######## glitch_sweep_flat ########
==> glitch_sweep_flat/layers.png <==
Bar = 20 µm.
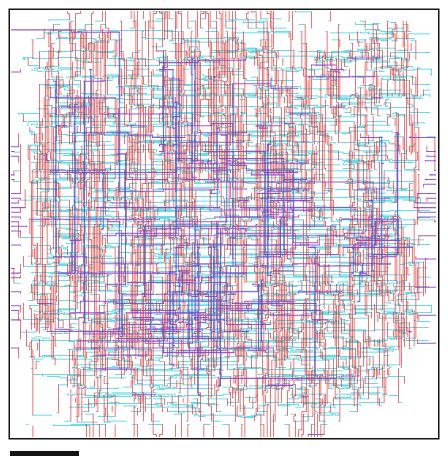

**src/rtl/glitch_sweep_if.sv**
```systemverilog
// Register bus between the glitch_sweep sequencer (master) and the glitch_wb slave.
// Single-beat Wishbone-style: stb held with stable adr/dat/we until ack.
interface glitch_sweep_if;
    logic [5:2] m_adr_o;
    logic [7:0] m_dat_o;
    logic [7:0] m_dat_i;
    logic       m_stb_o;
    logic       m_we_o;
    logic       m_ack_i;

    modport master (output m_adr_o, m_dat_o, m_stb_o, m_we_o, input m_dat_i, m_ack_i);
    modport slave  (input m_adr_o, m_dat_o, m_stb_o, m_we_o, output m_dat_i, m_ack_i);
endinterface

```
**src/rtl/glitch_sweep.sv**
```systemverilog
// Sweeps glitch delay (inner loop) and width (outer loop), programming and arming the
// glitch_wb slave once per point and polling STATUS until it reports the attempt finished.
module glitch_sweep #(
    parameter int POLL_GAP    = 4,
    parameter int ACK_TIMEOUT = 16
) (
    input  logic           clk_i,
    input  logic           rst_i,
    input  logic           start_i,
    input  logic           abort_i,
    input  logic [15:0]    delay_start_i,
    input  logic [15:0]    delay_end_i,
    input  logic [7:0]     delay_step_i,
    input  logic [7:0]     width_start_i,
    input  logic [7:0]     width_end_i,
    input  logic [7:0]     width_step_i,
    input  logic [7:0]     mode_i,
    glitch_sweep_if.master wb,
    output logic           busy_o,
    output logic           done_o,
    output logic           err_o,
    output logic           fire_o,
    output logic [15:0]    cur_delay_o,
    output logic [7:0]     cur_width_o
);

    // glitch_wb register map (word addresses)
    localparam logic [3:0] A_DLY0 = 4'h0;
    localparam logic [3:0] A_DLY1 = 4'h1;
    localparam logic [3:0] A_WID  = 4'h2;
    localparam logic [3:0] A_MODE = 4'h3;
    localparam logic [3:0] A_STAT = 4'h4;

    typedef enum logic [3:0] {
        IDLE, LOAD, WR_D0, WR_D1, WR_W, WR_MODE, ARM, GAP, POLL, NEXT, FIN
    } state_e;

    state_e      state_q, state_d;
    logic        stb_q, stb_d;
    logic        we_q, we_d;
    logic [3:0]  adr_q, adr_d;
    logic [7:0]  dat_q, dat_d;
    logic [15:0] cnt_q, cnt_d;
    logic        err_q, err_d;
    logic        fire_q, fire_d;
    logic        first_q, first_d;
    logic [15:0] cur_delay_q, cur_delay_d;
    logic [7:0]  cur_width_q, cur_width_d;
    logic [15:0] arm_delay_q, arm_delay_d;
    logic [7:0]  arm_width_q, arm_width_d;

    logic [15:0] dly_start_q, dly_end_q;
    logic [7:0]  dly_step_q, wid_start_q, wid_end_q, wid_step_q, mode_q;
    logic        one_shot_q;

    logic [16:0] nxt_delay;
    logic [8:0]  nxt_width;
    logic        dly_wrap, wid_done;

    assign nxt_delay = {1'b0, cur_delay_q} + {9'd0, dly_step_q};
    assign nxt_width = {1'b0, cur_width_q} + {1'b0, wid_step_q};
    assign dly_wrap  = (dly_step_q == 8'd0) || nxt_delay[16] || (nxt_delay[15:0] > dly_end_q);
    assign wid_done  = (wid_step_q == 8'd0) || nxt_width[8]  || (nxt_width[7:0] > wid_end_q);

    always_ff @(posedge clk_i) begin
        if (!rst_i) begin
            dly_start_q <= '0;
            dly_end_q   <= '0;
            dly_step_q  <= '0;
            wid_start_q <= '0;
            wid_end_q   <= '0;
            wid_step_q  <= '0;
            mode_q      <= '0;
            one_shot_q  <= 1'b0;
        end else if (state_q == IDLE && start_i) begin
            dly_start_q <= delay_start_i;
            dly_end_q   <= delay_end_i;
            dly_step_q  <= delay_step_i;
            wid_start_q <= width_start_i;
            wid_end_q   <= width_end_i;
            wid_step_q  <= width_step_i;
            mode_q      <= mode_i;
            // an inverted range yields a single attempt at (start, start)
            one_shot_q  <= (delay_start_i > delay_end_i) || (width_start_i > width_end_i);
        end
    end

    always_comb begin
        state_d     = state_q;
        stb_d       = stb_q;
        we_d        = we_q;
        adr_d       = adr_q;
        dat_d       = dat_q;
        cnt_d       = cnt_q;
        err_d       = err_q;
        fire_d      = 1'b0;
        first_d     = first_q;
        cur_delay_d = cur_delay_q;
        cur_width_d = cur_width_q;
        arm_delay_d = arm_delay_q;
        arm_width_d = arm_width_q;

        case (state_q)
            IDLE: begin
                if (start_i) begin
                    state_d     = LOAD;
                    err_d       = 1'b0;
                    first_d     = 1'b1;
                    cur_delay_d = delay_start_i;
                    cur_width_d = width_start_i;
                end
            end
            LOAD: state_d = abort_i ? FIN : WR_D0;
            WR_D0, WR_D1, WR_W, WR_MODE, ARM, POLL: begin
                if (!stb_q) begin
                    // stb low here means this state's access is not yet issued
                    if (abort_i) begin
                        state_d = FIN;
                    end else begin
                        stb_d = 1'b1;
                        cnt_d = '0;
                        we_d  = 1'b1;
                        case (state_q)
                            WR_D0:   begin adr_d = A_DLY0; dat_d = cur_delay_q[7:0];  end
                            WR_D1:   begin adr_d = A_DLY1; dat_d = cur_delay_q[15:8]; end
                            WR_W:    begin adr_d = A_WID;  dat_d = cur_width_q;       end
                            WR_MODE: begin adr_d = A_MODE; dat_d = mode_q;            end
                            ARM:     begin adr_d = A_STAT; dat_d = 8'h01;             end
                            default: begin adr_d = A_STAT; dat_d = 8'h00; we_d = 1'b0; end
                        endcase
                    end
                end else if (wb.m_ack_i) begin
                    stb_d = 1'b0;
                    cnt_d = '0;
                    case (state_q)
                        WR_D0:   state_d = WR_D1;
                        WR_D1:   state_d = WR_W;
                        WR_W:    state_d = first_q ? WR_MODE : ARM;
                        WR_MODE: begin
                            state_d = ARM;
                            first_d = 1'b0;
                        end
                        ARM: begin
                            state_d     = GAP;
                            fire_d      = 1'b1;
                            arm_delay_d = cur_delay_q;
                            arm_width_d = cur_width_q;
                        end
                        default: state_d = wb.m_dat_i[0] ? NEXT : GAP;
                    endcase
                    if (abort_i) state_d = FIN;
                end else if (cnt_q == 16'(ACK_TIMEOUT - 1)) begin
                    stb_d   = 1'b0;
                    err_d   = 1'b1;
                    state_d = FIN;
                end else begin
                    cnt_d = cnt_q + 16'd1;
                end
            end
            GAP: begin
                if (abort_i) begin
                    state_d = FIN;
                end else if (cnt_q == 16'(POLL_GAP - 1)) begin
                    state_d = POLL;
                    cnt_d   = '0;
                end else begin
                    cnt_d = cnt_q + 16'd1;
                end
            end
            NEXT: begin
                if (abort_i || one_shot_q) begin
                    state_d = FIN;
                end else if (!dly_wrap) begin
                    cur_delay_d = nxt_delay[15:0];
                    state_d     = WR_D0;
                end else if (!wid_done) begin
                    cur_delay_d = dly_start_q;
                    cur_width_d = nxt_width[7:0];
                    state_d     = WR_D0;
                end else begin
                    state_d = FIN;
                end
            end
            FIN:     state_d = IDLE;
            default: state_d = IDLE;
        endcase
    end

    always_ff @(posedge clk_i) begin
        if (!rst_i) begin
            state_q     <= IDLE;
            stb_q       <= 1'b0;
            we_q        <= 1'b0;
            adr_q       <= '0;
            dat_q       <= '0;
            cnt_q       <= '0;
            err_q       <= 1'b0;
            fire_q      <= 1'b0;
            first_q     <= 1'b0;
            cur_delay_q <= '0;
            cur_width_q <= '0;
            arm_delay_q <= '0;
            arm_width_q <= '0;
        end else begin
            state_q     <= state_d;
            stb_q       <= stb_d;
            we_q        <= we_d;
            adr_q       <= adr_d;
            dat_q       <= dat_d;
            cnt_q       <= cnt_d;
            err_q       <= err_d;
            fire_q      <= fire_d;
            first_q     <= first_d;
            cur_delay_q <= cur_delay_d;
            cur_width_q <= cur_width_d;
            arm_delay_q <= arm_delay_d;
            arm_width_q <= arm_width_d;
        end
    end

    assign wb.m_stb_o  = stb_q;
    assign wb.m_we_o   = we_q;
    assign wb.m_adr_o  = adr_q;
    assign wb.m_dat_o  = dat_q;
    assign busy_o      = (state_q != IDLE);
    assign done_o      = (state_q == FIN);
    assign err_o       = err_q;
    assign fire_o      = fire_q;
    assign cur_delay_o = arm_delay_q;
    assign cur_width_o = arm_width_q;

endmodule

```
**src/flat_wrapper.sv**
```systemverilog
// flat-port wrapper written by rule: the top's interface ports become plain ports
module glitch_sweep_flat 
#(
    parameter int POLL_GAP    = 4,
    parameter int ACK_TIMEOUT = 16
)
  (clk_i, rst_i, start_i, abort_i, delay_start_i, delay_end_i, delay_step_i, width_start_i, width_end_i, width_step_i, mode_i, busy_o, done_o, err_o, fire_o, cur_delay_o, cur_width_o, wb_m_adr_o, wb_m_dat_o, wb_m_stb_o, wb_m_we_o, wb_m_dat_i, wb_m_ack_i);
  glitch_sweep_if wb_i ();
  input  logic clk_i;
  input  logic rst_i;
  input  logic start_i;
  input  logic abort_i;
  input  logic [15:0] delay_start_i;
  input  logic [15:0] delay_end_i;
  input  logic [7:0] delay_step_i;
  input  logic [7:0] width_start_i;
  input  logic [7:0] width_end_i;
  input  logic [7:0] width_step_i;
  input  logic [7:0] mode_i;
  output logic busy_o;
  output logic done_o;
  output logic err_o;
  output logic fire_o;
  output logic [15:0] cur_delay_o;
  output logic [7:0] cur_width_o;
  output wire logic [$bits(wb_i.m_adr_o)-1:0] wb_m_adr_o;
  output wire logic [$bits(wb_i.m_dat_o)-1:0] wb_m_dat_o;
  output wire logic [$bits(wb_i.m_stb_o)-1:0] wb_m_stb_o;
  output wire logic [$bits(wb_i.m_we_o)-1:0] wb_m_we_o;
  input wire logic [$bits(wb_i.m_dat_i)-1:0] wb_m_dat_i;
  input wire logic [$bits(wb_i.m_ack_i)-1:0] wb_m_ack_i;
  assign wb_m_adr_o = wb_i.m_adr_o;
  assign wb_m_dat_o = wb_i.m_dat_o;
  assign wb_m_stb_o = wb_i.m_stb_o;
  assign wb_m_we_o = wb_i.m_we_o;
  assign wb_i.m_dat_i = wb_m_dat_i;
  assign wb_i.m_ack_i = wb_m_ack_i;
  glitch_sweep #(.POLL_GAP(POLL_GAP), .ACK_TIMEOUT(ACK_TIMEOUT)) u_core (.clk_i(clk_i), .rst_i(rst_i), .start_i(start_i), .abort_i(abort_i), .delay_start_i(delay_start_i), .delay_end_i(delay_end_i), .delay_step_i(delay_step_i), .width_start_i(width_start_i), .width_end_i(width_end_i), .width_step_i(width_step_i), .mode_i(mode_i), .wb(wb_i), .busy_o(busy_o), .done_o(done_o), .err_o(err_o), .fire_o(fire_o), .cur_delay_o(cur_delay_o), .cur_width_o(cur_width_o));
endmodule
```
**config.mk**
```make
export PLATFORM = sky130hd
export DESIGN_NAME = glitch_sweep_flat
export DESIGN_NICKNAME = d
export VERILOG_FILES = /design/src/rtl/glitch_sweep_if.sv /design/src/rtl/glitch_sweep.sv /design/src/flat_wrapper.sv
export SDC_FILE = /design/constraint.sdc
export NUM_CORES = 1
export LEC_CHECK = 0
export CAP_MARGIN = 20
export CORE_MARGIN = 2
export CORE_UTILIZATION = 59
export CTS_CLUSTER_DIAMETER = 200
export CTS_CLUSTER_SIZE = 30
export DETAILED_ROUTE_END_ITERATION = 12
export GPL_TIMING_DRIVEN = 0
export PLACE_DENSITY_LB_ADDON = 0.2
export SLEW_MARGIN = 5
export SYNTH_ARGS = -nofsm -noshare
export SYNTH_HDL_FRONTEND = slang
export SYNTH_SLANG_ARGS = --single-unit
```
**constraint.sdc**
```tcl
create_clock -name clk_i -period 5.9 [get_ports clk_i]
set_clock_uncertainty 0.2 [all_clocks]
set_input_delay 1.18 -clock clk_i [delete_from_list [all_inputs] [get_ports clk_i]]
set_output_delay 1.18 -clock clk_i [all_outputs]
set_load 0.005 [all_outputs]
```
######## halfband_interp_poly_flat ########
--- config.mk ---
export PLATFORM = sky130hd
export DESIGN_NAME = halfband_interp_poly_flat
export DESIGN_NICKNAME = d
export VERILOG_FILES = /design/src/rtl/halfband_interp_poly_if.sv /design/src/rtl/halfband_interp_poly.sv /design/src/flat_wrapper.sv
export SDC_FILE = /design/constraint.sdc
export NUM_CORES = 1
export LEC_CHECK = 0
export CAP_MARGIN = 30
export CORE_ASPECT_RATIO = 1.1
export CORE_MARGIN = 1.5
export CORE_UTILIZATION = 47
export CTS_CLUSTER_DIAMETER = 50
export DETAILED_ROUTE_END_ITERATION = 10
export GPL_TIMING_DRIVEN = 0
export PLACE_DENSITY = 0.68
export SYNTH_ARGS = -nofsm -noshare
export SYNTH_HDL_FRONTEND = slang
export SYNTH_SLANG_ARGS = --single-unit
--- constraint.sdc ---
create_clock -name sys_clk -period 12.88 [get_ports sys_clk]
set_input_delay 1.932 -clock sys_clk [delete_from_list [all_inputs] [get_ports sys_clk]]
set_output_delay 1.932 -clock sys_clk [all_outputs]
set_load 0.05 [all_outputs]
--- src/rtl/halfband_interp_poly_if.sv ---
// +--------------------------------------------------------------------------+
// | halfband_interp_poly_if                                                  |
// | Strobe/sample bundle between a sample source and the halfband            |
// | interpolator.                                                            |
// | Rev 1.0                                                                  |
// +--------------------------------------------------------------------------+
`default_nettype none

interface halfband_interp_poly_if #(
  parameter int WIDTH = 18
);
  logic                    sam_clk_en;
  logic                    sys_clk2_en;
  logic signed [WIDTH-1:0] x_in;
  logic signed [WIDTH-1:0] y;
  logic                    y_phase;

  modport master (
    output sam_clk_en, sys_clk2_en, x_in,
    input  y, y_phase
  );

  modport slave (
    input  sam_clk_en, sys_clk2_en, x_in,
    output y, y_phase
  );
endinterface

`default_nettype wire

--- src/rtl/halfband_interp_poly.sv ---
// +--------------------------------------------------------------------------+
// | halfband_interp_poly                                                     |
// | 2x polyphase halfband interpolator: 8-tap symmetric odd phase (F) plus   |
// | delayed center pass-through (C). Define HALFBAND_INTERP_SAT_EN for a     |
// | saturating 2s16->1s17 output conversion; wrapping otherwise.             |
// | Rev 1.0                                                                  |
// +--------------------------------------------------------------------------+
`default_nettype none

module halfband_interp_poly #(
  parameter int WIDTH   = 18,
  parameter int NTAPS   = 8,
  parameter int CTR_IDX = 3
) (
  input  wire logic             sys_clk,
  input  wire logic             reset,
  halfband_interp_poly_if.slave bus
);

  localparam int NPRE  = NTAPS / 2;
  localparam int NSUM  = NPRE / 2;
  localparam int PW    = 2 * WIDTH;
  // Four center stages put C exactly half a low-rate period after its F sample.
  localparam int NCDLY = 4;

  typedef logic signed [WIDTH-1:0] samp_t;

  function automatic samp_t coef(input int idx);
    case (idx)
      0:       coef = samp_t'(-322);
      1:       coef = samp_t'(3144);
      2:       coef = samp_t'(-15695);
      3:       coef = samp_t'(78408);
      default: coef = '0;
    endcase
  endfunction

  samp_t x_q  [NTAPS];
  samp_t p_q  [NPRE];
  samp_t s2_q [NSUM];
  samp_t s2_d [NSUM];
  samp_t s3_q;
  samp_t s3_d;
  samp_t c_q  [NCDLY];
  samp_t y_q;
  logic  y_phase_q;

  samp_t m_tr [NPRE];
  samp_t f_conv;
  samp_t c_conv;

  // Products are 3s33; the arithmetic shift keeps bits [34:17] as 2s16.
  for (genvar gi = 0; gi < NPRE; gi++) begin : g_mul
    logic signed [PW-1:0] prod;
    assign prod       = coef(gi) * p_q[gi];
    assign m_tr[gi]   = samp_t'(prod >>> (WIDTH - 1));
  end

  always_comb begin
    for (int j = 0; j < NSUM; j++) begin
      s2_d[j] = m_tr[2*j] + m_tr[2*j+1];
    end
    s3_d = '0;
    for (int j = 0; j < NSUM; j++) begin
      s3_d = s3_d + s2_q[j];
    end
  end

`ifdef HALFBAND_INTERP_SAT_EN
  localparam samp_t SAT_MAX = {1'b0, {(WIDTH-1){1'b1}}};
  localparam samp_t SAT_MIN = {1'b1, {(WIDTH-1){1'b0}}};

  always_comb begin
    if (s3_q[WIDTH-1] != s3_q[WIDTH-2]) begin
      f_conv = s3_q[WIDTH-1] ? SAT_MIN : SAT_MAX;
    end else begin
      f_conv = s3_q <<< 1;
    end
  end
`else
  assign f_conv = s3_q <<< 1;
`endif

  // The center branch doubles a halved input, so it cannot overflow.
  assign c_conv = c_q[NCDLY-1] <<< 1;

  always_ff @(posedge sys_clk) begin
    if (reset) begin
      for (int i = 0; i < NTAPS; i++) x_q[i]  <= '0;
      for (int i = 0; i < NPRE; i++)  p_q[i]  <= '0;
      for (int j = 0; j < NSUM; j++)  s2_q[j] <= '0;
      for (int k = 0; k < NCDLY; k++) c_q[k]  <= '0;
      s3_q      <= '0;
      y_q       <= '0;
      y_phase_q <= 1'b0;
    end else if (bus.sys_clk2_en) begin
      x_q[0] <= bus.x_in >>> 1;
      for (int i = 1; i < NTAPS; i++) x_q[i] <= x_q[i-1];
      for (int i = 0; i < NPRE; i++)  p_q[i] <= x_q[i] + x_q[NTAPS-1-i];
      c_q[0] <= x_q[CTR_IDX];
      for (int k = 1; k < NCDLY; k++) c_q[k] <= c_q[k-1];
      for (int j = 0; j < NSUM; j++)  s2_q[j] <= s2_d[j];
      s3_q      <= s3_d;
      y_q       <= f_conv;
      y_phase_q <= 1'b0;
    end else if (bus.sam_clk_en) begin
      y_q       <= c_conv;
      y_phase_q <= 1'b1;
    end
  end

  assign bus.y       = y_q;
  assign bus.y_phase = y_phase_q;

endmodule

`default_nettype wire
--- src/flat_wrapper.sv ---
// flat-port wrapper written by rule: the top's interface ports become plain ports
module halfband_interp_poly_flat 
#(
  parameter int WIDTH   = 18,
  parameter int NTAPS   = 8,
  parameter int CTR_IDX = 3
)
  (sys_clk, reset, bus_sam_clk_en, bus_sys_clk2_en, bus_x_in, bus_y, bus_y_phase);
  halfband_interp_poly_if #(.WIDTH(WIDTH)) bus_i ();
  input  wire logic sys_clk;
  input  wire logic reset;
  input wire logic [$bits(bus_i.sam_clk_en)-1:0] bus_sam_clk_en;
  input wire logic [$bits(bus_i.sys_clk2_en)-1:0] bus_sys_clk2_en;
  input wire logic [$bits(bus_i.x_in)-1:0] bus_x_in;
  output wire logic [$bits(bus_i.y)-1:0] bus_y;
  output wire logic [$bits(bus_i.y_phase)-1:0] bus_y_phase;
  assign bus_i.sam_clk_en = bus_sam_clk_en;
  assign bus_i.sys_clk2_en = bus_sys_clk2_en;
  assign bus_i.x_in = bus_x_in;
  assign bus_y = bus_i.y;
  assign bus_y_phase = bus_i.y_phase;
  halfband_interp_poly #(.WIDTH(WIDTH), .NTAPS(NTAPS), .CTR_IDX(CTR_IDX)) u_core (.sys_clk(sys_clk), .reset(reset), .bus(bus_i));
endmodule
######## regfile_access_ctrl ########
===== config.mk =====
export PLATFORM = sky130hd
export DESIGN_NAME = regfile_access_ctrl
export DESIGN_NICKNAME = d
export VERILOG_FILES = /design/src/rtl/regfile_access_ctrl.sv
export SDC_FILE = /design/constraint.sdc
export NUM_CORES = 1
export LEC_CHECK = 0
export CAP_MARGIN = 20
export CELL_PAD_IN_SITES_DETAIL_PLACEMENT = 2
export CELL_PAD_IN_SITES_GLOBAL_PLACEMENT = 2
export CORE_MARGIN = 3
export CORE_UTILIZATION = 27
export CTS_CLUSTER_SIZE = 8
export DETAILED_ROUTE_END_ITERATION = 6
export PLACE_DENSITY = 0.94
export SYNTH_ARGS = -nofsm -noshare
export SYNTH_HDL_FRONTEND = slang
export SYNTH_SLANG_ARGS = --single-unit

===== constraint.sdc =====
create_clock -name clk -period 2.7 [get_ports clk]
set_input_delay 0.54 -clock clk [delete_from_list [all_inputs] [get_ports clk]]
set_output_delay 0.54 -clock clk [all_outputs]
set_load 0.05 [all_outputs]

===== src/rtl/regfile_access_ctrl.sv =====
// Purpose: initiator-side controller for a 2-read/1-write register file with a
// one-cycle registered read. Sequences RA/RB for an operand fetch, captures the
// read buses (with same-edge write bypass and R0 forcing), and holds the operands
// until the consumer accepts them. The writeback path forwards requests straight
// to the file and suppresses writes to R0.
// Ports:
//   clk, rst_n                    clock, async active-low reset
//   req_valid/req_ready/req_rs1/2 operand-fetch request
//   op_valid/op_ready/op_a/op_b   captured operands, held until op_ready
//   wb_valid/wb_rd/wb_data        writeback request (never back-pressured)
//   flush                         abort an in-flight fetch
//   rf_en/rf_ra/rf_rb/rf_rw/rf_busw/rf_busa/rf_busb  register file port
module regfile_access_ctrl #(
    parameter int unsigned DATA_W = 16,
    parameter int unsigned ADDR_W = 3
) (
    input  logic              clk,
    input  logic              rst_n,
    input  logic              req_valid,
    output logic              req_ready,
    input  logic [ADDR_W-1:0] req_rs1,
    input  logic [ADDR_W-1:0] req_rs2,
    output logic              op_valid,
    input  logic              op_ready,
    output logic [DATA_W-1:0] op_a,
    output logic [DATA_W-1:0] op_b,
    input  logic              wb_valid,
    input  logic [ADDR_W-1:0] wb_rd,
    input  logic [DATA_W-1:0] wb_data,
    input  logic              flush,
    output logic              rf_en,
    output logic [ADDR_W-1:0] rf_ra,
    output logic [ADDR_W-1:0] rf_rb,
    output logic [ADDR_W-1:0] rf_rw,
    output logic [DATA_W-1:0] rf_busw,
    input  logic [DATA_W-1:0] rf_busa,
    input  logic [DATA_W-1:0] rf_busb
);

    localparam int unsigned ST_W = 2;

    localparam logic [ST_W-1:0] S_IDLE    = 2'd0;
    localparam logic [ST_W-1:0] S_ISSUE   = 2'd1;
    localparam logic [ST_W-1:0] S_CAPTURE = 2'd2;
    localparam logic [ST_W-1:0] S_DONE    = 2'd3;

    logic [ST_W-1:0]   state_q, state_d;
    logic [ADDR_W-1:0] rs1_q, rs1_d;
    logic [ADDR_W-1:0] rs2_q, rs2_d;
    logic [DATA_W-1:0] op_a_q, op_a_d;
    logic [DATA_W-1:0] op_b_q, op_b_d;
    logic              op_valid_q, op_valid_d;
    logic              byp_a_q, byp_a_d;
    logic              byp_b_q, byp_b_d;
    logic [DATA_W-1:0] byp_data_q, byp_data_d;
    logic              wb_en;

    // Writeback path: combinational pass-through, R0 writes dropped
    assign wb_en   = wb_valid && (wb_rd != '0);
    assign rf_en   = wb_en;
    assign rf_rw   = wb_rd;
    assign rf_busw = wb_data;

    assign rf_ra     = rs1_q;
    assign rf_rb     = rs2_q;
    assign req_ready = (state_q == S_IDLE);
    assign op_valid  = op_valid_q;
    assign op_a      = op_a_q;
    assign op_b      = op_b_q;

    // Next-state and datapath decode
    always_comb begin
        state_d    = state_q;
        rs1_d      = rs1_q;
        rs2_d      = rs2_q;
        op_a_d     = op_a_q;
        op_b_d     = op_b_q;
        op_valid_d = op_valid_q;
        byp_a_d    = 1'b0;
        byp_b_d    = 1'b0;
        byp_data_d = byp_data_q;

        case (state_q)
            S_IDLE: begin
                if (req_valid && !flush) begin
                    rs1_d   = req_rs1;
                    rs2_d   = req_rs2;
                    state_d = S_ISSUE;
                end
            end
            S_ISSUE: begin
                if (flush) begin
                    state_d = S_IDLE;
                end else begin
                    // File returns the old value on a same-edge write; remember the new one
                    byp_a_d    = wb_en && (wb_rd == rs1_q);
                    byp_b_d    = wb_en && (wb_rd == rs2_q);
                    byp_data_d = wb_data;
                    state_d    = S_CAPTURE;
                end
            end
            S_CAPTURE: begin
                if (flush) begin
                    state_d = S_IDLE;
                end else begin
                    // R0 forcing overrides both the bus and the bypass
                    if (rs1_q == '0)  op_a_d = '0;
                    else if (byp_a_q) op_a_d = byp_data_q;
                    else              op_a_d = rf_busa;
                    if (rs2_q == '0)  op_b_d = '0;
                    else if (byp_b_q) op_b_d = byp_data_q;
                    else              op_b_d = rf_busb;
                    op_valid_d = 1'b1;
                    state_d    = S_DONE;
                end
            end
            S_DONE: begin
                // flush and op_ready both release the operands and return to IDLE
                if (flush || op_ready) begin
                    op_valid_d = 1'b0;
                    state_d    = S_IDLE;
                end
            end
            default: begin
                op_valid_d = 1'b0;
                state_d    = S_IDLE;
            end
        endcase
    end

    // State registers
    always_ff @(posedge clk or negedge rst_n) begin
        if (!rst_n) begin
            state_q    <= S_IDLE;
            rs1_q      <= '0;
            rs2_q      <= '0;
            op_a_q     <= '0;
            op_b_q     <= '0;
            op_valid_q <= 1'b0;
            byp_a_q    <= 1'b0;
            byp_b_q    <= 1'b0;
            byp_data_q <= '0;
        end else begin
            state_q    <= state_d;
            rs1_q      <= rs1_d;
            rs2_q      <= rs2_d;
            op_a_q     <= op_a_d;
            op_b_q     <= op_b_d;
            op_valid_q <= op_valid_d;
            byp_a_q    <= byp_a_d;
            byp_b_q    <= byp_b_d;
            byp_data_q <= byp_data_d;
        end
    end

endmodule

######## word_uart_tx ########
[config.mk]
export PLATFORM = sky130hd
export DESIGN_NAME = word_uart_tx
export DESIGN_NICKNAME = d
export VERILOG_FILES = /design/src/rtl/word_uart_tx_pkg.sv /design/src/rtl/word_fifo.sv /design/src/rtl/word_uart_tx.sv
export SDC_FILE = /design/constraint.sdc
export NUM_CORES = 1
export LEC_CHECK = 0
export CAP_MARGIN = 20
export CORE_ASPECT_RATIO = 1.5
export CORE_MARGIN = 1.5
export CORE_UTILIZATION = 45
export DETAILED_ROUTE_END_ITERATION = 12
export HOLD_SLACK_MARGIN = 0.12
export SYNTH_ARGS = -nofsm -noshare
export SYNTH_HDL_FRONTEND = slang
export SYNTH_SLANG_ARGS = --single-unit
[constraint.sdc]
create_clock -name clk -period 3.75 [get_ports clk]
set_input_delay 0.9375 -clock clk [delete_from_list [all_inputs] [get_ports clk]]
set_output_delay 0.9375 -clock clk [all_outputs]
set_load 0.02 [all_outputs]
[src/rtl/word_uart_tx_pkg.sv]
// word_uart_tx shared types and constants.
// WORD_UART_TX_PARITY_EN adds an even-parity bit to every byte frame.
package word_uart_tx_pkg;

   localparam int DATA_BITS = 8;

`ifdef WORD_UART_TX_PARITY_EN
   localparam int FRAME_BITS = 11;
`else
   localparam int FRAME_BITS = 10;
`endif

   localparam int DEF_CLKS_PER_BIT = 868;
   localparam int DEF_FIFO_DEPTH   = 16;

   typedef enum logic [2:0] {
      S_IDLE   = 3'd0,
      S_START  = 3'd1,
      S_DATA   = 3'd2,
`ifdef WORD_UART_TX_PARITY_EN
      S_PARITY = 3'd3,
`endif
      S_STOP   = 3'd4
   } tx_state_t;

   // Byte of a word currently on the wire; high byte goes first.
   function automatic logic [7:0] pick_byte(
      input logic [15:0] word,
      input logic        hi
   );
      return hi ? word[15:8] : word[7:0];
   endfunction

endpackage

[src/rtl/word_fifo.sv]
// Single-clock word FIFO, synchronous reset.
// Pointers carry a wrap bit so full/empty come from a plain compare.
module word_fifo #(
   parameter int WIDTH = 16,
   parameter int DEPTH = 16
) (
   input  logic             clk,
   input  logic             rst,
   input  logic             push,
   input  logic [WIDTH-1:0] push_data,
   input  logic             pop,
   output logic [WIDTH-1:0] pop_data,
   output logic             full,
   output logic             empty
);

   localparam int AW = $clog2(DEPTH);

   logic [WIDTH-1:0] mem [DEPTH];
   logic [AW:0]      wr_ptr;
   logic [AW:0]      rd_ptr;
   logic             do_push;
   logic             do_pop;

   assign do_push = push && !full;
   assign do_pop  = pop && !empty;

   assign empty = (wr_ptr == rd_ptr);
   assign full  = (wr_ptr[AW] != rd_ptr[AW]) &&
                  (wr_ptr[AW-1:0] == rd_ptr[AW-1:0]);

   assign pop_data = mem[rd_ptr[AW-1:0]];

   // Pointer update; the wrap bit toggles every DEPTH entries.
   always_ff @(posedge clk) begin
      if (rst) begin
         wr_ptr <= '0;
         rd_ptr <= '0;
      end else begin
         if (do_push) wr_ptr <= wr_ptr + 1'b1;
         if (do_pop)  rd_ptr <= rd_ptr + 1'b1;
      end
   end

   // Storage write; contents need no reset since empty masks them.
   always_ff @(posedge clk) begin
      if (do_push) mem[wr_ptr[AW-1:0]] <= push_data;
   end

endmodule

[src/rtl/word_uart_tx.sv]
// Word-to-UART serialiser: FIFO, byte FSM, baud timing, flags.
// WORD_UART_TX_PARITY_EN inserts an even-parity bit before STOP.
module word_uart_tx
   import word_uart_tx_pkg::*;
#(
   parameter int CLKS_PER_BIT = DEF_CLKS_PER_BIT,
   parameter int FIFO_DEPTH   = DEF_FIFO_DEPTH
) (
   input  logic        clk,
   input  logic        rst,
   input  logic        in_valid,
   input  logic [15:0] in_data,
   output logic        tx,
   output logic        busy,
   output logic        full,
   output logic        overflow
);

   localparam int BW = $clog2(CLKS_PER_BIT);
   localparam logic [BW-1:0] BAUD_LAST = BW'(CLKS_PER_BIT - 1);
   localparam logic [2:0]    BIT_LAST  = 3'(DATA_BITS - 1);

   tx_state_t   state;
   tx_state_t   state_nxt;
   logic [BW-1:0] baud_cnt;
   logic [BW-1:0] baud_nxt;
   logic [2:0]  bit_cnt;
   logic [2:0]  bit_nxt;
   logic        byte_hi;
   logic        byte_hi_nxt;
   logic [15:0] hold_word;
   logic [7:0]  cur_byte;
   logic        baud_end;
   logic        pop;
   logic        tx_bit;
   logic        tx_q;
   logic        ovf_q;

   logic [15:0] fifo_data;
   logic        fifo_full;
   logic        fifo_empty;

   word_fifo #(
      .WIDTH (16),
      .DEPTH (FIFO_DEPTH)
   ) u_fifo (
      .clk       (clk),
      .rst       (rst),
      .push      (in_valid),
      .push_data (in_data),
      .pop       (pop),
      .pop_data  (fifo_data),
      .full      (fifo_full),
      .empty     (fifo_empty)
   );

   assign cur_byte = pick_byte(hold_word, byte_hi);
   assign baud_end = (baud_cnt == BAUD_LAST);

   assign tx       = tx_q;
   assign busy     = !fifo_empty || (state != S_IDLE);
   assign full     = fifo_full;
   assign overflow = ovf_q;

   // Next-state, line level and counter steps for the byte FSM.
   always_comb begin
      state_nxt   = state;
      pop         = 1'b0;
      byte_hi_nxt = byte_hi;
      tx_bit      = 1'b1;
      bit_nxt     = bit_cnt;
      baud_nxt    = baud_end ? '0 : baud_cnt + 1'b1;

      unique case (state)
         S_IDLE: begin
            baud_nxt = '0;
            if (!fifo_empty) begin
               pop         = 1'b1;
               byte_hi_nxt = 1'b1;
               state_nxt   = S_START;
            end
         end
         S_START: begin
            tx_bit = 1'b0;
            if (baud_end) state_nxt = S_DATA;
         end
         S_DATA: begin
            tx_bit = cur_byte[bit_cnt];
            if (baud_end) begin
               if (bit_cnt == BIT_LAST) begin
`ifdef WORD_UART_TX_PARITY_EN
                  state_nxt = S_PARITY;
`else
                  state_nxt = S_STOP;
`endif
               end else begin
                  bit_nxt = bit_cnt + 1'b1;
               end
            end
         end
`ifdef WORD_UART_TX_PARITY_EN
         S_PARITY: begin
            tx_bit = ^cur_byte;
            if (baud_end) state_nxt = S_STOP;
         end
`endif
         S_STOP: begin
            tx_bit = 1'b1;
            if (baud_end) begin
               if (byte_hi) begin
                  byte_hi_nxt = 1'b0;
                  state_nxt   = S_START;
               end else begin
                  state_nxt = S_IDLE;
               end
            end
         end
         default: begin
            state_nxt = S_IDLE;
         end
      endcase

      if (state_nxt != state) begin
         baud_nxt = '0;
         bit_nxt  = '0;
      end
   end

   // FSM state, counters, holding word, registered line and flag.
   always_ff @(posedge clk) begin
      if (rst) begin
         state     <= S_IDLE;
         baud_cnt  <= '0;
         bit_cnt   <= '0;
         byte_hi   <= 1'b1;
         hold_word <= '0;
         tx_q      <= 1'b1;
         ovf_q     <= 1'b0;
      end else begin
         state    <= state_nxt;
         baud_cnt <= baud_nxt;
         bit_cnt  <= bit_nxt;
         byte_hi  <= byte_hi_nxt;
         tx_q     <= tx_bit;
         if (pop) hold_word <= fifo_data;
         if (in_valid && fifo_full) ovf_q <= 1'b1;
      end
   end

endmodule

==> halfband_interp_poly_flat/m4.png <==
Cells faint in the background.
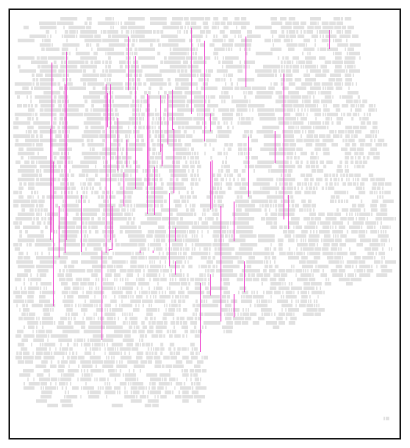
nets with wire on the layer: 32
wire length on this layer: 2010 µm
longest straight run: 118 µm
share of all routed wire: 3.0%
main direction: vertical

==> results.json, halfband_interp_poly_flat <==
{
  "status": "finished, final reports clean",
  "final-seq-area_um2": 8990,
  "numCtsBuffers": 40,
  "dp_cells": 3739,
  "critical-path-slowest-cell": "fa_1",
  "dr_wl_met2_um": 34200,
  "max_freq_mhz": 120,
  "path_buffers": 3,
  "cp-endpoint": "u_core.s2_q[0][34]",
  "clk_path_buf_depth": 3,
  "criticalPathCategory": "flip-flop to flip-flop",
  "period_used_pct": 64.6,
  "r2r_cells": 30,
  "skew_ps": 21.7,
  "io_pins": 41,
  "use_met2_pct": 38.8,
  "synthXorXnorAreaFrac_pct": 4.47,
  "drive_gt1_share_pct": 3.22,
  "postLayoutCoreUtil_pct": 52.3,
  "hold_ws_ps": 484,
  "startpoint_type": "flip-flop",
  "die_area_um2": 65400,
  "whs_endpoint": "u_core.s3_q[12]",
  "setup_violations": 0,
  "drv_slew": 0,
  "wl_met3_um": 2210,
  "ys_sh_simple_pct": 10.4
}
-- halfband_interp_poly_flat: registers in the layout (all words and copies together), names as in the netlist --
signal              count
u_core.x_q            119
u_core.bus.y_phase      1
u_core.s2_q            34
u_core.bus.y           17
u_core.s3_q            17
u_core.c_q             51
u_core.p_q             72
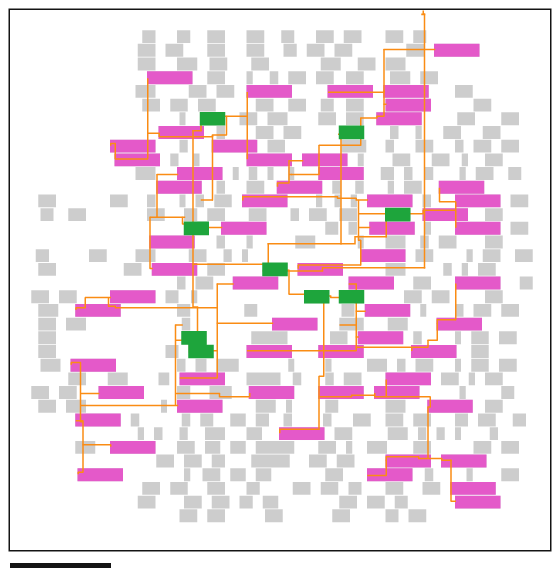
(regfile_access_ctrl/clock_wires.png)
Bar = 20 µm.
[magenta] flip-flops | count: 59
[orange] clock wires | length: 862 µm
[green] clock-net drivers | count: 9
flops lie: spread over the die
routed clock nets: 10

==> results.json, regfile_access_ctrl <==
{
  "status": "finished, final reports clean",
  "synthAoiAreaFrac_pct": 7.68,
  "cts.sinks": 59,
  "fin_crit_ps": 2460,
  "postLayoutCoreUtil_pct": 42.1,
  "slew_headroom_pct": 44.5,
  "worstMarginPinSlew_ps": 827,
  "grt_pass1_vias": 2541,
  "tns_ps": 0,
  "dp_hpwl_um": 7370,
  "postSynthSeqShare_pct": 53.3,
  "biggestCellCategory": "registers",
  "synth-edff-count": 0,
  "dp_cells": 467,
  "drtIter0Drc": 53,
  "via_per_inst": 4.59,
  "h-tree-depth": 3,
  "path_buffers": 1,
  "met3_usage_pct": 3.60,
  "drive_gt1_share_pct": 21.1,
  "taps": 133,
  "grt_max_degree": 37,
  "use_met2_pct": 29.2,
  "drv_cap": 0,
  "dr.pass1.iters": 4,
  "grt_first_pass_wirelength_um": 14700,
  "top_cell": "dfrtp_1",
  "placed_cell_area_um2": 3970,
  "synthTopCellsByArea": "dfrtp_1 53%, mux2i_1 12%, mux2_2 8.9%",
  "r2r_cells": 4,
  "yosys_register_bits": 59,
  "top_logic_kind": "multiplexers",
  "ctsHoldBuffers": 0,
  "startpoint_type": "flip-flop",
  "core-area_um2": 9860,
  "grt_setup_unrepaired": "no",
  "numCtsBuffers": 9,
  "syn2layout_area_growth_pct": 50.0,
  "comb_area_um2": 1080,
  "synth_top_area_share_pct": 53.3,
  "critical-path-slowest-cell": "clkdlybuf4s50_1",
  "cp.required_ps": 2160
}
==> regfile_access_ctrl: registers in the layout (all words and copies together) (netlist names) <==
register / count
op_a: 16
op_b: 16
op_valid: 1
byp_data_q: 16
byp_b_q: 1
byp_a_q: 1
rf_rb: 3
rf_ra: 3
state_q: 2
==> glitch_sweep_flat/m4.png <==
Cells faint in the background.
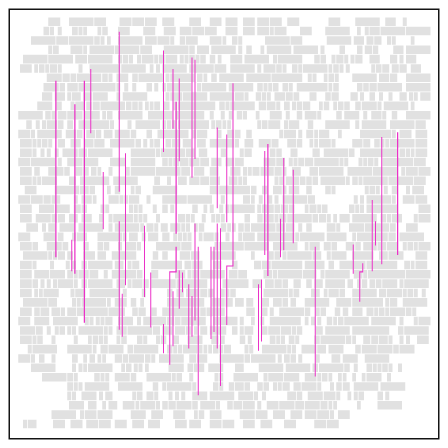
share of all routed wire: 4.8%
wire length on this layer: 1300 µm
main direction: vertical
longest straight run: 70.0 µm
Post-Route WL: 27000 µm
routed vias: 8843

==> glitch_sweep_flat/clock_wires.png <==
Bar = 20 µm.
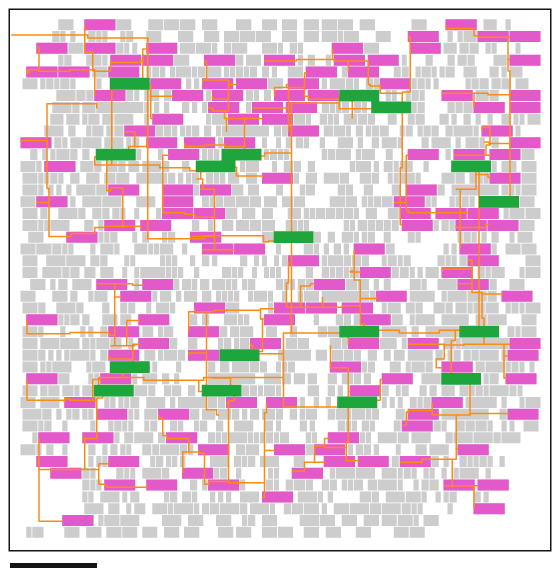
[green] clock-net drivers | count: 17
[orange] clock wires | length: 1820 µm
[magenta] flip-flops | count: 149
routed clock nets: 18
flops lie: spread over the die
Insertion Delay late pin: 440 ps

About glitch_sweep_flat/layers.png:
| color | layer | wire length |
|---|---|---|
| cyan | M1 | 10800 µm |
| blue | M4 | 1300 µm |
| red | M2 | 12600 µm |
| purple | M3 | 2340 µm |

==> results.json, glitch_sweep_flat <==
{
  "setup_ws_ps": 561,
  "clkbuf_count": 19,
  "placed_cell_area_um2": 9960,
  "synthXorXnorAreaFrac_pct": 2.66,
  "antenna_left": 0,
  "h-tree-depth": 4,
  "clk_share_pct": 6.44,
  "crit_start": "u_core.cur_delay_q[0]",
  "postSynthCellCount": 1132,
  "taps": 184,
  "status": "finished, final reports clean",
  "syn_area_um2": 8560,
  "critical-path-slowest-cell": "nor4_1",
  "synth.distinct_cells": 65,
  "min_path_cells": 2,
  "comb.multi_input.count": 851,
  "diodes": 0,
  "comb_area_um2": 5040,
  "nonClkBufAreaFrac_pct": 13.9,
  "yosysWarningCount": 0,
  "synthAoiAreaFrac_pct": 22.1
}
-- glitch_sweep_flat: registers in the layout (all words and copies together), names as in the netlist, 8 cells and up --
name,cells
u_core.wb.m_dat_o,8
u_core.cur_width_o,8
u_core.dly_step_q,8
u_core.cur_width_q,8
u_core.wid_step_q,8
u_core.cur_delay_q,16
u_core.mode_q,8
u_core.wid_end_q,8
u_core.cur_delay_o,16
u_core.cnt_q,16
u_core.dly_end_q,16
u_core.dly_start_q,16
==> word_uart_tx/ff_map.png <==
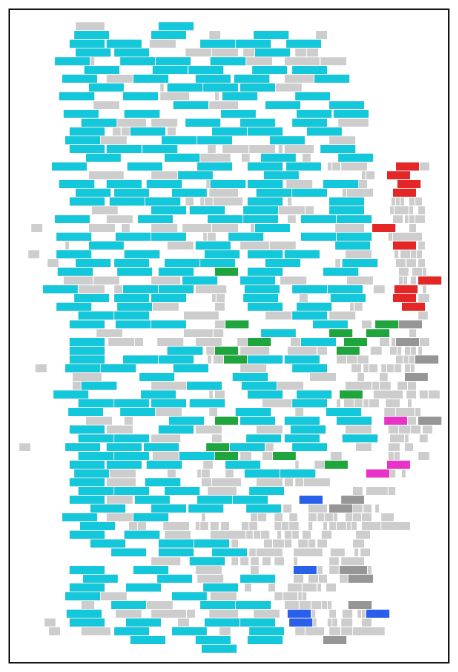
| color | signal | sequential cells |
|---|---|---|
| blue | u_fifo.wr_ptr | 5 |
| cyan | u_fifo.mem | 256 |
| magenta | bit_cnt | 3 |
| green | hold_word | 16 |
| red | baud_cnt | 10 |

==> results.json, word_uart_tx <==
{
  "chipWidth_um": 136,
  "crit_arrival_ps": 2440,
  "r2r_cells": 5,
  "synthXorXnorAreaFrac_pct": 1.91,
  "place_congestion": 0.736,
  "drc": 0,
  "biggestCellCategory": "registers",
  "clkbuf_count": 31,
  "top_area_cell": "edfxtp_1",
  "sh_seq_area_pct": 63.7,
  "die_area_um2": 27500,
  "syn-num-nets": 652,
  "drive_gt1_share_pct": 21.2,
  "highest_layer": "met4",
  "synth-edff-count": 256,
  "fa_ha_area_share_pct": 0.841,
  "synth.top_cells.by_count": "256 x edfxtp_1, 63 x mux4_2, 45 x dfxtp_1",
  "vias": 5767,
  "dr_wl_met2_um": 13300,
  "warnings": 29,
  "design_area_um2": 13500,
  "synth_top_area_share_pct": 64.6,
  "dp_cells": 965,
  "setup_ws_ps": 371,
  "ctsHoldBuffers": 0,
  "dr.pass1.iters": 5,
  "status": "finished, final reports clean",
  "ys_sh_mux_pct": 13.3,
  "io_pins": 23,
  "postSynthSeqShare_pct": 72.1,
  "die_h_um": 202,
  "min_from": "overflow",
  "fp-utilization_pct": 46.1,
  "slew_headroom_pct": 32.9,
  "r2r_start": "u_fifo.rd_ptr[1]",
  "track_usage_pct": 18.8,
  "wl_um": 24400,
  "drv_cap": 0,
  "drtIter0Drc": 398,
  "final_layout_top_logic_cells": "256 x edfxtp_1, 63 x mux4_2, 43 x dfxtp_1",
  "fp-row-count": 72,
  "grt_pass1_vias": 6245,
  "skew_ps": 28.4,
  "postCtsSetupBuffers": 0
}
-- word_uart_tx: sequential cells by signal, summed over array words and instances (netlist names) --
name / flops
tx: 1
byte_hi: 1
u_fifo.mem: 256
state: 3
bit_cnt: 3
overflow: 1
hold_word: 16
u_fifo.rd_ptr: 5
baud_cnt: 10
u_fifo.wr_ptr: 5

==> notes/layouts.md <==
Pictures saved along the way, in no particular order.

Track usage over the die.
picture 1
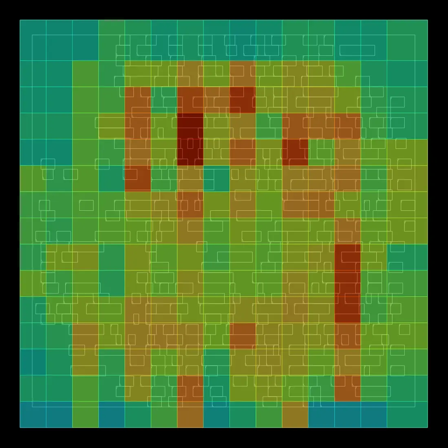
picture 2
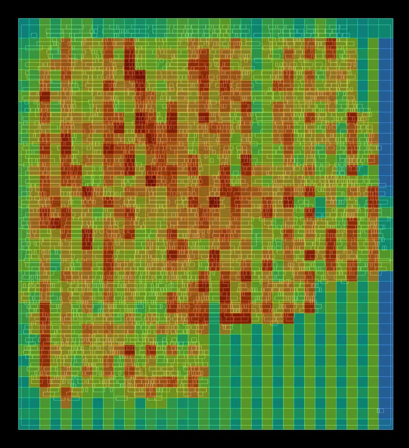
picture 3
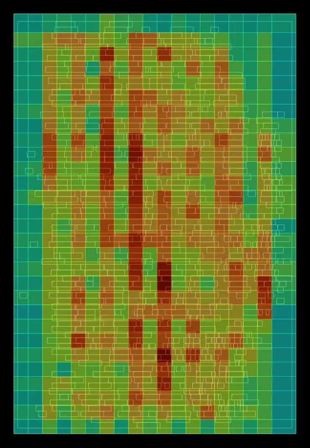
picture 4
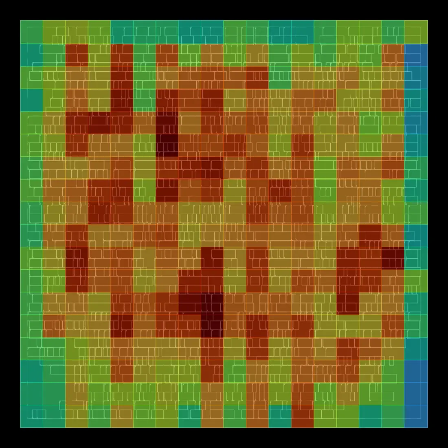
- highest track usage: picture 4
- lowest utilization: picture 1
glitch_sweep_flat -> picture 4
regfile_access_ctrl -> picture 1
halfband_interp_poly_flat -> picture 2
word_uart_tx -> picture 3


######## sw_debounce ########
==> sw_debounce/layers.png <==
Bar = 10 µm.
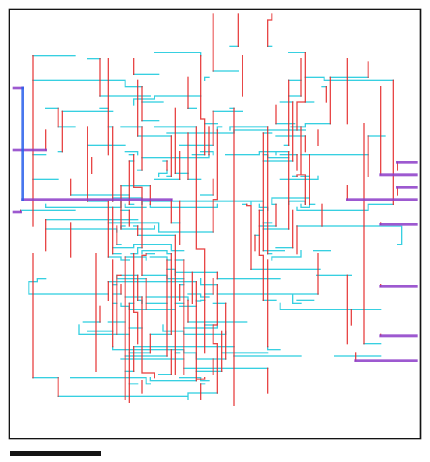

**src/rtl/sw_debounce.sv**
```systemverilog
// Debounces a raw, asynchronous switch input into a clean synchronous level.
// Also produces one-cycle rise/fall pulses and a wrapping count of accepted presses.
module sw_debounce #(
    parameter int DEBOUNCE_CYCLES = 16,
    parameter int CNT_W           = 8
) (
    input  logic             i_clk,
    input  logic             i_reset_n,
    input  logic             i_sw,
    output logic             o_sw,
    output logic             o_rise,
    output logic             o_fall,
    output logic [CNT_W-1:0] o_count
);

    // A one-cycle debounce still needs a 1-bit counter so the compare is well formed.
    localparam int CW = (DEBOUNCE_CYCLES > 1) ? $clog2(DEBOUNCE_CYCLES) : 1;
    localparam logic [CW-1:0] CNT_LAST = CW'(DEBOUNCE_CYCLES - 1);

    typedef enum logic [1:0] {
        STABLE_LO,
        CHECK_HI,
        STABLE_HI,
        CHECK_LO
    } state_t;

    state_t           state_q, state_d;
    logic             s1_q, s1_d;
    logic             s2_q, s2_d;
    logic [CW-1:0]    cnt_q, cnt_d;
    logic             sw_q, sw_d;
    logic             rise_q, rise_d;
    logic             fall_q, fall_d;
    logic [CNT_W-1:0] count_q, count_d;

    always_comb begin
        s1_d    = i_sw;
        s2_d    = s1_q;
        state_d = state_q;
        cnt_d   = cnt_q;
        sw_d    = sw_q;
        rise_d  = 1'b0;
        fall_d  = 1'b0;
        count_d = count_q;

        case (state_q)
            STABLE_LO: begin
                if (s2_q) begin
                    state_d = CHECK_HI;
                    cnt_d   = '0;
                end
            end
            CHECK_HI: begin
                if (!s2_q) begin
                    state_d = STABLE_LO;
                    cnt_d   = '0;
                end else if (cnt_q == CNT_LAST) begin
                    state_d = STABLE_HI;
                    sw_d    = 1'b1;
                    rise_d  = 1'b1;
                    count_d = count_q + 1'b1;
                end else begin
                    cnt_d = cnt_q + 1'b1;
                end
            end
            STABLE_HI: begin
                if (!s2_q) begin
                    state_d = CHECK_LO;
                    cnt_d   = '0;
                end
            end
            CHECK_LO: begin
                if (s2_q) begin
                    state_d = STABLE_HI;
                    cnt_d   = '0;
                end else if (cnt_q == CNT_LAST) begin
                    state_d = STABLE_LO;
                    sw_d    = 1'b0;
                    fall_d  = 1'b1;
                end else begin
                    cnt_d = cnt_q + 1'b1;
                end
            end
            default: begin
                state_d = STABLE_LO;
                cnt_d   = '0;
            end
        endcase
    end

    always_ff @(posedge i_clk or negedge i_reset_n) begin
        if (!i_reset_n) begin
            s1_q    <= 1'b0;
            s2_q    <= 1'b0;
            state_q <= STABLE_LO;
            cnt_q   <= '0;
            sw_q    <= 1'b0;
            rise_q  <= 1'b0;
            fall_q  <= 1'b0;
            count_q <= '0;
        end else begin
            s1_q    <= s1_d;
            s2_q    <= s2_d;
            state_q <= state_d;
            cnt_q   <= cnt_d;
            sw_q    <= sw_d;
            rise_q  <= rise_d;
            fall_q  <= fall_d;
            count_q <= count_d;
        end
    end

    assign o_sw    = sw_q;
    assign o_rise  = rise_q;
    assign o_fall  = fall_q;
    assign o_count = count_q;

endmodule

```
**config.mk**
```make
export PLATFORM = sky130hd
export DESIGN_NAME = sw_debounce
export DESIGN_NICKNAME = d
export VERILOG_FILES = /design/src/rtl/sw_debounce.sv
export SDC_FILE = /design/constraint.sdc
export NUM_CORES = 1
export LEC_CHECK = 0
export CAP_MARGIN = 20
export CORE_AREA = 2 2 43 45
export CTS_CLUSTER_DIAMETER = 200
export DETAILED_ROUTE_END_ITERATION = 6
export DIE_AREA = 0 0 45 47
export GPL_ROUTABILITY_DRIVEN = 0
export PLACE_DENSITY_LB_ADDON = 0.2
export RECOVER_POWER = 50
export SETUP_SLACK_MARGIN = 0.3
export SYNTH_ARGS = -nofsm -noshare
export SYNTH_HDL_FRONTEND = slang
export SYNTH_SLANG_ARGS = --single-unit
```
**constraint.sdc**
```tcl
create_clock -name i_clk -period 3.3 [get_ports i_clk]
set_clock_uncertainty 0.05 [all_clocks]
set_input_delay 0.495 -clock i_clk [delete_from_list [all_inputs] [get_ports i_clk]]
set_output_delay 0.495 -clock i_clk [all_outputs]
set_load 0.03 [all_outputs]
```
######## debouncer_bank ########
[src/rtl/debouncer_bank.sv]
// debouncer_bank: multi-channel input debouncer with edge pulses and a long-press flag.
//   clock   : system clock, all state updates on its rising edge
//   reset   : asynchronous, active-high reset
//   in      : raw asynchronous inputs, one bit per channel
//   out     : debounced levels (a new level is accepted only after it is stable for 2^COUNTER_WIDTH clocks)
//   rise    : one-clock pulse coincident with out[i] going 0->1
//   fall    : one-clock pulse coincident with out[i] going 1->0
//   held    : out[i] has been 1 long enough for its hold counter to saturate
//   changed : OR of rise|fall across all channels, coincident with them
module debouncer_bank #(
    parameter int unsigned         CHANNELS      = 4,
    parameter int unsigned         COUNTER_WIDTH = 16,
    parameter int unsigned         SYNC_STAGES   = 2,
    parameter int unsigned         HOLD_WIDTH    = 24,
    parameter logic [CHANNELS-1:0] RESET_VALUE   = '0
) (
    input  logic                clock,
    input  logic                reset,
    input  logic [CHANNELS-1:0] in,
    output logic [CHANNELS-1:0] out,
    output logic [CHANNELS-1:0] rise,
    output logic [CHANNELS-1:0] fall,
    output logic [CHANNELS-1:0] held,
    output logic                changed
);

    localparam logic [COUNTER_WIDTH-1:0] CNT_MAX  = '1;
    localparam logic [HOLD_WIDTH-1:0]    HOLD_MAX = '1;

    logic [CHANNELS-1:0]      sync_q [SYNC_STAGES];
    logic [CHANNELS-1:0]      sync_last;

    logic [COUNTER_WIDTH-1:0] cnt_q  [CHANNELS];
    logic [COUNTER_WIDTH-1:0] cnt_d  [CHANNELS];
    logic [HOLD_WIDTH-1:0]    hold_q [CHANNELS];
    logic [HOLD_WIDTH-1:0]    hold_d [CHANNELS];

    logic [CHANNELS-1:0]      out_q,  out_d;
    logic [CHANNELS-1:0]      rise_q, rise_d;
    logic [CHANNELS-1:0]      fall_q, fall_d;
    logic [CHANNELS-1:0]      held_q, held_d;
    logic                     changed_q, changed_d;

    // Input synchroniser chains; only the last stage is consumed.
    always_ff @(posedge clock or posedge reset) begin
        if (reset) begin
            for (int unsigned s = 0; s < SYNC_STAGES; s++) begin
                sync_q[s] <= RESET_VALUE;
            end
        end else begin
            sync_q[0] <= in;
            for (int unsigned s = 1; s < SYNC_STAGES; s++) begin
                sync_q[s] <= sync_q[s-1];
            end
        end
    end

    assign sync_last = sync_q[SYNC_STAGES-1];

    // Next-state logic for stability counters, levels, pulses and hold tracking.
    always_comb begin
        cnt_d     = cnt_q;
        hold_d    = hold_q;
        out_d     = out_q;
        rise_d    = '0;
        fall_d    = '0;
        held_d    = '0;
        changed_d = 1'b0;

        for (int unsigned i = 0; i < CHANNELS; i++) begin
            // Any return to the current level restarts the stability window.
            if (sync_last[i] == out_q[i]) begin
                cnt_d[i] = '0;
            end else if (cnt_q[i] == CNT_MAX) begin
                out_d[i] = sync_last[i];
                cnt_d[i] = '0;
            end else begin
                cnt_d[i] = cnt_q[i] + COUNTER_WIDTH'(1);
            end

            rise_d[i] = out_d[i] & ~out_q[i];
            fall_d[i] = ~out_d[i] & out_q[i];

            // Clearing on the next level lets held drop on the same edge as fall.
            if (!out_d[i]) begin
                hold_d[i] = '0;
            end else if (out_q[i] && (hold_q[i] != HOLD_MAX)) begin
                hold_d[i] = hold_q[i] + HOLD_WIDTH'(1);
            end

            held_d[i] = out_d[i] & (hold_d[i] == HOLD_MAX);
        end

        changed_d = |(rise_d | fall_d);
    end

    // State and output registers.
    always_ff @(posedge clock or posedge reset) begin
        if (reset) begin
            for (int unsigned i = 0; i < CHANNELS; i++) begin
                cnt_q[i]  <= '0;
                hold_q[i] <= '0;
            end
            out_q     <= RESET_VALUE;
            rise_q    <= '0;
            fall_q    <= '0;
            held_q    <= '0;
            changed_q <= 1'b0;
        end else begin
            cnt_q     <= cnt_d;
            hold_q    <= hold_d;
            out_q     <= out_d;
            rise_q    <= rise_d;
            fall_q    <= fall_d;
            held_q    <= held_d;
            changed_q <= changed_d;
        end
    end

    assign out     = out_q;
    assign rise    = rise_q;
    assign fall    = fall_q;
    assign held    = held_q;
    assign changed = changed_q;

endmodule

[config.mk]
export PLATFORM = sky130hd
export DESIGN_NAME = debouncer_bank
export DESIGN_NICKNAME = d
export VERILOG_FILES = /design/src/rtl/debouncer_bank.sv
export SDC_FILE = /design/constraint.sdc
export NUM_CORES = 1
export LEC_CHECK = 0
export CAP_MARGIN = 15
export CELL_PAD_IN_SITES_DETAIL_PLACEMENT = 0
export CELL_PAD_IN_SITES_GLOBAL_PLACEMENT = 2
export CORE_MARGIN = 2
export CORE_UTILIZATION = 30
export DETAILED_ROUTE_END_ITERATION = 6
export PLACE_DENSITY_LB_ADDON = 0.1
export SETUP_SLACK_MARGIN = 0.3
export SYNTH_ARGS = -nofsm -noshare
export SYNTH_HDL_FRONTEND = slang
export SYNTH_SLANG_ARGS = --single-unit
export TNS_END_PERCENT = 1
[constraint.sdc]
create_clock -name clock -period 5.8 [get_ports clock]
set_clock_uncertainty 0.05 [all_clocks]
set_input_delay 0.58 -clock clock [delete_from_list [all_inputs] [get_ports clock]]
set_output_delay 0.58 -clock clock [all_outputs]
set_load 0.05 [all_outputs]
==> debouncer_bank/congestion_map.png <==
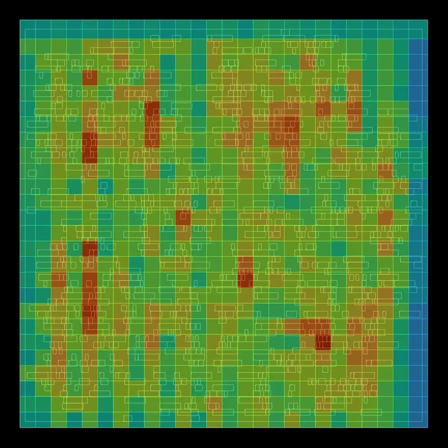
met1 Resource Use GR: 19.6%
final core occ: 34.6%
Global Route Usage Sum: 14.1%
Wirelength per Cell: 15.4 µm

==> results.json, debouncer_bank <==
{
  "warnings": 32,
  "yosysWarningCount": 0,
  "antenna_found_initial": 1,
  "chipWidth_um": 181,
  "place_ws_ps": 2670,
  "criticalPathCategory": "flip-flop to flip-flop",
  "dp_cells": 1377,
  "clkbuf_count": 20,
  "die_h_um": 181,
  "synth-edff-count": 0,
  "clkLatencyLatePin_ps": 440,
  "place_congestion": 0.728,
  "dr.pass1.iters": 5,
  "postSynthSeqShare_pct": 49.3,
  "diodes": 0,
  "hold_ws_ps": 300,
  "synth.distinct_cells": 55,
  "status": "finished, final reports clean",
  "endpoint_kind": "flip-flop",
  "synthAoiAreaFrac_pct": 5.43,
  "synthTopCellsByArea": "dfrtp_1 49%, nor2_1 6.9%, xnor2_1 6.6%"
}
-- debouncer_bank: how the worst min path moves through the flow --
stage | from | endpoint | slack [ps] | cells past startpoint
finish | sync_q[4] | sync_last[0] | 300 | 0
global route | sync_q[4] | sync_last[0] | 310 | 0
CTS | sync_q[4] | sync_last[0] | 300 | 0
detailed placement | sync_q[4] | sync_last[0] | 280 | 0
global placement | sync_q[7] | sync_last[3] | 290 | 0
floorplan | sync_q[4] | sync_last[0] | 280 | 0
==> sw_debounce/ff_map.png <==
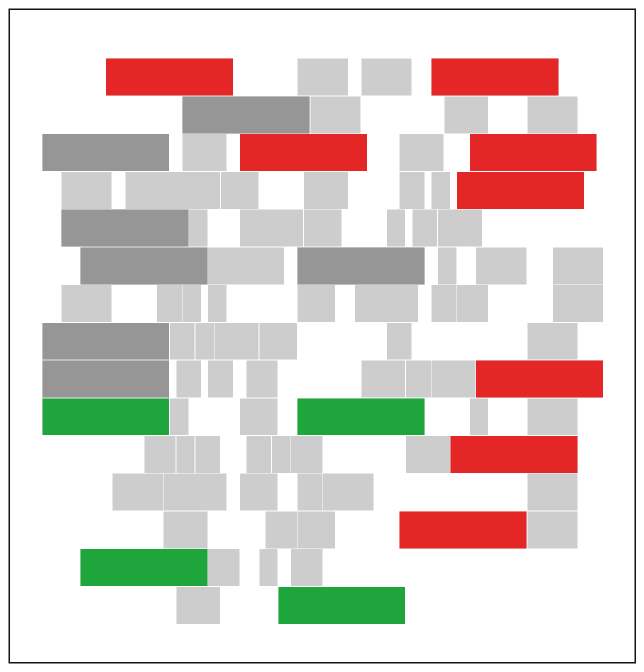
| color | signal | sequential cells |
|---|---|---|
| green | cnt_q | 4 |
| red | o_count | 8 |
not colored: 7
Seq group: 0.000242 W
Seq/total area: 46.8%

==> sw_debounce/pinout.png <==
Pins as bars across the die edge, other pins in gray.
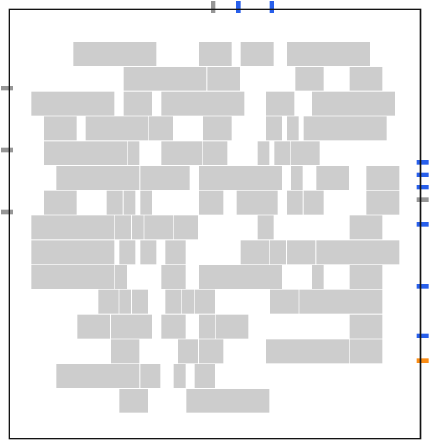
| color | port | pins | direction | edge |
|---|---|---|---|---|
| blue | o_count | 8 | output | 6 right, 2 top |
| orange | i_reset_n | 1 | input | right |
all pins by edge: 8 right, 3 left, 3 top

## Picture notes: sw_debounce/layers.png
| color | layer | wire length |
|---|---|---|
| purple | M3 | 55.4 µm |
| cyan | M1 | 642 µm |
| blue | M4 | 12.2 µm |
| red | M2 | 688 µm |

==> results.json, sw_debounce <==
{
  "status": "finished, final reports clean",
  "r2r_cells": 4,
  "drv_cap": 0,
  "p_comb_share_pct": 4.0,
  "startpoint_type": "flip-flop",
  "criticalPathCategory": "flip-flop to output port",
  "taps": 17,
  "p_comb_w": 0.0000150,
  "synthAoiAreaFrac_pct": 5.26,
  "clk_share_pct": 2.71,
  "power_switching_w": 0.0000828,
  "nonClkBufAreaFrac_pct": 12.8,
  "grt_max_degree": 20,
  "final-seq-area_um2": 475,
  "diodes": 0,
  "tns_ps": 0,
  "avgSynthCellArea_um2": 11.9,
  "yosys_area_um2": 857,
  "dp_cells": 101,
  "ir_worst_vdd_mv": 0.217,
  "biggestCellCategory": "registers",
  "synth-async-reset-ratio_pct": 100,
  "drtIter0Drc": 5,
  "antenna_left": 0,
  "synthTopCellsByArea": "dfrtp_1 55%, xor2_1 5.1%, xnor2_1 4.1%",
  "die_area_um2": 2120,
  "drc": 0
}
-- sw_debounce: worst register-to-register path, stage by stage, from the launching register on --
cell and delay, ps:
dfrtp_1 410, ha_1 260, nand4_1 410, nor3b_4 380
mux2_4 320
-- sw_debounce: sequential cells by signal (all words and copies together) (netlist names), named ones only --
signal and count:
o_count 8, o_fall 1, o_rise 1, s1_q 1, o_sw 1, s2_q 1, state_q 1, cnt_q 4
-- sw_debounce: routing by layer --
layer	share of wire [%]	track usage, %
met4	0.86	8.82
met3	3.9	3.46
met5	0	0
met1	46	21.7
met2	49	23.4

## Gallery

Routed clock nets over the placement.
(a)
Bar = 10 µm.
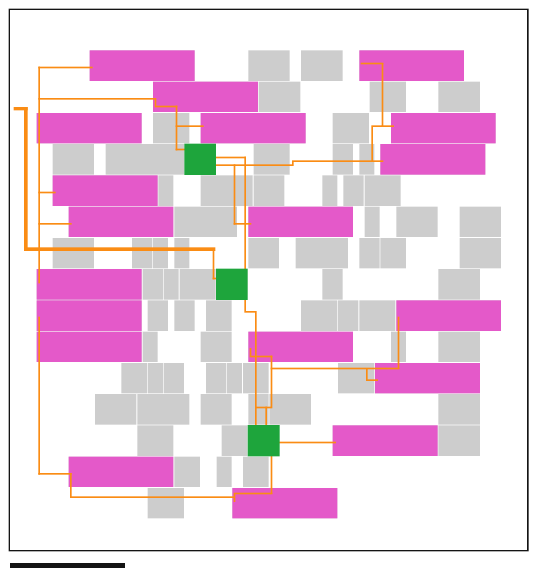
(b)
Bar = 50 µm.
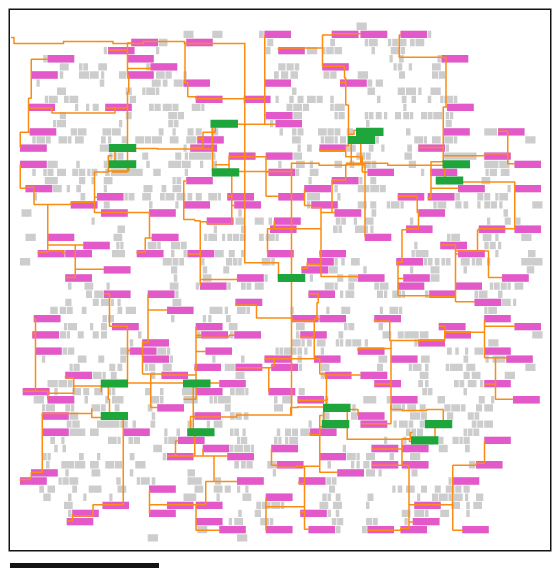
Of these, most sequential cells: (b)
Of these, largest die: (b)
debouncer_bank is (b).
sw_debounce is (a).


######## icache_refill_unit ########
===== config.mk =====
export PLATFORM = sky130hd
export DESIGN_NAME = icache_refill_unit
export DESIGN_NICKNAME = d
export VERILOG_FILES = /design/src/rtl/icache_pkg.sv /design/src/rtl/icache_refill_unit.sv
export SDC_FILE = /design/constraint.sdc
export NUM_CORES = 1
export LEC_CHECK = 0
export ABC_AREA = 1
export CAP_MARGIN = 40
export CORE_ASPECT_RATIO = 0.5
export CORE_MARGIN = 1
export CORE_UTILIZATION = 52
export CTS_BUF_LIST = sky130_fd_sc_hd__clkbuf_16
export DETAILED_ROUTE_END_ITERATION = 8
export PLACE_DENSITY_LB_ADDON = 0.15
export SLEW_MARGIN = 20
export SYNTH_ARGS = -nofsm -noshare
export SYNTH_HDL_FRONTEND = slang
export SYNTH_SLANG_ARGS = --single-unit

===== constraint.sdc =====
create_clock -name clk -period 6.9 [get_ports clk]
set_clock_uncertainty 0.2 [all_clocks]
set_input_delay 0.69 -clock clk [delete_from_list [all_inputs] [get_ports clk]]
set_output_delay 0.69 -clock clk [all_outputs]
set_load 0.02 [all_outputs]

===== src/rtl/icache_pkg.sv =====
// Shared instruction-cache constants, refill FSM encoding and line address helpers.
package icache_pkg;

  localparam int ADDR_W      = 16;
  localparam int INSTR_W     = 16;
  localparam int WORDS       = 4;
  localparam int LINE_W      = WORDS * INSTR_W;
  localparam int OFFSET_BITS = 3;
  localparam int BEAT_W      = $clog2(WORDS);

  typedef enum logic [1:0] {
    IDLE  = 2'd0,
    ISSUE = 2'd1,
    WAIT  = 2'd2,
    DONE  = 2'd3
  } refill_state_e;

  // Base of the 8-byte line holding a byte address.
  function automatic logic [ADDR_W-1:0] line_base(input logic [ADDR_W-1:0] addr);
    return addr & ~ADDR_W'((1 << OFFSET_BITS) - 1);
  endfunction

  // Beat offset only ever lands in the cleared offset bits, so the line never wraps.
  function automatic logic [ADDR_W-1:0] beat_addr(input logic [ADDR_W-1:0] base,
                                                  input logic [BEAT_W-1:0] beat);
    return base | ADDR_W'({beat, 1'b0});
  endfunction

endpackage


===== src/rtl/icache_refill_unit.sv =====
// Instruction cache miss responder: fetches four 16-bit beats from backing memory
// and hands the assembled 64-bit line back to the cache.
module icache_refill_unit
  import icache_pkg::*;
(
  input  logic              clk,
  input  logic              rst,
  input  logic              req_valid,
  input  logic [ADDR_W-1:0] req_addr,
  output logic              req_ready,
  output logic              mem_rd,
  output logic [ADDR_W-1:0] mem_addr,
  input  logic [INSTR_W-1:0] mem_rdata,
  input  logic              mem_valid,
  output logic              line_valid,
  output logic [LINE_W-1:0] line_data,
  output logic [ADDR_W-1:0] line_addr
);

  refill_state_e     state;
  logic [ADDR_W-1:0] base;
  logic [BEAT_W-1:0] beat;

  // Strobes are entered together with the state that owns them so every output is registered.
  always_ff @(posedge clk or posedge rst) begin
    if (rst) begin
      state      <= IDLE;
      base       <= '0;
      beat       <= '0;
      req_ready  <= 1'b1;
      mem_rd     <= 1'b0;
      mem_addr   <= '0;
      line_valid <= 1'b0;
      line_data  <= '0;
      line_addr  <= '0;
    end else begin
      mem_rd     <= 1'b0;
      line_valid <= 1'b0;
      case (state)
        IDLE: begin
          if (req_valid && req_ready) begin
            base      <= line_base(req_addr);
            beat      <= '0;
            mem_addr  <= line_base(req_addr);
            mem_rd    <= 1'b1;
            req_ready <= 1'b0;
            state     <= ISSUE;
          end
        end
        ISSUE: begin
          state <= WAIT;
        end
        WAIT: begin
          if (mem_valid) begin
            line_data[beat*INSTR_W +: INSTR_W] <= mem_rdata;
            if (beat == '0) begin
              line_addr <= base;
            end
            if (beat == BEAT_W'(WORDS - 1)) begin
              line_valid <= 1'b1;
              state      <= DONE;
            end else begin
              beat     <= beat + 1'b1;
              mem_addr <= beat_addr(base, beat + 1'b1);
              mem_rd   <= 1'b1;
              state    <= ISSUE;
            end
          end
        end
        DONE: begin
          req_ready <= 1'b1;
          state     <= IDLE;
        end
        default: begin
          req_ready <= 1'b1;
          state     <= IDLE;
        end
      endcase
    end
  end

endmodule


######## bcd_serial_sub_ctrl ########
--- config.mk ---
export PLATFORM = sky130hd
export DESIGN_NAME = bcd_serial_sub_ctrl
export DESIGN_NICKNAME = d
export VERILOG_FILES = /design/src/rtl/bcd_serial_sub_ctrl.sv
export SDC_FILE = /design/constraint.sdc
export NUM_CORES = 1
export LEC_CHECK = 0
export CAP_MARGIN = 30
export CORE_AREA = 4 4 91 93
export CTS_CLUSTER_DIAMETER = 120
export DETAILED_ROUTE_END_ITERATION = 8
export DIE_AREA = 0 0 95 97
export PLACE_DENSITY = 0.87
export SETUP_SLACK_MARGIN = 0.02
export SYNTH_ARGS = -nofsm -noshare
export SYNTH_HDL_FRONTEND = slang
export SYNTH_SLANG_ARGS = --single-unit
--- constraint.sdc ---
create_clock -name CLK -period 3.6 [get_ports CLK]
set_input_delay 0.9 -clock CLK [delete_from_list [all_inputs] [get_ports CLK]]
set_output_delay 0.9 -clock CLK [all_outputs]
set_load 0.05 [all_outputs]
--- src/rtl/bcd_serial_sub_ctrl.sv ---
// Serial BCD subtractor: one shared digit stage computes |A-B| digit by digit,
// with a second pass to tens-complement the result when the first pass borrows out.
module bcd_serial_sub_ctrl #(
   parameter int unsigned DIGITS = 4
) (
   input  logic                CLK,
   input  logic                nRST,
   input  logic                START,
   input  logic [4*DIGITS-1:0] A,
   input  logic [4*DIGITS-1:0] B,
   output logic [4*DIGITS-1:0] S,
   output logic                NEG,
   output logic                ERR,
   output logic                BUSY,
   output logic                DONE
);

   localparam int unsigned W  = 4 * DIGITS;
   localparam int unsigned CW = (DIGITS > 1) ? $clog2(DIGITS) : 1;

   typedef enum logic [1:0] {
      IDLE = 2'd0,
      SUB  = 2'd1,
      COMP = 2'd2,
      FIN  = 2'd3
   } state_t;

   state_t          state;
   logic [W-1:0]    a_q;
   logic [W-1:0]    b_q;
   logic [W-1:0]    work;
   logic [CW-1:0]   cnt;
   logic            borrow;

   logic            bad_c;
   logic [3:0]      sa_c;
   logic [3:0]      sb_c;
   logic [4:0]      diff_c;
   logic [3:0]      sd_c;
   logic            bout_c;
   logic            last_c;

   // Any non-BCD nibble in either operand
   always_comb begin
      bad_c = 1'b0;
      for (int i = 0; i < int'(DIGITS); i++) begin
         if (A[4*i +: 4] > 4'd9 || B[4*i +: 4] > 4'd9) bad_c = 1'b1;
      end
   end

   // Shared digit stage; COMP reuses it as 0 - work[i] - borrow
   always_comb begin
      sa_c   = (state == COMP) ? 4'd0 : a_q[4*cnt +: 4];
      sb_c   = (state == COMP) ? work[4*cnt +: 4] : b_q[4*cnt +: 4];
      diff_c = 5'(sa_c) - 5'(sb_c) - 5'(borrow);
      bout_c = diff_c[4];
      sd_c   = bout_c ? 4'(diff_c + 5'd10) : diff_c[3:0];
      last_c = (cnt == CW'(DIGITS - 1));
   end

   always_ff @(posedge CLK or negedge nRST) begin
      if (!nRST) begin
         state  <= IDLE;
         a_q    <= '0;
         b_q    <= '0;
         work   <= '0;
         cnt    <= '0;
         borrow <= 1'b0;
         S      <= '0;
         NEG    <= 1'b0;
         ERR    <= 1'b0;
         BUSY   <= 1'b0;
         DONE   <= 1'b0;
      end else begin
         DONE <= 1'b0;
         case (state)
            IDLE, FIN: begin
               if (START) begin
                  a_q    <= A;
                  b_q    <= B;
                  borrow <= 1'b0;
                  cnt    <= '0;
                  if (bad_c) begin
                     state <= FIN;
                     S     <= '0;
                     NEG   <= 1'b0;
                     ERR   <= 1'b1;
                     DONE  <= 1'b1;
                     BUSY  <= 1'b0;
                  end else begin
                     state <= SUB;
                     BUSY  <= 1'b1;
                  end
               end else begin
                  state <= IDLE;
                  BUSY  <= 1'b0;
               end
            end
            SUB: begin
               work[4*cnt +: 4] <= sd_c;
               borrow           <= bout_c;
               cnt              <= cnt + CW'(1);
               if (last_c) begin
                  cnt <= '0;
                  if (!bout_c) begin
                     state <= FIN;
                     S     <= {sd_c, work[W-5:0]};
                     NEG   <= 1'b0;
                     ERR   <= 1'b0;
                     DONE  <= 1'b1;
                     BUSY  <= 1'b0;
                  end else begin
                     state  <= COMP;
                     borrow <= 1'b0;
                  end
               end
            end
            COMP: begin
               work[4*cnt +: 4] <= sd_c;
               borrow           <= bout_c;
               cnt              <= cnt + CW'(1);
               if (last_c) begin
                  cnt   <= '0;
                  state <= FIN;
                  S     <= {sd_c, work[W-5:0]};
                  NEG   <= 1'b1;
                  ERR   <= 1'b0;
                  DONE  <= 1'b1;
                  BUSY  <= 1'b0;
               end
            end
            default: begin
               state <= IDLE;
               BUSY  <= 1'b0;
            end
         endcase
      end
   end

endmodule

==> icache_refill_unit/congestion_map.png <==
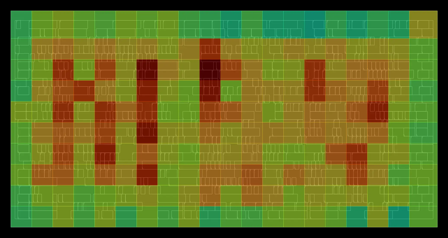
met1 Resource Use GR: 35.8%
Global Route Usage Sum: 26.7%
met2 Track Usage GR: 43.2%
final core occ: 73.3%

==> results.json, icache_refill_unit <==
{
  "lay_top_count": "nand2_1",
  "synth_top_area_share_pct": 54.8,
  "drv_slew": 0,
  "n_all_buffers": 131,
  "sh_seq_area_pct": 41.9,
  "postCtsSetupBuffers": 0,
  "drv_cap": 0,
  "grt_pass1_vias": 4142,
  "grt_busiest_layer": "met2",
  "yosys_register_bits": 110,
  "tritoncts": "built",
  "h-tree-depth": 3,
  "ys_sh_mux_pct": 0,
  "status": "finished, final reports clean",
  "drtIter0Drc": 280,
  "ctsHoldBuffers": 0,
  "met3_usage_pct": 6.70,
  "die_area_um2": 9990,
  "reg2reg_to": "line_data[14]",
  "tns_ps": 0,
  "wl_um": 12700,
  "path_buffers": 2,
  "worstMarginPinSlew_ps": 767,
  "cpPeakStageDelay_ps": 670,
  "cts.clk_slew.worst_paths_ps": 80,
  "hold_ws_ps": 271,
  "comb.multi_input.count": 463,
  "avgSynthCellArea_um2": 8.02,
  "setup_ws_ps": 3980,
  "design.final.nets": 773,
  "antenna_left": 0,
  "min_from": "line_data[48]",
  "cp.required_ps": 6920,
  "endpoint_kind": "flip-flop",
  "synth-async-reset-ratio_pct": 100
}
icache_refill_unit: registers in the layout, indices dropped and copies added (netlist names):
| name | cells |
|---|---|
| beat | 1 |
| mem_addr | 14 |
| base | 13 |
| line_data | 64 |
| line_valid | 1 |
| mem_rd | 1 |
| state | 2 |
| line_addr | 13 |
| req_ready | 1 |
icache_refill_unit: layer usage:
| metal | part of all wire, % | wire [µm] |
|---|---|---|
| met5 | 0 | 0 |
| met1 | 44 | 5610 |
| met4 | 1.3 | 170 |
| met2 | 47 | 5910 |
| met3 | 7.7 | 979 |
==> bcd_serial_sub_ctrl/clock_wires.png <==
Bar = 20 µm.
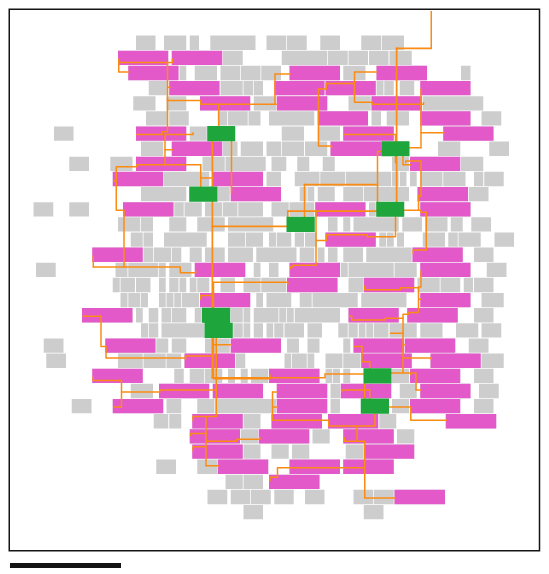
[green] clock-net drivers | count: 9
[magenta] flip-flops | count: 73
[orange] clock wires | length: 835 µm
routed clock nets: 10
Insertion Delay late pin: 340 ps
clock skew: 5.40 ps

==> results.json, bcd_serial_sub_ctrl <==
{
  "synth.distinct_cells": 44,
  "dp_cells": 439,
  "criticalPathCategory": "flip-flop to flip-flop",
  "status": "finished, final reports clean",
  "postSynthCellCount": 284,
  "fa_ha_area_share_pct": 4.91,
  "taps": 102,
  "nonClkBufAreaFrac_pct": 14.1,
  "ys_sh_simple_pct": 8.09,
  "syn-num-nets": 332,
  "cts.clk_slew.worst_paths_ps": 80,
  "grt_setup_unrepaired": "no",
  "syn2layout_area_growth_pct": 25.4,
  "hold_class": "flip-flop to flip-flop",
  "wl_met1_um": 3680,
  "lay_top_count": "dfrtp_1"
}
bcd_serial_sub_ctrl: cells in the mapped netlist, types with 3 or more instances:
cell      instances  area [µm²]
a21oi_1           4        20.0
a22o_1           18         158
buf_2             4        20.0
clkbuf_1          6        22.5
dfrtp_1          73        1830
ha_1             11         138
inv_1            14        52.6
mux2_2           35         394
mux2i_1           3        30.0
mux4_2           12         270
nand2_1          27         101
nand2b_1          4        25.0
nor2_1            4        15.0
nor3_1            5        25.0
o21ai_0          19        95.1
o22ai_1           3        18.8
o31ai_1           4        30.0
or3_1             3        18.8

######## lfsr_gen ########
[config.mk]
export PLATFORM = sky130hd
export DESIGN_NAME = lfsr_gen
export DESIGN_NICKNAME = d
export VERILOG_FILES = /design/src/rtl/lfsr_gen.sv
export SDC_FILE = /design/constraint.sdc
export NUM_CORES = 1
export LEC_CHECK = 0
export CAP_MARGIN = 30
export CORE_AREA = 2 2 39 41
export DETAILED_ROUTE_END_ITERATION = 7
export DIE_AREA = 0 0 41 43
export GPL_ROUTABILITY_DRIVEN = 0
export PLACE_DENSITY = 0.6
export SLEW_MARGIN = 5
export SYNTH_ARGS = -nofsm -noshare
export SYNTH_HDL_FRONTEND = slang
export SYNTH_SLANG_ARGS = --single-unit
[constraint.sdc]
create_clock -name clock -period 1.7 [get_ports clock]
set_clock_uncertainty 0.1 [all_clocks]
set_input_delay 0.34 -clock clock [delete_from_list [all_inputs] [get_ports clock]]
set_output_delay 0.34 -clock clock [all_outputs]
set_load 0.01 [all_outputs]
[src/rtl/lfsr_gen.sv]
// lfsr_gen: Fibonacci LFSR pattern generator with seed load, lock-up recovery and wrap strobe.
// Define LFSR_PERIOD_CNT_EN to add the step_cnt/period_len period measurement outputs.
module lfsr_gen #(
    parameter int WIDTH = 4,
    parameter logic [WIDTH-1:0] TAPS = 4'b1100,
    parameter logic [WIDTH-1:0] SEED = 4'b0001
) (
    input  logic             clock,
    input  logic             reset,
    input  logic             enable,
    input  logic             load,
    input  logic [WIDTH-1:0] seed_in,
    output logic [WIDTH-1:0] Q,
    output logic             serial_out,
    output logic             wrap,
    output logic             lock_err
`ifdef LFSR_PERIOD_CNT_EN
    ,
    output logic [WIDTH-1:0] step_cnt,
    output logic [WIDTH-1:0] period_len
`endif
);
    generate
        if (SEED == '0 || WIDTH < 2) begin : g_bad_param
            $error("lfsr_gen: SEED must be non-zero and WIDTH >= 2");
        end
    endgenerate

    logic [WIDTH-1:0] active_seed;
    logic [WIDTH-1:0] nxt;
    logic             zero_seed;
    logic             lock_step;

    assign nxt        = {Q[WIDTH-2:0], ^(Q & TAPS)};
    assign zero_seed  = seed_in == '0;
    assign lock_step  = Q == '0;
    assign serial_out = Q[WIDTH-1];

    always_ff @(posedge clock) begin
        if (reset) begin
            Q           <= SEED;
            active_seed <= SEED;
            wrap        <= 1'b0;
            lock_err    <= 1'b0;
        end else if (load) begin
            Q           <= zero_seed ? SEED : seed_in;
            active_seed <= zero_seed ? SEED : seed_in;
            wrap        <= 1'b0;
            lock_err    <= zero_seed;
        end else if (enable) begin
            Q        <= lock_step ? SEED : nxt;
            wrap     <= !lock_step && (nxt == active_seed);
            lock_err <= lock_step;
        end else begin
            wrap     <= 1'b0;
            lock_err <= 1'b0;
        end
    end

`ifdef LFSR_PERIOD_CNT_EN
    localparam logic [WIDTH-1:0] ONE = {{(WIDTH-1){1'b0}}, 1'b1};

    // A wrap step closes the period: its length includes the wrapping step itself.
    always_ff @(posedge clock) begin
        if (reset) begin
            step_cnt   <= '0;
            period_len <= '0;
        end else if (load || (enable && lock_step)) begin
            step_cnt <= '0;
        end else if (enable && nxt == active_seed) begin
            period_len <= step_cnt + ONE;
            step_cnt   <= '0;
        end else if (enable) begin
            step_cnt <= step_cnt + ONE;
        end
    end
`endif
endmodule

######## proc_net_interface ########
File: config.mk
export PLATFORM = sky130hd
export DESIGN_NAME = proc_net_interface
export DESIGN_NICKNAME = d
export VERILOG_FILES = /design/src/rtl/noc_pkg.sv /design/src/rtl/sync_fifo.sv /design/src/rtl/proc_net_interface.sv
export SDC_FILE = /design/constraint.sdc
export NUM_CORES = 1
export LEC_CHECK = 0
export CORE_ASPECT_RATIO = 1.4
export CORE_MARGIN = 4
export CORE_UTILIZATION = 36
export CTS_BUF_LIST = sky130_fd_sc_hd__clkbuf_4
export DETAILED_ROUTE_END_ITERATION = 8
export GPL_TIMING_DRIVEN = 0
export SLEW_MARGIN = 40
export SYNTH_ARGS = -nofsm -noshare
export SYNTH_HDL_FRONTEND = slang
export SYNTH_HIERARCHICAL = 1
export SYNTH_SLANG_ARGS = --single-unit
File: constraint.sdc
create_clock -name clk -period 3.66 [get_ports clk]
set_clock_uncertainty 0.2 [all_clocks]
set_input_delay 0.366 -clock clk [delete_from_list [all_inputs] [get_ports clk]]
set_output_delay 0.366 -clock clk [all_outputs]
set_load 0.03 [all_outputs]
File: src/rtl/noc_pkg.sv
// noc_pkg: shared network-on-chip definitions used by the processor
// interface and the router: address width derivation, flit field offsets
// and pack/unpack helpers for the default network configuration.
package noc_pkg;

    // Address bits needed to name one of num_nodes nodes (at least one bit).
    function automatic int calc_addr_w(input int num_nodes);
        return (num_nodes > 2) ? $clog2(num_nodes) : 1;
    endfunction

    // A flit carries {dest, src, payload}, dest in the MSBs.
    function automatic int calc_flit_w(input int data_w, input int addr_w);
        return data_w + 2 * addr_w;
    endfunction

    function automatic int src_lsb(input int data_w);
        return data_w;
    endfunction

    function automatic int dest_lsb(input int data_w, input int addr_w);
        return data_w + addr_w;
    endfunction

    localparam int DEF_DATA_W    = 32;
    localparam int DEF_NUM_NODES = 4;
    localparam int DEF_ADDR_W    = calc_addr_w(DEF_NUM_NODES);
    localparam int DEF_FLIT_W    = calc_flit_w(DEF_DATA_W, DEF_ADDR_W);

    typedef logic [DEF_ADDR_W-1:0] node_addr_t;
    typedef logic [DEF_DATA_W-1:0] payload_t;

    typedef struct packed {
        node_addr_t dest;
        node_addr_t src;
        payload_t   payload;
    } flit_t;

    function automatic flit_t pack_flit(input node_addr_t dest,
                                        input node_addr_t src,
                                        input payload_t   payload);
        flit_t f;
        f.dest    = dest;
        f.src     = src;
        f.payload = payload;
        return f;
    endfunction

    function automatic flit_t unpack_flit(input logic [DEF_FLIT_W-1:0] raw);
        return flit_t'(raw);
    endfunction

endpackage

File: src/rtl/sync_fifo.sv
// sync_fifo: first-word fall-through FIFO. The head entry is always visible
// on rd_data; push while full and pop while empty are ignored.
module sync_fifo #(
    parameter int WIDTH = 8,
    parameter int DEPTH = 4
) (
    input  logic                           clk,
    input  logic                           rst,
    input  logic                           push,
    input  logic [WIDTH-1:0]               wr_data,
    input  logic                           pop,
    output logic [WIDTH-1:0]               rd_data,
    output logic                           full,
    output logic                           empty,
    output logic [$clog2(DEPTH+1)-1:0]     count
);

    localparam int PTR_W = $clog2(DEPTH);
    localparam int CNT_W = $clog2(DEPTH + 1);

    logic [WIDTH-1:0] mem [DEPTH];
    logic [PTR_W-1:0] wr_ptr;
    logic [PTR_W-1:0] rd_ptr;
    logic             do_push;
    logic             do_pop;

    assign full    = (count == CNT_W'(DEPTH));
    assign empty   = (count == '0);
    assign do_push = push && !full;
    assign do_pop  = pop && !empty;
    assign rd_data = mem[rd_ptr];

    // Pointers wrap naturally because DEPTH is a power of two; count tracks occupancy.
    always_ff @(posedge clk or posedge rst) begin
        if (rst) begin
            wr_ptr <= '0;
            rd_ptr <= '0;
            count  <= '0;
        end else begin
            if (do_push) wr_ptr <= wr_ptr + PTR_W'(1);
            if (do_pop)  rd_ptr <= rd_ptr + PTR_W'(1);
            case ({do_push, do_pop})
                2'b10:   count <= count + CNT_W'(1);
                2'b01:   count <= count - CNT_W'(1);
                default: count <= count;
            endcase
        end
    end

    // Storage needs no reset: entries are only visible once counted.
    always_ff @(posedge clk) begin
        if (do_push) mem[wr_ptr] <= wr_data;
    end

endmodule

File: src/rtl/proc_net_interface.sv
// proc_net_interface: buffered core-to-router port with flit packing,
// local loopback, network-over-loopback arbitration and misroute counting.
module proc_net_interface
    import noc_pkg::*;
#(
    parameter  int DATA_W    = 32,
    parameter  int NUM_NODES = 4,
    parameter  int TX_DEPTH  = 4,
    parameter  int RX_DEPTH  = 4,
    localparam int ADDR_W    = calc_addr_w(NUM_NODES),
    localparam int FLIT_W    = calc_flit_w(DATA_W, ADDR_W)
) (
    input  logic                              clk,
    input  logic                              rst,
    input  logic [ADDR_W-1:0]                 current_node,
    input  logic                              proc_valid,
    output logic                              proc_ready,
    input  logic [ADDR_W-1:0]                 proc_dest,
    input  logic [DATA_W-1:0]                 proc_data,
    output logic                              net_tx_valid,
    input  logic                              net_tx_ready,
    output logic [FLIT_W-1:0]                 net_tx_flit,
    input  logic                              net_rx_valid,
    output logic                              net_rx_ready,
    input  logic [FLIT_W-1:0]                 net_rx_flit,
    output logic                              rx_valid,
    output logic [DATA_W-1:0]                 rx_data,
    output logic [ADDR_W-1:0]                 rx_src,
    input  logic                              rx_pop,
    output logic                              misroute,
    output logic [7:0]                        misroute_cnt,
    output logic [$clog2(TX_DEPTH+1)-1:0]     tx_count,
    output logic [$clog2(RX_DEPTH+1)-1:0]     rx_count
);

    localparam int RX_W     = ADDR_W + DATA_W;
    localparam int DEST_LSB = dest_lsb(DATA_W, ADDR_W);
    localparam int SRC_LSB  = src_lsb(DATA_W);

    logic              tx_push;
    logic              tx_pop;
    logic [FLIT_W-1:0] tx_head;
    logic              tx_full;
    logic              tx_empty;

    logic              rx_push;
    logic [RX_W-1:0]   rx_wr_data;
    logic [RX_W-1:0]   rx_head;
    logic              rx_full;
    logic              rx_empty;

    logic              head_local;
    logic              net_accept;
    logic              net_for_us;
    logic              net_write;
    logic              loop_move;

    sync_fifo #(.WIDTH(FLIT_W), .DEPTH(TX_DEPTH)) u_tx_fifo (
        .clk     (clk),
        .rst     (rst),
        .push    (tx_push),
        .wr_data ({proc_dest, current_node, proc_data}),
        .pop     (tx_pop),
        .rd_data (tx_head),
        .full    (tx_full),
        .empty   (tx_empty),
        .count   (tx_count)
    );

    sync_fifo #(.WIDTH(RX_W), .DEPTH(RX_DEPTH)) u_rx_fifo (
        .clk     (clk),
        .rst     (rst),
        .push    (rx_push),
        .wr_data (rx_wr_data),
        .pop     (rx_pop && rx_valid),
        .rd_data (rx_head),
        .full    (rx_full),
        .empty   (rx_empty),
        .count   (rx_count)
    );

    assign proc_ready   = !tx_full && !rst;
    assign net_rx_ready = !rx_full && !rst;
    assign tx_push      = proc_valid && proc_ready;
    assign rx_valid     = !rx_empty;
    assign rx_data      = rx_valid ? rx_head[DATA_W-1:0] : '0;
    assign rx_src       = rx_valid ? rx_head[RX_W-1 -: ADDR_W] : '0;

    // Head dispatch and RX write-port arbitration: the network wins and a
    // blocked loopback head simply stays at the TX head until the next cycle.
    always_comb begin
        head_local   = 1'b0;
        net_tx_valid = 1'b0;
        net_tx_flit  = '0;
        net_accept   = 1'b0;
        net_for_us   = 1'b0;
        net_write    = 1'b0;
        loop_move    = 1'b0;
        rx_push      = 1'b0;
        rx_wr_data   = '0;
        tx_pop       = 1'b0;

        head_local   = !tx_empty && (tx_head[DEST_LSB +: ADDR_W] == current_node);
        net_tx_valid = !tx_empty && !head_local;
        if (net_tx_valid) net_tx_flit = tx_head;

        net_accept = net_rx_valid && net_rx_ready;
        net_for_us = (net_rx_flit[DEST_LSB +: ADDR_W] == current_node);
        net_write  = net_accept && net_for_us;
        loop_move  = head_local && !rx_full && !net_write;

        if (net_write) begin
            rx_push    = 1'b1;
            rx_wr_data = {net_rx_flit[SRC_LSB +: ADDR_W], net_rx_flit[DATA_W-1:0]};
        end else if (loop_move) begin
            rx_push    = 1'b1;
            rx_wr_data = {tx_head[SRC_LSB +: ADDR_W], tx_head[DATA_W-1:0]};
        end

        tx_pop = (net_tx_valid && net_tx_ready) || loop_move;
    end

    // Misrouted flits are dropped; flag them for one cycle and count them, saturating.
    always_ff @(posedge clk or posedge rst) begin
        if (rst) begin
            misroute     <= 1'b0;
            misroute_cnt <= '0;
        end else begin
            misroute <= net_accept && !net_for_us;
            if (net_accept && !net_for_us && (misroute_cnt != 8'hFF)) begin
                misroute_cnt <= misroute_cnt + 8'd1;
            end
        end
    end

endmodule

######## io_write_arbiter_flat ########
### src/rtl/io_write_arbiter_if.sv
// Bundle between the I/O write arbiter, its requesters and the status
// register write port. The arbiter takes the master view.
interface io_write_arbiter_if #(
    parameter int DATA_WIDTH = 32,
    parameter int NUM_REQ    = 4
);
    localparam int GW = (NUM_REQ > 1) ? $clog2(NUM_REQ) : 1;

    logic [NUM_REQ-1:0]            Req_Valid;
    logic [NUM_REQ*DATA_WIDTH-1:0] Req_WrData;
    logic [NUM_REQ*DATA_WIDTH-1:0] Req_WrMask;
    logic [NUM_REQ-1:0]            Req_Ack;
    logic [DATA_WIDTH-1:0]         IO_WrData;
    logic [DATA_WIDTH-1:0]         IO_WrMask;
    logic                          IO_WrEn;
    logic                          IO_Busy;
    logic [GW-1:0]                 Grant_Id;
    logic                          Timeout_Err;

    modport master (
        input  Req_Valid, Req_WrData, Req_WrMask, IO_Busy,
        output Req_Ack, IO_WrData, IO_WrMask, IO_WrEn, Grant_Id, Timeout_Err
    );

    modport slave (
        output Req_Valid, Req_WrData, Req_WrMask, IO_Busy,
        input  Req_Ack, IO_WrData, IO_WrMask, IO_WrEn, Grant_Id, Timeout_Err
    );
endinterface

### src/rtl/io_write_arbiter.sv
// Round-robin arbiter sharing one status-register write port among NUM_REQ
// requesters. Issues one masked write, follows the register's Busy crossing
// handshake to completion, then acknowledges the winner. A write whose Busy
// never rises is dropped after BUSY_TIMEOUT cycles and flagged sticky.
module io_write_arbiter #(
    parameter int DATA_WIDTH   = 32,
    parameter int NUM_REQ      = 4,
    parameter int BUSY_TIMEOUT = 15
) (
    input  logic               Clock,
    input  logic               Reset,
    io_write_arbiter_if.master bus
);
    localparam int GW = (NUM_REQ > 1) ? $clog2(NUM_REQ) : 1;
    localparam int TW = $clog2(BUSY_TIMEOUT + 1);

    typedef enum logic [2:0] {
        IDLE      = 3'd0,
        ISSUE     = 3'd1,
        WAIT_RISE = 3'd2,
        WAIT_FALL = 3'd3,
        ACK       = 3'd4
    } state_t;

    state_t                state_q;
    logic [GW-1:0]         ptr_q;
    logic [GW-1:0]         grant_q;
    logic [TW-1:0]         timer_q;
    logic [DATA_WIDTH-1:0] wr_data_q;
    logic [DATA_WIDTH-1:0] wr_mask_q;
    logic                  wr_en_q;
    logic                  timeout_q;
    logic [NUM_REQ-1:0]    ack_q;

    logic                  any_d;
    logic [GW-1:0]         pick_d;
    logic [GW-1:0]         scan_idx;
    logic [DATA_WIDTH-1:0] pick_data_d;
    logic [DATA_WIDTH-1:0] pick_mask_d;
    logic [GW-1:0]         ptr_d;
    logic [TW-1:0]         timer_d;

    // Round-robin pick: scan from the pointer upward with wrap; the lowest
    // offset that is requesting wins, so the loop runs from the far end down.
    always_comb begin
        any_d    = 1'b0;
        pick_d   = '0;
        scan_idx = '0;
        for (int k = NUM_REQ - 1; k >= 0; k--) begin
            scan_idx = GW'((int'(ptr_q) + k) % NUM_REQ);
            if (bus.Req_Valid[scan_idx]) begin
                any_d  = 1'b1;
                pick_d = scan_idx;
            end
        end
        pick_data_d = bus.Req_WrData[int'(pick_d) * DATA_WIDTH +: DATA_WIDTH];
        pick_mask_d = bus.Req_WrMask[int'(pick_d) * DATA_WIDTH +: DATA_WIDTH];
    end

    // Next pointer sits just past the requester being acknowledged; timer step.
    always_comb begin
        ptr_d   = (grant_q == GW'(NUM_REQ - 1)) ? '0 : grant_q + 1'b1;
        timer_d = timer_q + 1'b1;
    end

    // Transaction FSM; every output is a register set on the transition
    // into the state where it must be visible.
    always_ff @(posedge Clock) begin
        if (Reset) begin
            state_q   <= IDLE;
            ptr_q     <= '0;
            grant_q   <= '0;
            timer_q   <= '0;
            wr_data_q <= '0;
            wr_mask_q <= '0;
            wr_en_q   <= 1'b0;
            timeout_q <= 1'b0;
            ack_q     <= '0;
        end else begin
            wr_en_q <= 1'b0;
            ack_q   <= '0;
            case (state_q)
                IDLE: begin
                    // A pending crossing blocks new issues.
                    if (any_d && !bus.IO_Busy) begin
                        wr_data_q <= pick_data_d;
                        wr_mask_q <= pick_mask_d;
                        grant_q   <= pick_d;
                        wr_en_q   <= 1'b1;
                        state_q   <= ISSUE;
                    end
                end
                ISSUE: begin
                    timer_q <= '0;
                    state_q <= bus.IO_Busy ? WAIT_FALL : WAIT_RISE;
                end
                WAIT_RISE: begin
                    if (bus.IO_Busy) begin
                        state_q <= WAIT_FALL;
                    end else begin
                        timer_q <= timer_d;
                        if (timer_d == TW'(BUSY_TIMEOUT)) begin
                            // Busy never rose: drop the write but still release the requester.
                            timeout_q <= 1'b1;
                            ack_q     <= NUM_REQ'(1) << grant_q;
                            state_q   <= ACK;
                        end
                    end
                end
                WAIT_FALL: begin
                    if (!bus.IO_Busy) begin
                        ack_q   <= NUM_REQ'(1) << grant_q;
                        state_q <= ACK;
                    end
                end
                ACK: begin
                    ptr_q   <= ptr_d;
                    state_q <= IDLE;
                end
                default: state_q <= IDLE;
            endcase
        end
    end

    assign bus.IO_WrEn     = wr_en_q;
    assign bus.IO_WrData   = wr_data_q;
    assign bus.IO_WrMask   = wr_mask_q;
    assign bus.Req_Ack     = ack_q;
    assign bus.Grant_Id    = grant_q;
    assign bus.Timeout_Err = timeout_q;
endmodule

### src/flat_wrapper.sv
// flat-port wrapper written by rule: the top's interface ports become plain ports
module io_write_arbiter_flat 
#(
    parameter int DATA_WIDTH   = 32,
    parameter int NUM_REQ      = 4,
    parameter int BUSY_TIMEOUT = 15
)
  (Clock, Reset, bus_Req_Valid, bus_Req_WrData, bus_Req_WrMask, bus_IO_Busy, bus_Req_Ack, bus_IO_WrData, bus_IO_WrMask, bus_IO_WrEn, bus_Grant_Id, bus_Timeout_Err);
  io_write_arbiter_if #(.DATA_WIDTH(DATA_WIDTH), .NUM_REQ(NUM_REQ)) bus_i ();
  input  logic Clock;
  input  logic Reset;
  input wire logic [$bits(bus_i.Req_Valid)-1:0] bus_Req_Valid;
  input wire logic [$bits(bus_i.Req_WrData)-1:0] bus_Req_WrData;
  input wire logic [$bits(bus_i.Req_WrMask)-1:0] bus_Req_WrMask;
  input wire logic [$bits(bus_i.IO_Busy)-1:0] bus_IO_Busy;
  output wire logic [$bits(bus_i.Req_Ack)-1:0] bus_Req_Ack;
  output wire logic [$bits(bus_i.IO_WrData)-1:0] bus_IO_WrData;
  output wire logic [$bits(bus_i.IO_WrMask)-1:0] bus_IO_WrMask;
  output wire logic [$bits(bus_i.IO_WrEn)-1:0] bus_IO_WrEn;
  output wire logic [$bits(bus_i.Grant_Id)-1:0] bus_Grant_Id;
  output wire logic [$bits(bus_i.Timeout_Err)-1:0] bus_Timeout_Err;
  assign bus_i.Req_Valid = bus_Req_Valid;
  assign bus_i.Req_WrData = bus_Req_WrData;
  assign bus_i.Req_WrMask = bus_Req_WrMask;
  assign bus_i.IO_Busy = bus_IO_Busy;
  assign bus_Req_Ack = bus_i.Req_Ack;
  assign bus_IO_WrData = bus_i.IO_WrData;
  assign bus_IO_WrMask = bus_i.IO_WrMask;
  assign bus_IO_WrEn = bus_i.IO_WrEn;
  assign bus_Grant_Id = bus_i.Grant_Id;
  assign bus_Timeout_Err = bus_i.Timeout_Err;
  io_write_arbiter #(.DATA_WIDTH(DATA_WIDTH), .NUM_REQ(NUM_REQ), .BUSY_TIMEOUT(BUSY_TIMEOUT)) u_core (.Clock(Clock), .Reset(Reset), .bus(bus_i));
endmodule
### config.mk
export PLATFORM = sky130hd
export DESIGN_NAME = io_write_arbiter_flat
export DESIGN_NICKNAME = d
export VERILOG_FILES = /design/src/rtl/io_write_arbiter_if.sv /design/src/rtl/io_write_arbiter.sv /design/src/flat_wrapper.sv
export SDC_FILE = /design/constraint.sdc
export NUM_CORES = 1
export LEC_CHECK = 0
export CORE_AREA = 2 2 129 131
export DETAILED_ROUTE_END_ITERATION = 7
export DIE_AREA = 0 0 131 133
export GPL_TIMING_DRIVEN = 0
export PLACE_DENSITY = 0.77
export SLEW_MARGIN = 10
export SYNTH_ARGS = -nofsm -noshare
export SYNTH_HDL_FRONTEND = slang
export SYNTH_SLANG_ARGS = --single-unit
### constraint.sdc
create_clock -name Clock -period 6.4 [get_ports Clock]
set_clock_uncertainty 0.1 [all_clocks]
set_input_delay 1.92 -clock Clock [delete_from_list [all_inputs] [get_ports Clock]]
set_output_delay 1.92 -clock Clock [all_outputs]
set_load 0.1 [all_outputs]
######## pulse_sequencer ########
===== config.mk =====
export PLATFORM = sky130hd
export DESIGN_NAME = pulse_sequencer
export DESIGN_NICKNAME = d
export VERILOG_FILES = /design/src/rtl/pulse_sequencer.sv
export SDC_FILE = /design/constraint.sdc
export NUM_CORES = 1
export LEC_CHECK = 0
export ABC_CLOCK_PERIOD_IN_PS = 2009
export CAP_MARGIN = 20
export CORE_ASPECT_RATIO = 1.4
export CORE_MARGIN = 2
export CORE_UTILIZATION = 30
export DETAILED_ROUTE_END_ITERATION = 8
export SKIP_LAST_GASP = 1
export SLEW_MARGIN = 20
export SYNTH_ARGS = -nofsm -noshare
export SYNTH_HDL_FRONTEND = slang
export SYNTH_SLANG_ARGS = --single-unit

===== constraint.sdc =====
create_clock -name clock -period 2.01 [get_ports clock]
set_input_delay 0.201 -clock clock [delete_from_list [all_inputs] [get_ports clock]]
set_output_delay 0.201 -clock clock [all_outputs]
set_load 0.03 [all_outputs]

===== src/rtl/pulse_sequencer.sv =====
// Steps the programmable pulse divider through a small table of rate stages,
// running each stage for a programmed number of go strobes from the divider.
module pulse_sequencer #(
  parameter int NSTAGE = 4,
  parameter int DIVW   = 6,
  parameter int CNTW   = 4,
  localparam int SW    = (NSTAGE > 1) ? $clog2(NSTAGE) : 1
) (
  input  logic            clock,
  input  logic            reset,
  input  logic            cfg_we,
  input  logic [SW-1:0]   cfg_addr,
  input  logic [DIVW-1:0] cfg_div,
  input  logic [CNTW-1:0] cfg_count,
  input  logic            loop,
  input  logic            start,
  input  logic            stop,
  input  logic            go,
  output logic            pulse_enable,
  output logic            pulse_reset,
  output logic [DIVW-1:0] pulse_div,
  output logic [SW-1:0]   stage,
  output logic            busy,
  output logic            done
);

  typedef enum logic [1:0] {
    IDLE = 2'd0,
    LOAD = 2'd1,
    RUN  = 2'd2,
    DONE = 2'd3
  } state_t;

  state_t          state, stateNext;
  logic [SW-1:0]   stageReg, stageNext;
  logic [CNTW-1:0] cnt, cntNext;

  logic [DIVW-1:0] tabDiv [NSTAGE];
  logic [CNTW-1:0] tabCnt [NSTAGE];
  logic [DIVW-1:0] runDiv [NSTAGE];
  logic [CNTW-1:0] runCnt [NSTAGE];

  logic            snapshot;
  logic            advance;
  logic            anyCount;
  logic            lastStage;
  logic [DIVW-1:0] curDiv;
  logic [CNTW-1:0] curCnt;

  // The running sequence works from a copy taken at start, so a table write
  // landing on the same edge as start only affects later runs.
  assign curDiv    = runDiv[stageReg];
  assign curCnt    = runCnt[stageReg];
  assign lastStage = (stageReg == SW'(NSTAGE - 1));
  assign stage     = stageReg;

  always_comb begin
    anyCount = 1'b0;
    for (int i = 0; i < NSTAGE; i++) begin
      if (tabCnt[i] != '0) anyCount = 1'b1;
    end
  end

  always_comb begin
    stateNext    = state;
    stageNext    = stageReg;
    cntNext      = cnt;
    snapshot     = 1'b0;
    advance      = 1'b0;
    pulse_enable = 1'b0;
    pulse_reset  = 1'b0;
    pulse_div    = '0;
    busy         = 1'b0;
    done         = 1'b0;

    case (state)
      IDLE: begin
        if (start && !stop && !reset) begin
          if (!anyCount) begin
            done = 1'b1;
          end else begin
            stageNext = '0;
            snapshot  = 1'b1;
            stateNext = LOAD;
          end
        end
      end
      LOAD: begin
        pulse_reset  = 1'b1;
        pulse_enable = 1'b1;
        pulse_div    = curDiv;
        busy         = 1'b1;
        cntNext      = '0;
        if (curCnt != '0) stateNext = RUN;
        else              advance   = 1'b1;
      end
      RUN: begin
        pulse_enable = 1'b1;
        pulse_div    = curDiv;
        busy         = 1'b1;
        if (go) begin
          cntNext = cnt + CNTW'(1);
          if (cnt == curCnt - CNTW'(1)) advance = 1'b1;
        end
      end
      DONE: begin
        done      = 1'b1;
        stageNext = '0;
        stateNext = IDLE;
      end
      default: stateNext = IDLE;
    endcase

    // Wrapping to stage 0 re-enters LOAD so the divider gets its restart strobe.
    if (advance) begin
      if (!lastStage) begin
        stageNext = stageReg + SW'(1);
        stateNext = LOAD;
      end else if (loop) begin
        stageNext = '0;
        stateNext = LOAD;
      end else begin
        stateNext = DONE;
      end
    end

    if (stop && state != IDLE) begin
      stageNext = '0;
      stateNext = IDLE;
    end
  end

  always_ff @(posedge clock) begin
    if (reset) begin
      state    <= IDLE;
      stageReg <= '0;
      cnt      <= '0;
      for (int i = 0; i < NSTAGE; i++) begin
        tabDiv[i] <= '0;
        tabCnt[i] <= '0;
        runDiv[i] <= '0;
        runCnt[i] <= '0;
      end
    end else begin
      state    <= stateNext;
      stageReg <= stageNext;
      cnt      <= cntNext;
      if (cfg_we && !busy) begin
        tabDiv[cfg_addr] <= cfg_div;
        tabCnt[cfg_addr] <= cfg_count;
      end
      if (snapshot) begin
        runDiv <= tabDiv;
        runCnt <= tabCnt;
      end
    end
  end

endmodule


==> lfsr_gen/clock_wires.png <==
Bar = 10 µm.
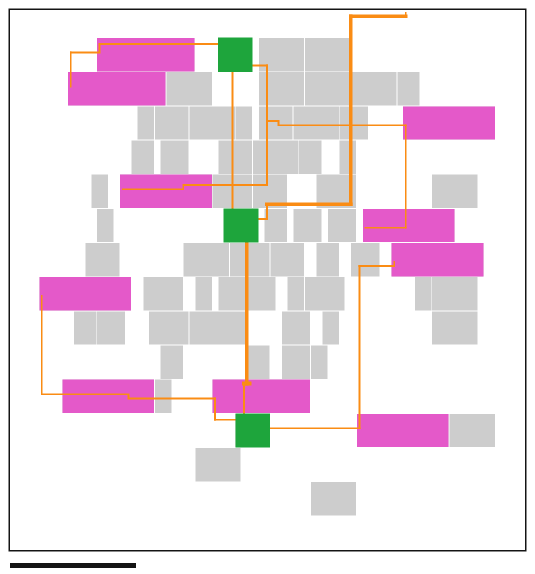
[orange] clock wires | length: 176 µm
[green] clock-net drivers | count: 3
[magenta] flip-flops | count: 10
routed clock nets: 4
Clock group: 0.000166 W
Insertion Delay late pin: 270 ps
Clk pwr share: 30.9%

==> results.json, lfsr_gen <==
{
  "power-top-group": "sequential cells",
  "endpoint_kind": "output port",
  "synth.distinct_cells": 25,
  "cts.sinks": 10,
  "synth_top_area_share_pct": 42.0,
  "status": "finished, final reports clean",
  "ys_sh_mux_pct": 4.20,
  "clk_path_buf_depth": 2,
  "core-area_um2": 1380,
  "dp_cells": 84,
  "setup_violations": 0,
  "fa_ha_area_share_pct": 2.62,
  "grt_first_pass_wirelength_um": 1740,
  "ff_type": "dfxtp_1",
  "routedWlPerCell_um": 12.2,
  "worst-path-stages": 1,
  "warnings": 26
}
==> lfsr_gen: area by class of cell <==
class	count	area, µm²
inverter	4	15.0
fill	145	723
tap	16	20.0
clock buffer	3	22.5
multi-input combinational	38	244
sequential	10	204
timing repair buffer	16	155
==> lfsr_gen: metal layers <==
metal	part of all wire (%)	up-vias
li1	-	221
met1	46	193
met2	48	13
met3	3.2	4
met4	2.6	0
met5	0	-
==> lfsr_gen: sequential cells by signal, summed over array words and instances, names as in the netlist <==
| register | flops |
|---|---|
| Q | 4 |
| active_seed | 4 |
| lock_err | 1 |
| wrap | 1 |
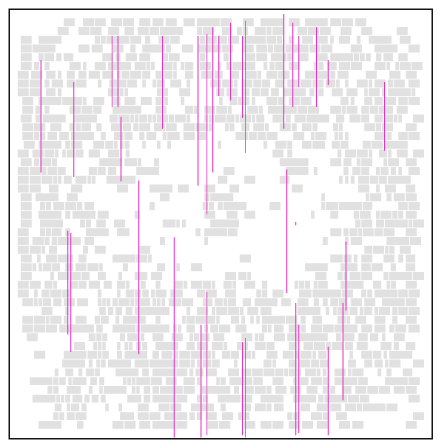
(io_write_arbiter_flat/m4.png)
Cells faint in the background.
wire length on this layer: 1050 µm
nets with wire on the layer: 32
longest straight run: 61.9 µm
main direction: vertical
share of all routed wire: 4.3%

==> results.json, io_write_arbiter_flat <==
{
  "synthAoiAreaFrac_pct": 28.2,
  "avgSynthCellArea_um2": 7.67,
  "crit_arrival_ps": 4540,
  "design_area_um2": 9790,
  "synth-async-reset-ratio_pct": 0,
  "status": "finished, final reports clean",
  "yosys_register_bits": 81,
  "postSynthCellCount": 765,
  "r2r_cells": 7,
  "drc": 0,
  "critical-path-slowest-cell": "buf_1",
  "placed_cell_area_um2": 9480,
  "grt_pass1_vias": 6943,
  "comb_share_pct": 33.5,
  "nonClkBufAreaFrac_pct": 38.7,
  "fa_ha_area_share_pct": 1.28,
  "lay_top_count": "clkdlybuf4s50_1"
}
-- io_write_arbiter_flat: how the worst max path moves through the flow --
stage	slack (ps)	start	cells past startpoint	end
floorplan	2750	bus_IO_Busy	8	u_core.bus.IO_WrMask[11]
global placement	1710	bus_Req_Valid[2]	8	u_core.bus.IO_WrMask[2]
detailed placement	1670	bus_Req_Valid[2]	8	u_core.bus.IO_WrMask[2]
CTS	2030	bus_Req_Valid[2]	8	u_core.bus.IO_WrMask[2]
global route	1790	bus_Req_Valid[2]	9	u_core.bus.IO_WrData[11]
finish	2050	bus_Req_Valid[2]	9	u_core.bus.IO_WrData[11]
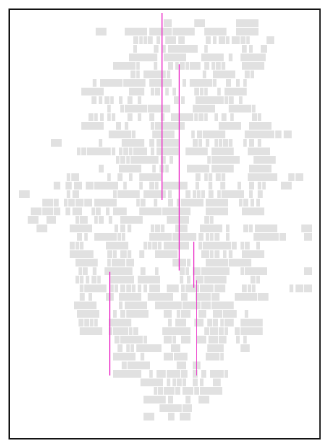
(pulse_sequencer/m4.png)
Cells faint in the background.
nets with wire on the layer: 4
longest straight run: 65.3 µm

==> results.json, pulse_sequencer <==
{
  "warnings": 32,
  "dr_wl_met2_um": 4680,
  "place_ws_ps": -175,
  "grt_setup_unrepaired": "yes",
  "postSynthSeqShare_pct": 47.1,
  "syn_area_um2": 3740,
  "p_comb_w": 0.000737,
  "min_from": "reset",
  "numCtsBuffers": 9,
  "seq_power_share_pct": 44.6,
  "fin_cells": 645,
  "reg2reg_to": "state[1]",
  "yosys_register_bits": 88,
  "worst-path-stages": 8,
  "design_area_um2": 4600,
  "fa_ha_area_share_pct": 2.34,
  "top_area_cell": "dfxtp_1",
  "worstMarginPinSlew_ps": 475,
  "sh_seq_area_pct": 38.5,
  "comb.multi_input.count": 337,
  "seq_cells": 88,
  "fin_crit_ps": 2100,
  "nonClkBufAreaFrac_pct": 9.39,
  "io_buffers": 30,
  "io_pins": 31,
  "setup_ws_ps": -91.8,
  "finalPower_w": 0.00416,
  "setup_violations": 5,
  "cts.sinks": 88,
  "violations": "setup timing",
  "status": "finished with violations",
  "startpoint_type": "flip-flop"
}
## pulse_sequencer: synth_stat cells, types with 4 or more instances
| cell type | n |
|---|---|
| nor4_1 | 4 |
| o21ai_0 | 4 |
| ha_1 | 7 |
| xnor2_1 | 5 |
| clkbuf_1 | 22 |
| nor2_1 | 10 |
| dfxtp_1 | 88 |
| nor3_1 | 5 |
| inv_1 | 6 |
| a21oi_1 | 85 |
| mux4_2 | 4 |
| nand2_1 | 169 |
| and2_1 | 7 |
| mux4_1 | 6 |
==> proc_net_interface/m4.png <==
Cells faint in the background.
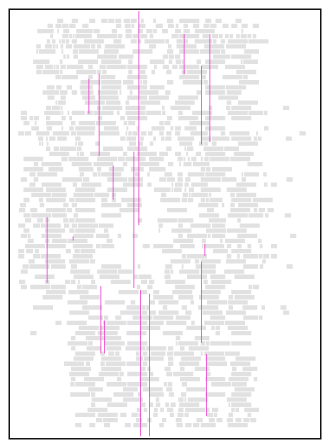
nets with wire on the layer: 13
longest straight run: 114 µm
share of all routed wire: 2.5%
wire length on this layer: 709 µm
Post-Route WL: 27900 µm
routed vias: 6428

==> results.json, proc_net_interface <==
{
  "status": "finished, final reports clean",
  "io_pins": 167,
  "clk_path_buf_depth": 3,
  "highest_layer": "met5",
  "synth-async-reset-ratio_pct": 7.59,
  "hold_class": "input pin to flip-flop",
  "syn_area_um2": 12400,
  "design_area_um2": 15700,
  "p_int_w": 0.00902,
  "overflow": 0,
  "setup_ws_ps": 125,
  "power_switching_w": 0.00537,
  "design.final.nets": 957,
  "setup_violations": 0,
  "postSynthCellCount": 614,
  "whs_endpoint": "u_tx_fifo/mem[2][7]",
  "power_frac_clock_pct": 17.6,
  "die_h_um": 227,
  "reg2reg_to": "u_tx_fifo/count[2]",
  "crit_chain": "buf_12 > buf_12 > mux4_2 > xor2_2 > or4_4 > nor2_8 > a21o_1 > o31a_1 > ha_2 > inv_1 > fa_1 > xor2_1 > nor2_1 > xor2_1",
  "ys_sh_mux_pct": 13.4,
  "power_density_nw_per_um2": 916,
  "top_area_cell": "edfxtp_1"
}
proc_net_interface: metal layers:
metal	track usage [%]	vias to the layer above
met5	0	-
met4	6.60	2
met3	3.84	43
met2	26.8	149
met1	16.9	3240
li1	-	2994
proc_net_interface: final cells by class:
type | count | area [µm²] | area share [%]
multi-input combinational | 263 | 3160 | 20.1
sequential | 303 | 8980 | 57.2
timing repair buffer | 180 | 1760 | 11.2
clock inverter | 20 | 77.6 | 0.494
antenna | 5 | 12.5 | 0.0797
buffer | 29 | 302 | 1.92
inverter | 18 | 67.6 | 0.430
tap | 451 | 564 | 3.59
clock buffer | 104 | 781 | 4.97

######## sram_rr_arbiter ########
<file path="config.mk">
export PLATFORM = sky130hd
export DESIGN_NAME = sram_rr_arbiter
export DESIGN_NICKNAME = d
export VERILOG_FILES = /design/src/rtl/sram_rr_arbiter.sv
export SDC_FILE = /design/constraint.sdc
export NUM_CORES = 1
export LEC_CHECK = 0
export CAP_MARGIN = 10
export CORE_MARGIN = 4
export CORE_UTILIZATION = 40
export DETAILED_ROUTE_END_ITERATION = 7
export PLACE_DENSITY = 0.8
export SYNTH_ARGS = -nofsm -noshare
export SYNTH_HDL_FRONTEND = slang
export SYNTH_SLANG_ARGS = --single-unit
</file>
<file path="constraint.sdc">
create_clock -name sram_clock -period 3.2 [get_ports sram_clock]
set_input_delay 0.64 -clock sram_clock [delete_from_list [all_inputs] [get_ports sram_clock]]
set_output_delay 0.64 -clock sram_clock [all_outputs]
set_load 0.02 [all_outputs]
</file>
<file path="src/rtl/sram_rr_arbiter.sv">
// Round-robin arbiter feeding NUM_WR writers and NUM_RD readers into one SRAM
// command port; a tag FIFO steers in-order read data back to its requester.
module sram_rr_arbiter #(
  parameter int NUM_WR    = 2,
  parameter int NUM_RD    = 2,
  parameter int ADDR_W    = 18,
  parameter int DATA_W    = 32,
  parameter int MASK_W    = 4,
  parameter int TAG_DEPTH = 8
) (
  input  logic                                        sram_clock,
  input  logic                                        reset,
  input  logic [NUM_WR-1:0]                           wr_valid,
  output logic [NUM_WR-1:0]                           wr_pop,
  input  logic [NUM_WR*(MASK_W+ADDR_W+DATA_W)-1:0]    wr_req,
  input  logic [NUM_RD-1:0]                           rd_valid,
  output logic [NUM_RD-1:0]                           rd_pop,
  input  logic [NUM_RD*ADDR_W-1:0]                    rd_addr,
  input  logic [NUM_RD-1:0]                           rd_resp_full,
  output logic [NUM_RD-1:0]                           rd_resp_wr,
  output logic [DATA_W-1:0]                           rd_resp_data,
  output logic                                        sram_addr_valid,
  input  logic                                        sram_ready,
  output logic [ADDR_W-1:0]                           sram_addr,
  output logic [DATA_W-1:0]                           sram_data_in,
  output logic [MASK_W-1:0]                           sram_write_mask,
  input  logic [DATA_W-1:0]                           sram_data_out,
  input  logic                                        sram_data_out_valid,
  output logic [$clog2(TAG_DEPTH):0]                  outstanding,
  output logic                                        resp_underflow
);

  localparam int N  = NUM_WR + NUM_RD;
  localparam int IW = $clog2(N);
  localparam int RW = (NUM_RD > 1) ? $clog2(NUM_RD) : 1;
  localparam int PW = $clog2(TAG_DEPTH);
  localparam int WW = MASK_W + ADDR_W + DATA_W;

  logic [IW-1:0]     last_q, last_d;
  logic              cmd_valid_q, cmd_valid_d;
  logic [ADDR_W-1:0] cmd_addr_q, cmd_addr_d;
  logic [DATA_W-1:0] cmd_data_q, cmd_data_d;
  logic [MASK_W-1:0] cmd_mask_q, cmd_mask_d;
  logic [PW-1:0]     wp_q, wp_d, rp_q, rp_d;
  logic [PW:0]       cnt_q, cnt_d;
  logic [NUM_RD-1:0] resp_wr_q, resp_wr_d;
  logic [DATA_W-1:0] resp_data_q, resp_data_d;
  logic              uflow_q, uflow_d;
  logic [RW-1:0]     tag_mem_q [TAG_DEPTH];

  logic [(1<<IW)-1:0] elig;
  logic [IW:0]        cand;
  logic [IW-1:0]      gidx;
  logic               gnt_any, gnt, free, tag_full;
  logic               wr_hit, rd_hit, tpush, tpop;
  logic [WW-1:0]      wsel;
  logic [ADDR_W-1:0]  rsel;
  logic [RW-1:0]      rport, head;

  assign free     = ~cmd_valid_q | sram_ready;
  assign tag_full = (cnt_q == (PW+1)'(TAG_DEPTH));
  assign head     = tag_mem_q[rp_q];

  always_comb begin
    elig = '0;
    for (int i = 0; i < NUM_WR; i++) elig[i] = wr_valid[i];
    for (int j = 0; j < NUM_RD; j++)
      elig[NUM_WR+j] = rd_valid[j] & ~rd_resp_full[j] & ~tag_full;
  end

  // Search starts one past the last winner and wraps modulo N.
  always_comb begin
    gnt_any = 1'b0;
    gidx    = '0;
    cand    = '0;
    for (int k = 1; k <= N; k++) begin
      cand = {1'b0, last_q} + (IW+1)'(k);
      if (cand >= (IW+1)'(N)) cand = cand - (IW+1)'(N);
      if (!gnt_any && elig[cand[IW-1:0]]) begin
        gnt_any = 1'b1;
        gidx    = cand[IW-1:0];
      end
    end
  end

  assign gnt = gnt_any & free;

  always_comb begin
    wr_pop = '0;
    rd_pop = '0;
    wr_hit = 1'b0;
    rd_hit = 1'b0;
    wsel   = '0;
    rsel   = '0;
    rport  = '0;
    for (int i = 0; i < NUM_WR; i++) begin
      if (gidx == IW'(i)) begin
        wr_hit    = 1'b1;
        wsel      = wr_req[i*WW +: WW];
        wr_pop[i] = gnt;
      end
    end
    for (int j = 0; j < NUM_RD; j++) begin
      if (gidx == IW'(NUM_WR + j)) begin
        rd_hit    = 1'b1;
        rsel      = rd_addr[j*ADDR_W +: ADDR_W];
        rport     = RW'(j);
        rd_pop[j] = gnt;
      end
    end
  end

  assign tpush = gnt & rd_hit;
  assign tpop  = sram_data_out_valid & (cnt_q != '0);

  always_comb begin
    last_d      = gnt ? gidx : last_q;
    cmd_valid_d = cmd_valid_q;
    cmd_addr_d  = cmd_addr_q;
    cmd_data_d  = cmd_data_q;
    cmd_mask_d  = cmd_mask_q;
    if (free) begin
      cmd_valid_d = 1'b0;
      if (tpush) begin
        cmd_valid_d = 1'b1;
        cmd_addr_d  = rsel;
        cmd_data_d  = '0;
        cmd_mask_d  = '0;
      end else if (gnt && wr_hit && wsel[WW-1 -: MASK_W] != '0) begin
        cmd_valid_d = 1'b1;
        cmd_mask_d  = wsel[WW-1 -: MASK_W];
        cmd_addr_d  = wsel[DATA_W +: ADDR_W];
        cmd_data_d  = wsel[DATA_W-1:0];
      end
    end
  end

  always_comb begin
    wp_d        = wp_q + PW'(tpush);
    rp_d        = rp_q + PW'(tpop);
    cnt_d       = cnt_q + (PW+1)'(tpush) - (PW+1)'(tpop);
    uflow_d     = uflow_q | (sram_data_out_valid & (cnt_q == '0));
    resp_data_d = tpop ? sram_data_out : resp_data_q;
    resp_wr_d   = '0;
    for (int j = 0; j < NUM_RD; j++)
      resp_wr_d[j] = tpop & (head == RW'(j));
  end

  always_ff @(posedge sram_clock) begin
    if (reset) begin
      last_q      <= IW'(N - 1);
      cmd_valid_q <= 1'b0;
      cmd_addr_q  <= '0;
      cmd_data_q  <= '0;
      cmd_mask_q  <= '0;
      wp_q        <= '0;
      rp_q        <= '0;
      cnt_q       <= '0;
      resp_wr_q   <= '0;
      resp_data_q <= '0;
      uflow_q     <= 1'b0;
    end else begin
      last_q      <= last_d;
      cmd_valid_q <= cmd_valid_d;
      cmd_addr_q  <= cmd_addr_d;
      cmd_data_q  <= cmd_data_d;
      cmd_mask_q  <= cmd_mask_d;
      wp_q        <= wp_d;
      rp_q        <= rp_d;
      cnt_q       <= cnt_d;
      resp_wr_q   <= resp_wr_d;
      resp_data_q <= resp_data_d;
      uflow_q     <= uflow_d;
    end
  end

  always_ff @(posedge sram_clock) begin
    if (tpush) tag_mem_q[wp_q] <= rport;
  end

  assign sram_addr_valid = cmd_valid_q;
  assign sram_addr       = cmd_addr_q;
  assign sram_data_in    = cmd_data_q;
  assign sram_write_mask = cmd_mask_q;
  assign rd_resp_wr      = resp_wr_q;
  assign rd_resp_data    = resp_data_q;
  assign outstanding     = cnt_q;
  assign resp_underflow  = uflow_q;

endmodule
</file>
==> sram_rr_arbiter/clock_wires.png <==
Bar = 50 µm.
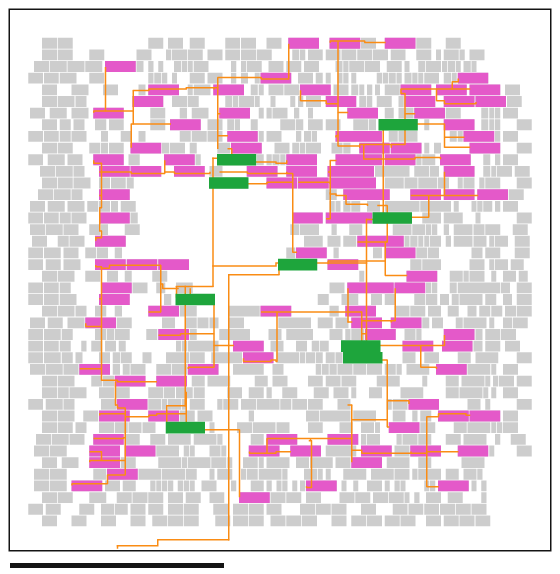
[magenta] flip-flops | count: 110
[green] clock-net drivers | count: 9
[orange] clock wires | length: 1290 µm
flops lie: spread over the die

==> results.json <==
{
  "worstMarginPinSlew_ps": 693,
  "fin_cells": 1055,
  "crit_path_frequent_cell": "buf_4",
  "vias": 5651,
  "antenna_left": 0,
  "fa_ha_area_share_pct": 2.60,
  "cp.required_ps": 2560,
  "top_area_cell": "dfxtp_1",
  "die_area_um2": 15900,
  "antenna_found_initial": 0,
  "ctsHoldBuffers": 0,
  "status": "finished, final reports clean",
  "clkLatencyLatePin_ps": 350,
  "top_cell": "nand2_1",
  "max_freq_mhz": 331,
  "postCtsSetupBuffers": 0,
  "hold_class": "flip-flop to flip-flop",
  "routedWlPerCell_um": 17.4,
  "io_buffers": 283,
  "crit_start": "wr_valid[1]",
  "syn2layout_area_growth_pct": 62.2,
  "cp_max_fo": 3,
  "startpoint_type": "input pin",
  "ys_sh_simple_pct": 15.0,
  "synth.top_cells.by_count": "139 x nand2_1, 102 x dfxtp_1, 56 x a21oi_1",
  "highest_layer": "met4",
  "worst-path-stages": 9
}
-- per-stage QoR --
stage          setup WS, ps  cell area, µm²
2_1_floorplan           144            5580
3_3_place_gp           -116            8750
3_5_place_dp           -228            8750
4_1_cts                 158            9040
6_report                177            9040
5_1_grt                47.0            9040
-- area by class of cell --
cell class	count	area share, %
Clock inverter	7	0.761
Clock buffer	9	2.49
Multi-Input combinational cell	423	33.4
Tap cell	176	2.43
Timing Repair Buffer	321	35.3
Inverter	9	0.374
Sequential cell	110	25.2


## Gallery

Pin placement.
Pins as bars across the die edge, other pins in gray.
image #1
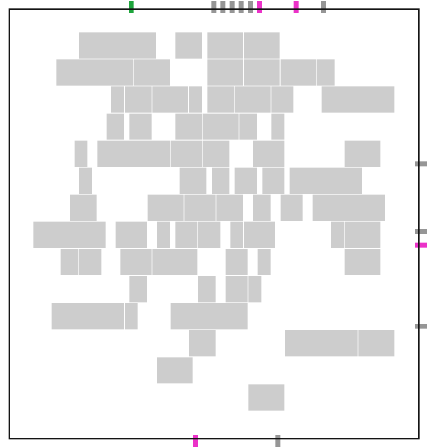
image #2
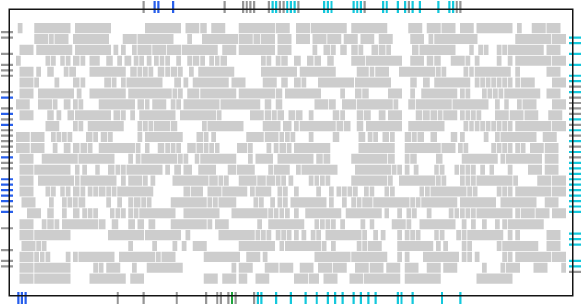
image #3
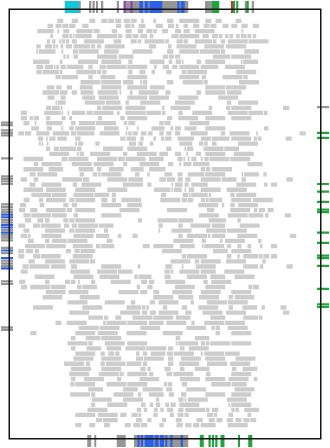
image #4
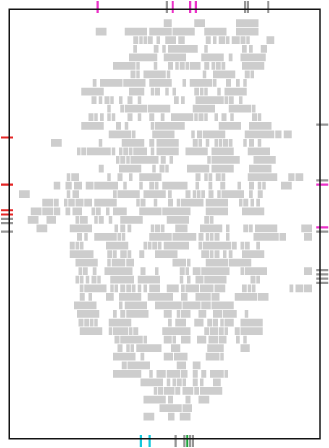
image #5
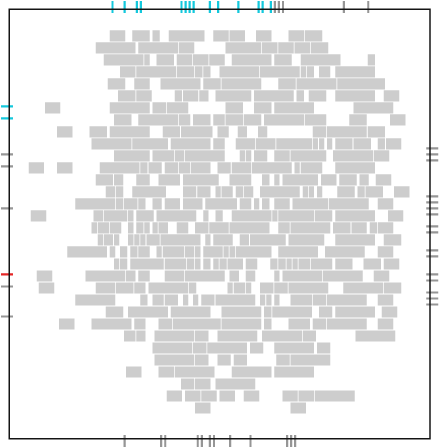
image #6
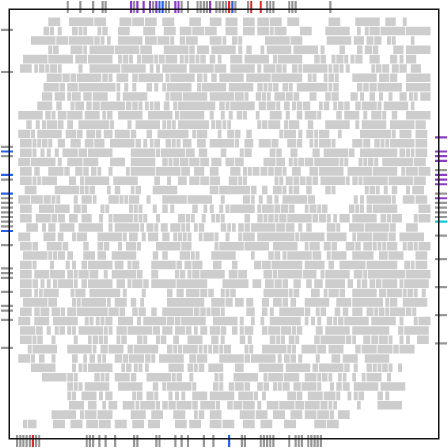
The one with the most pins is image #3.
The one with the fewest pins is image #1.
For glitch_sweep_flat, see image #6.
For pulse_sequencer, see image #4.
For lfsr_gen, see image #1.
For proc_net_interface, see image #3.
For icache_refill_unit, see image #2.
For bcd_serial_sub_ctrl, see image #5.

Key to image #6:
| color | port | pins | direction | edge |
|---|---|---|---|---|
| cyan | abort_i | 1 | input | right |
| blue | mode_i | 8 | input | 4 left, 3 top, 1 bottom |
| purple | cur_delay_o | 16 | output | 8 right, 8 top |
| red | wb_m_adr_o | 4 | output | 3 top, 1 bottom |


==> screenshots <==
Routed clock nets over the placement.
panel A
Bar = 50 µm.
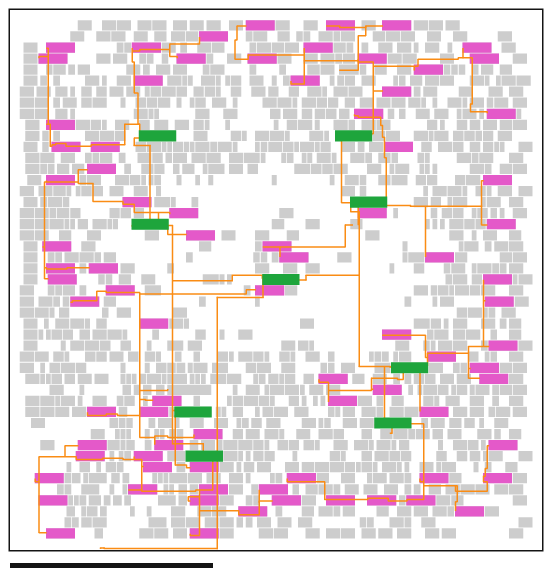
panel B
Bar = 50 µm.
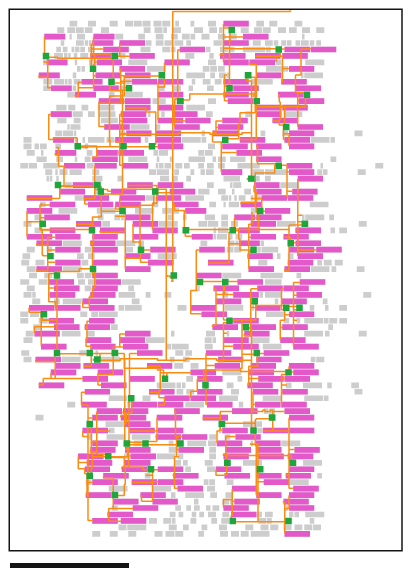
panel C
Bar = 50 µm.
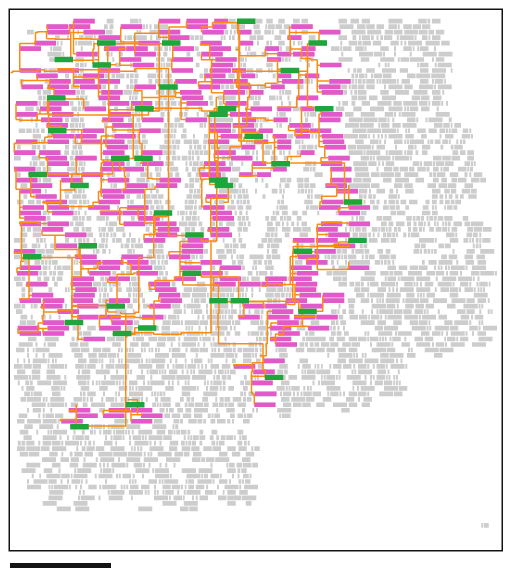
panel D
Bar = 50 µm.
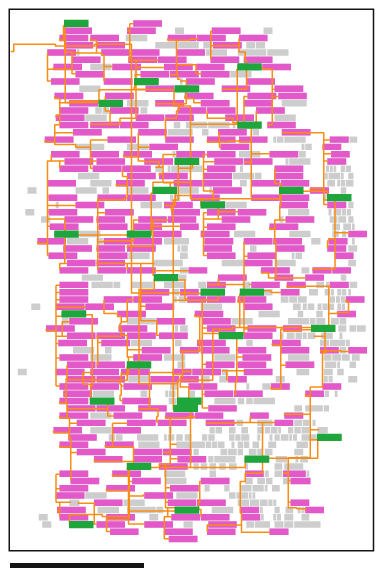
panel E
Bar = 20 µm.
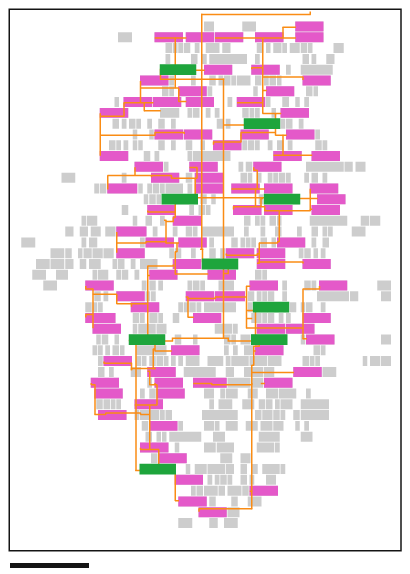
panel F
Bar = 50 µm.
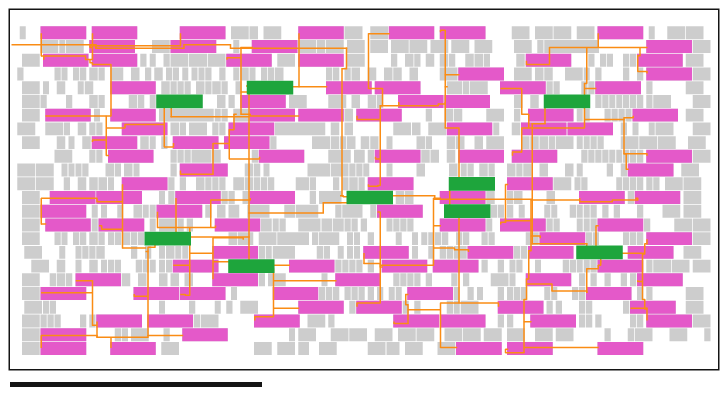
panel D -> word_uart_tx
panel C -> halfband_interp_poly_flat
panel F -> icache_refill_unit
panel A -> io_write_arbiter_flat
panel B -> proc_net_interface
panel E -> pulse_sequencer
- largest die: panel C
- smallest die: panel F

Key to panel C:
[magenta] flip-flops | count: 311
[green] clock-net drivers | count: 40
[orange] clock wires | length: 4070 µm
routed clock nets: 41

No activity file was given, so power comes from the tool's default toggle rates.
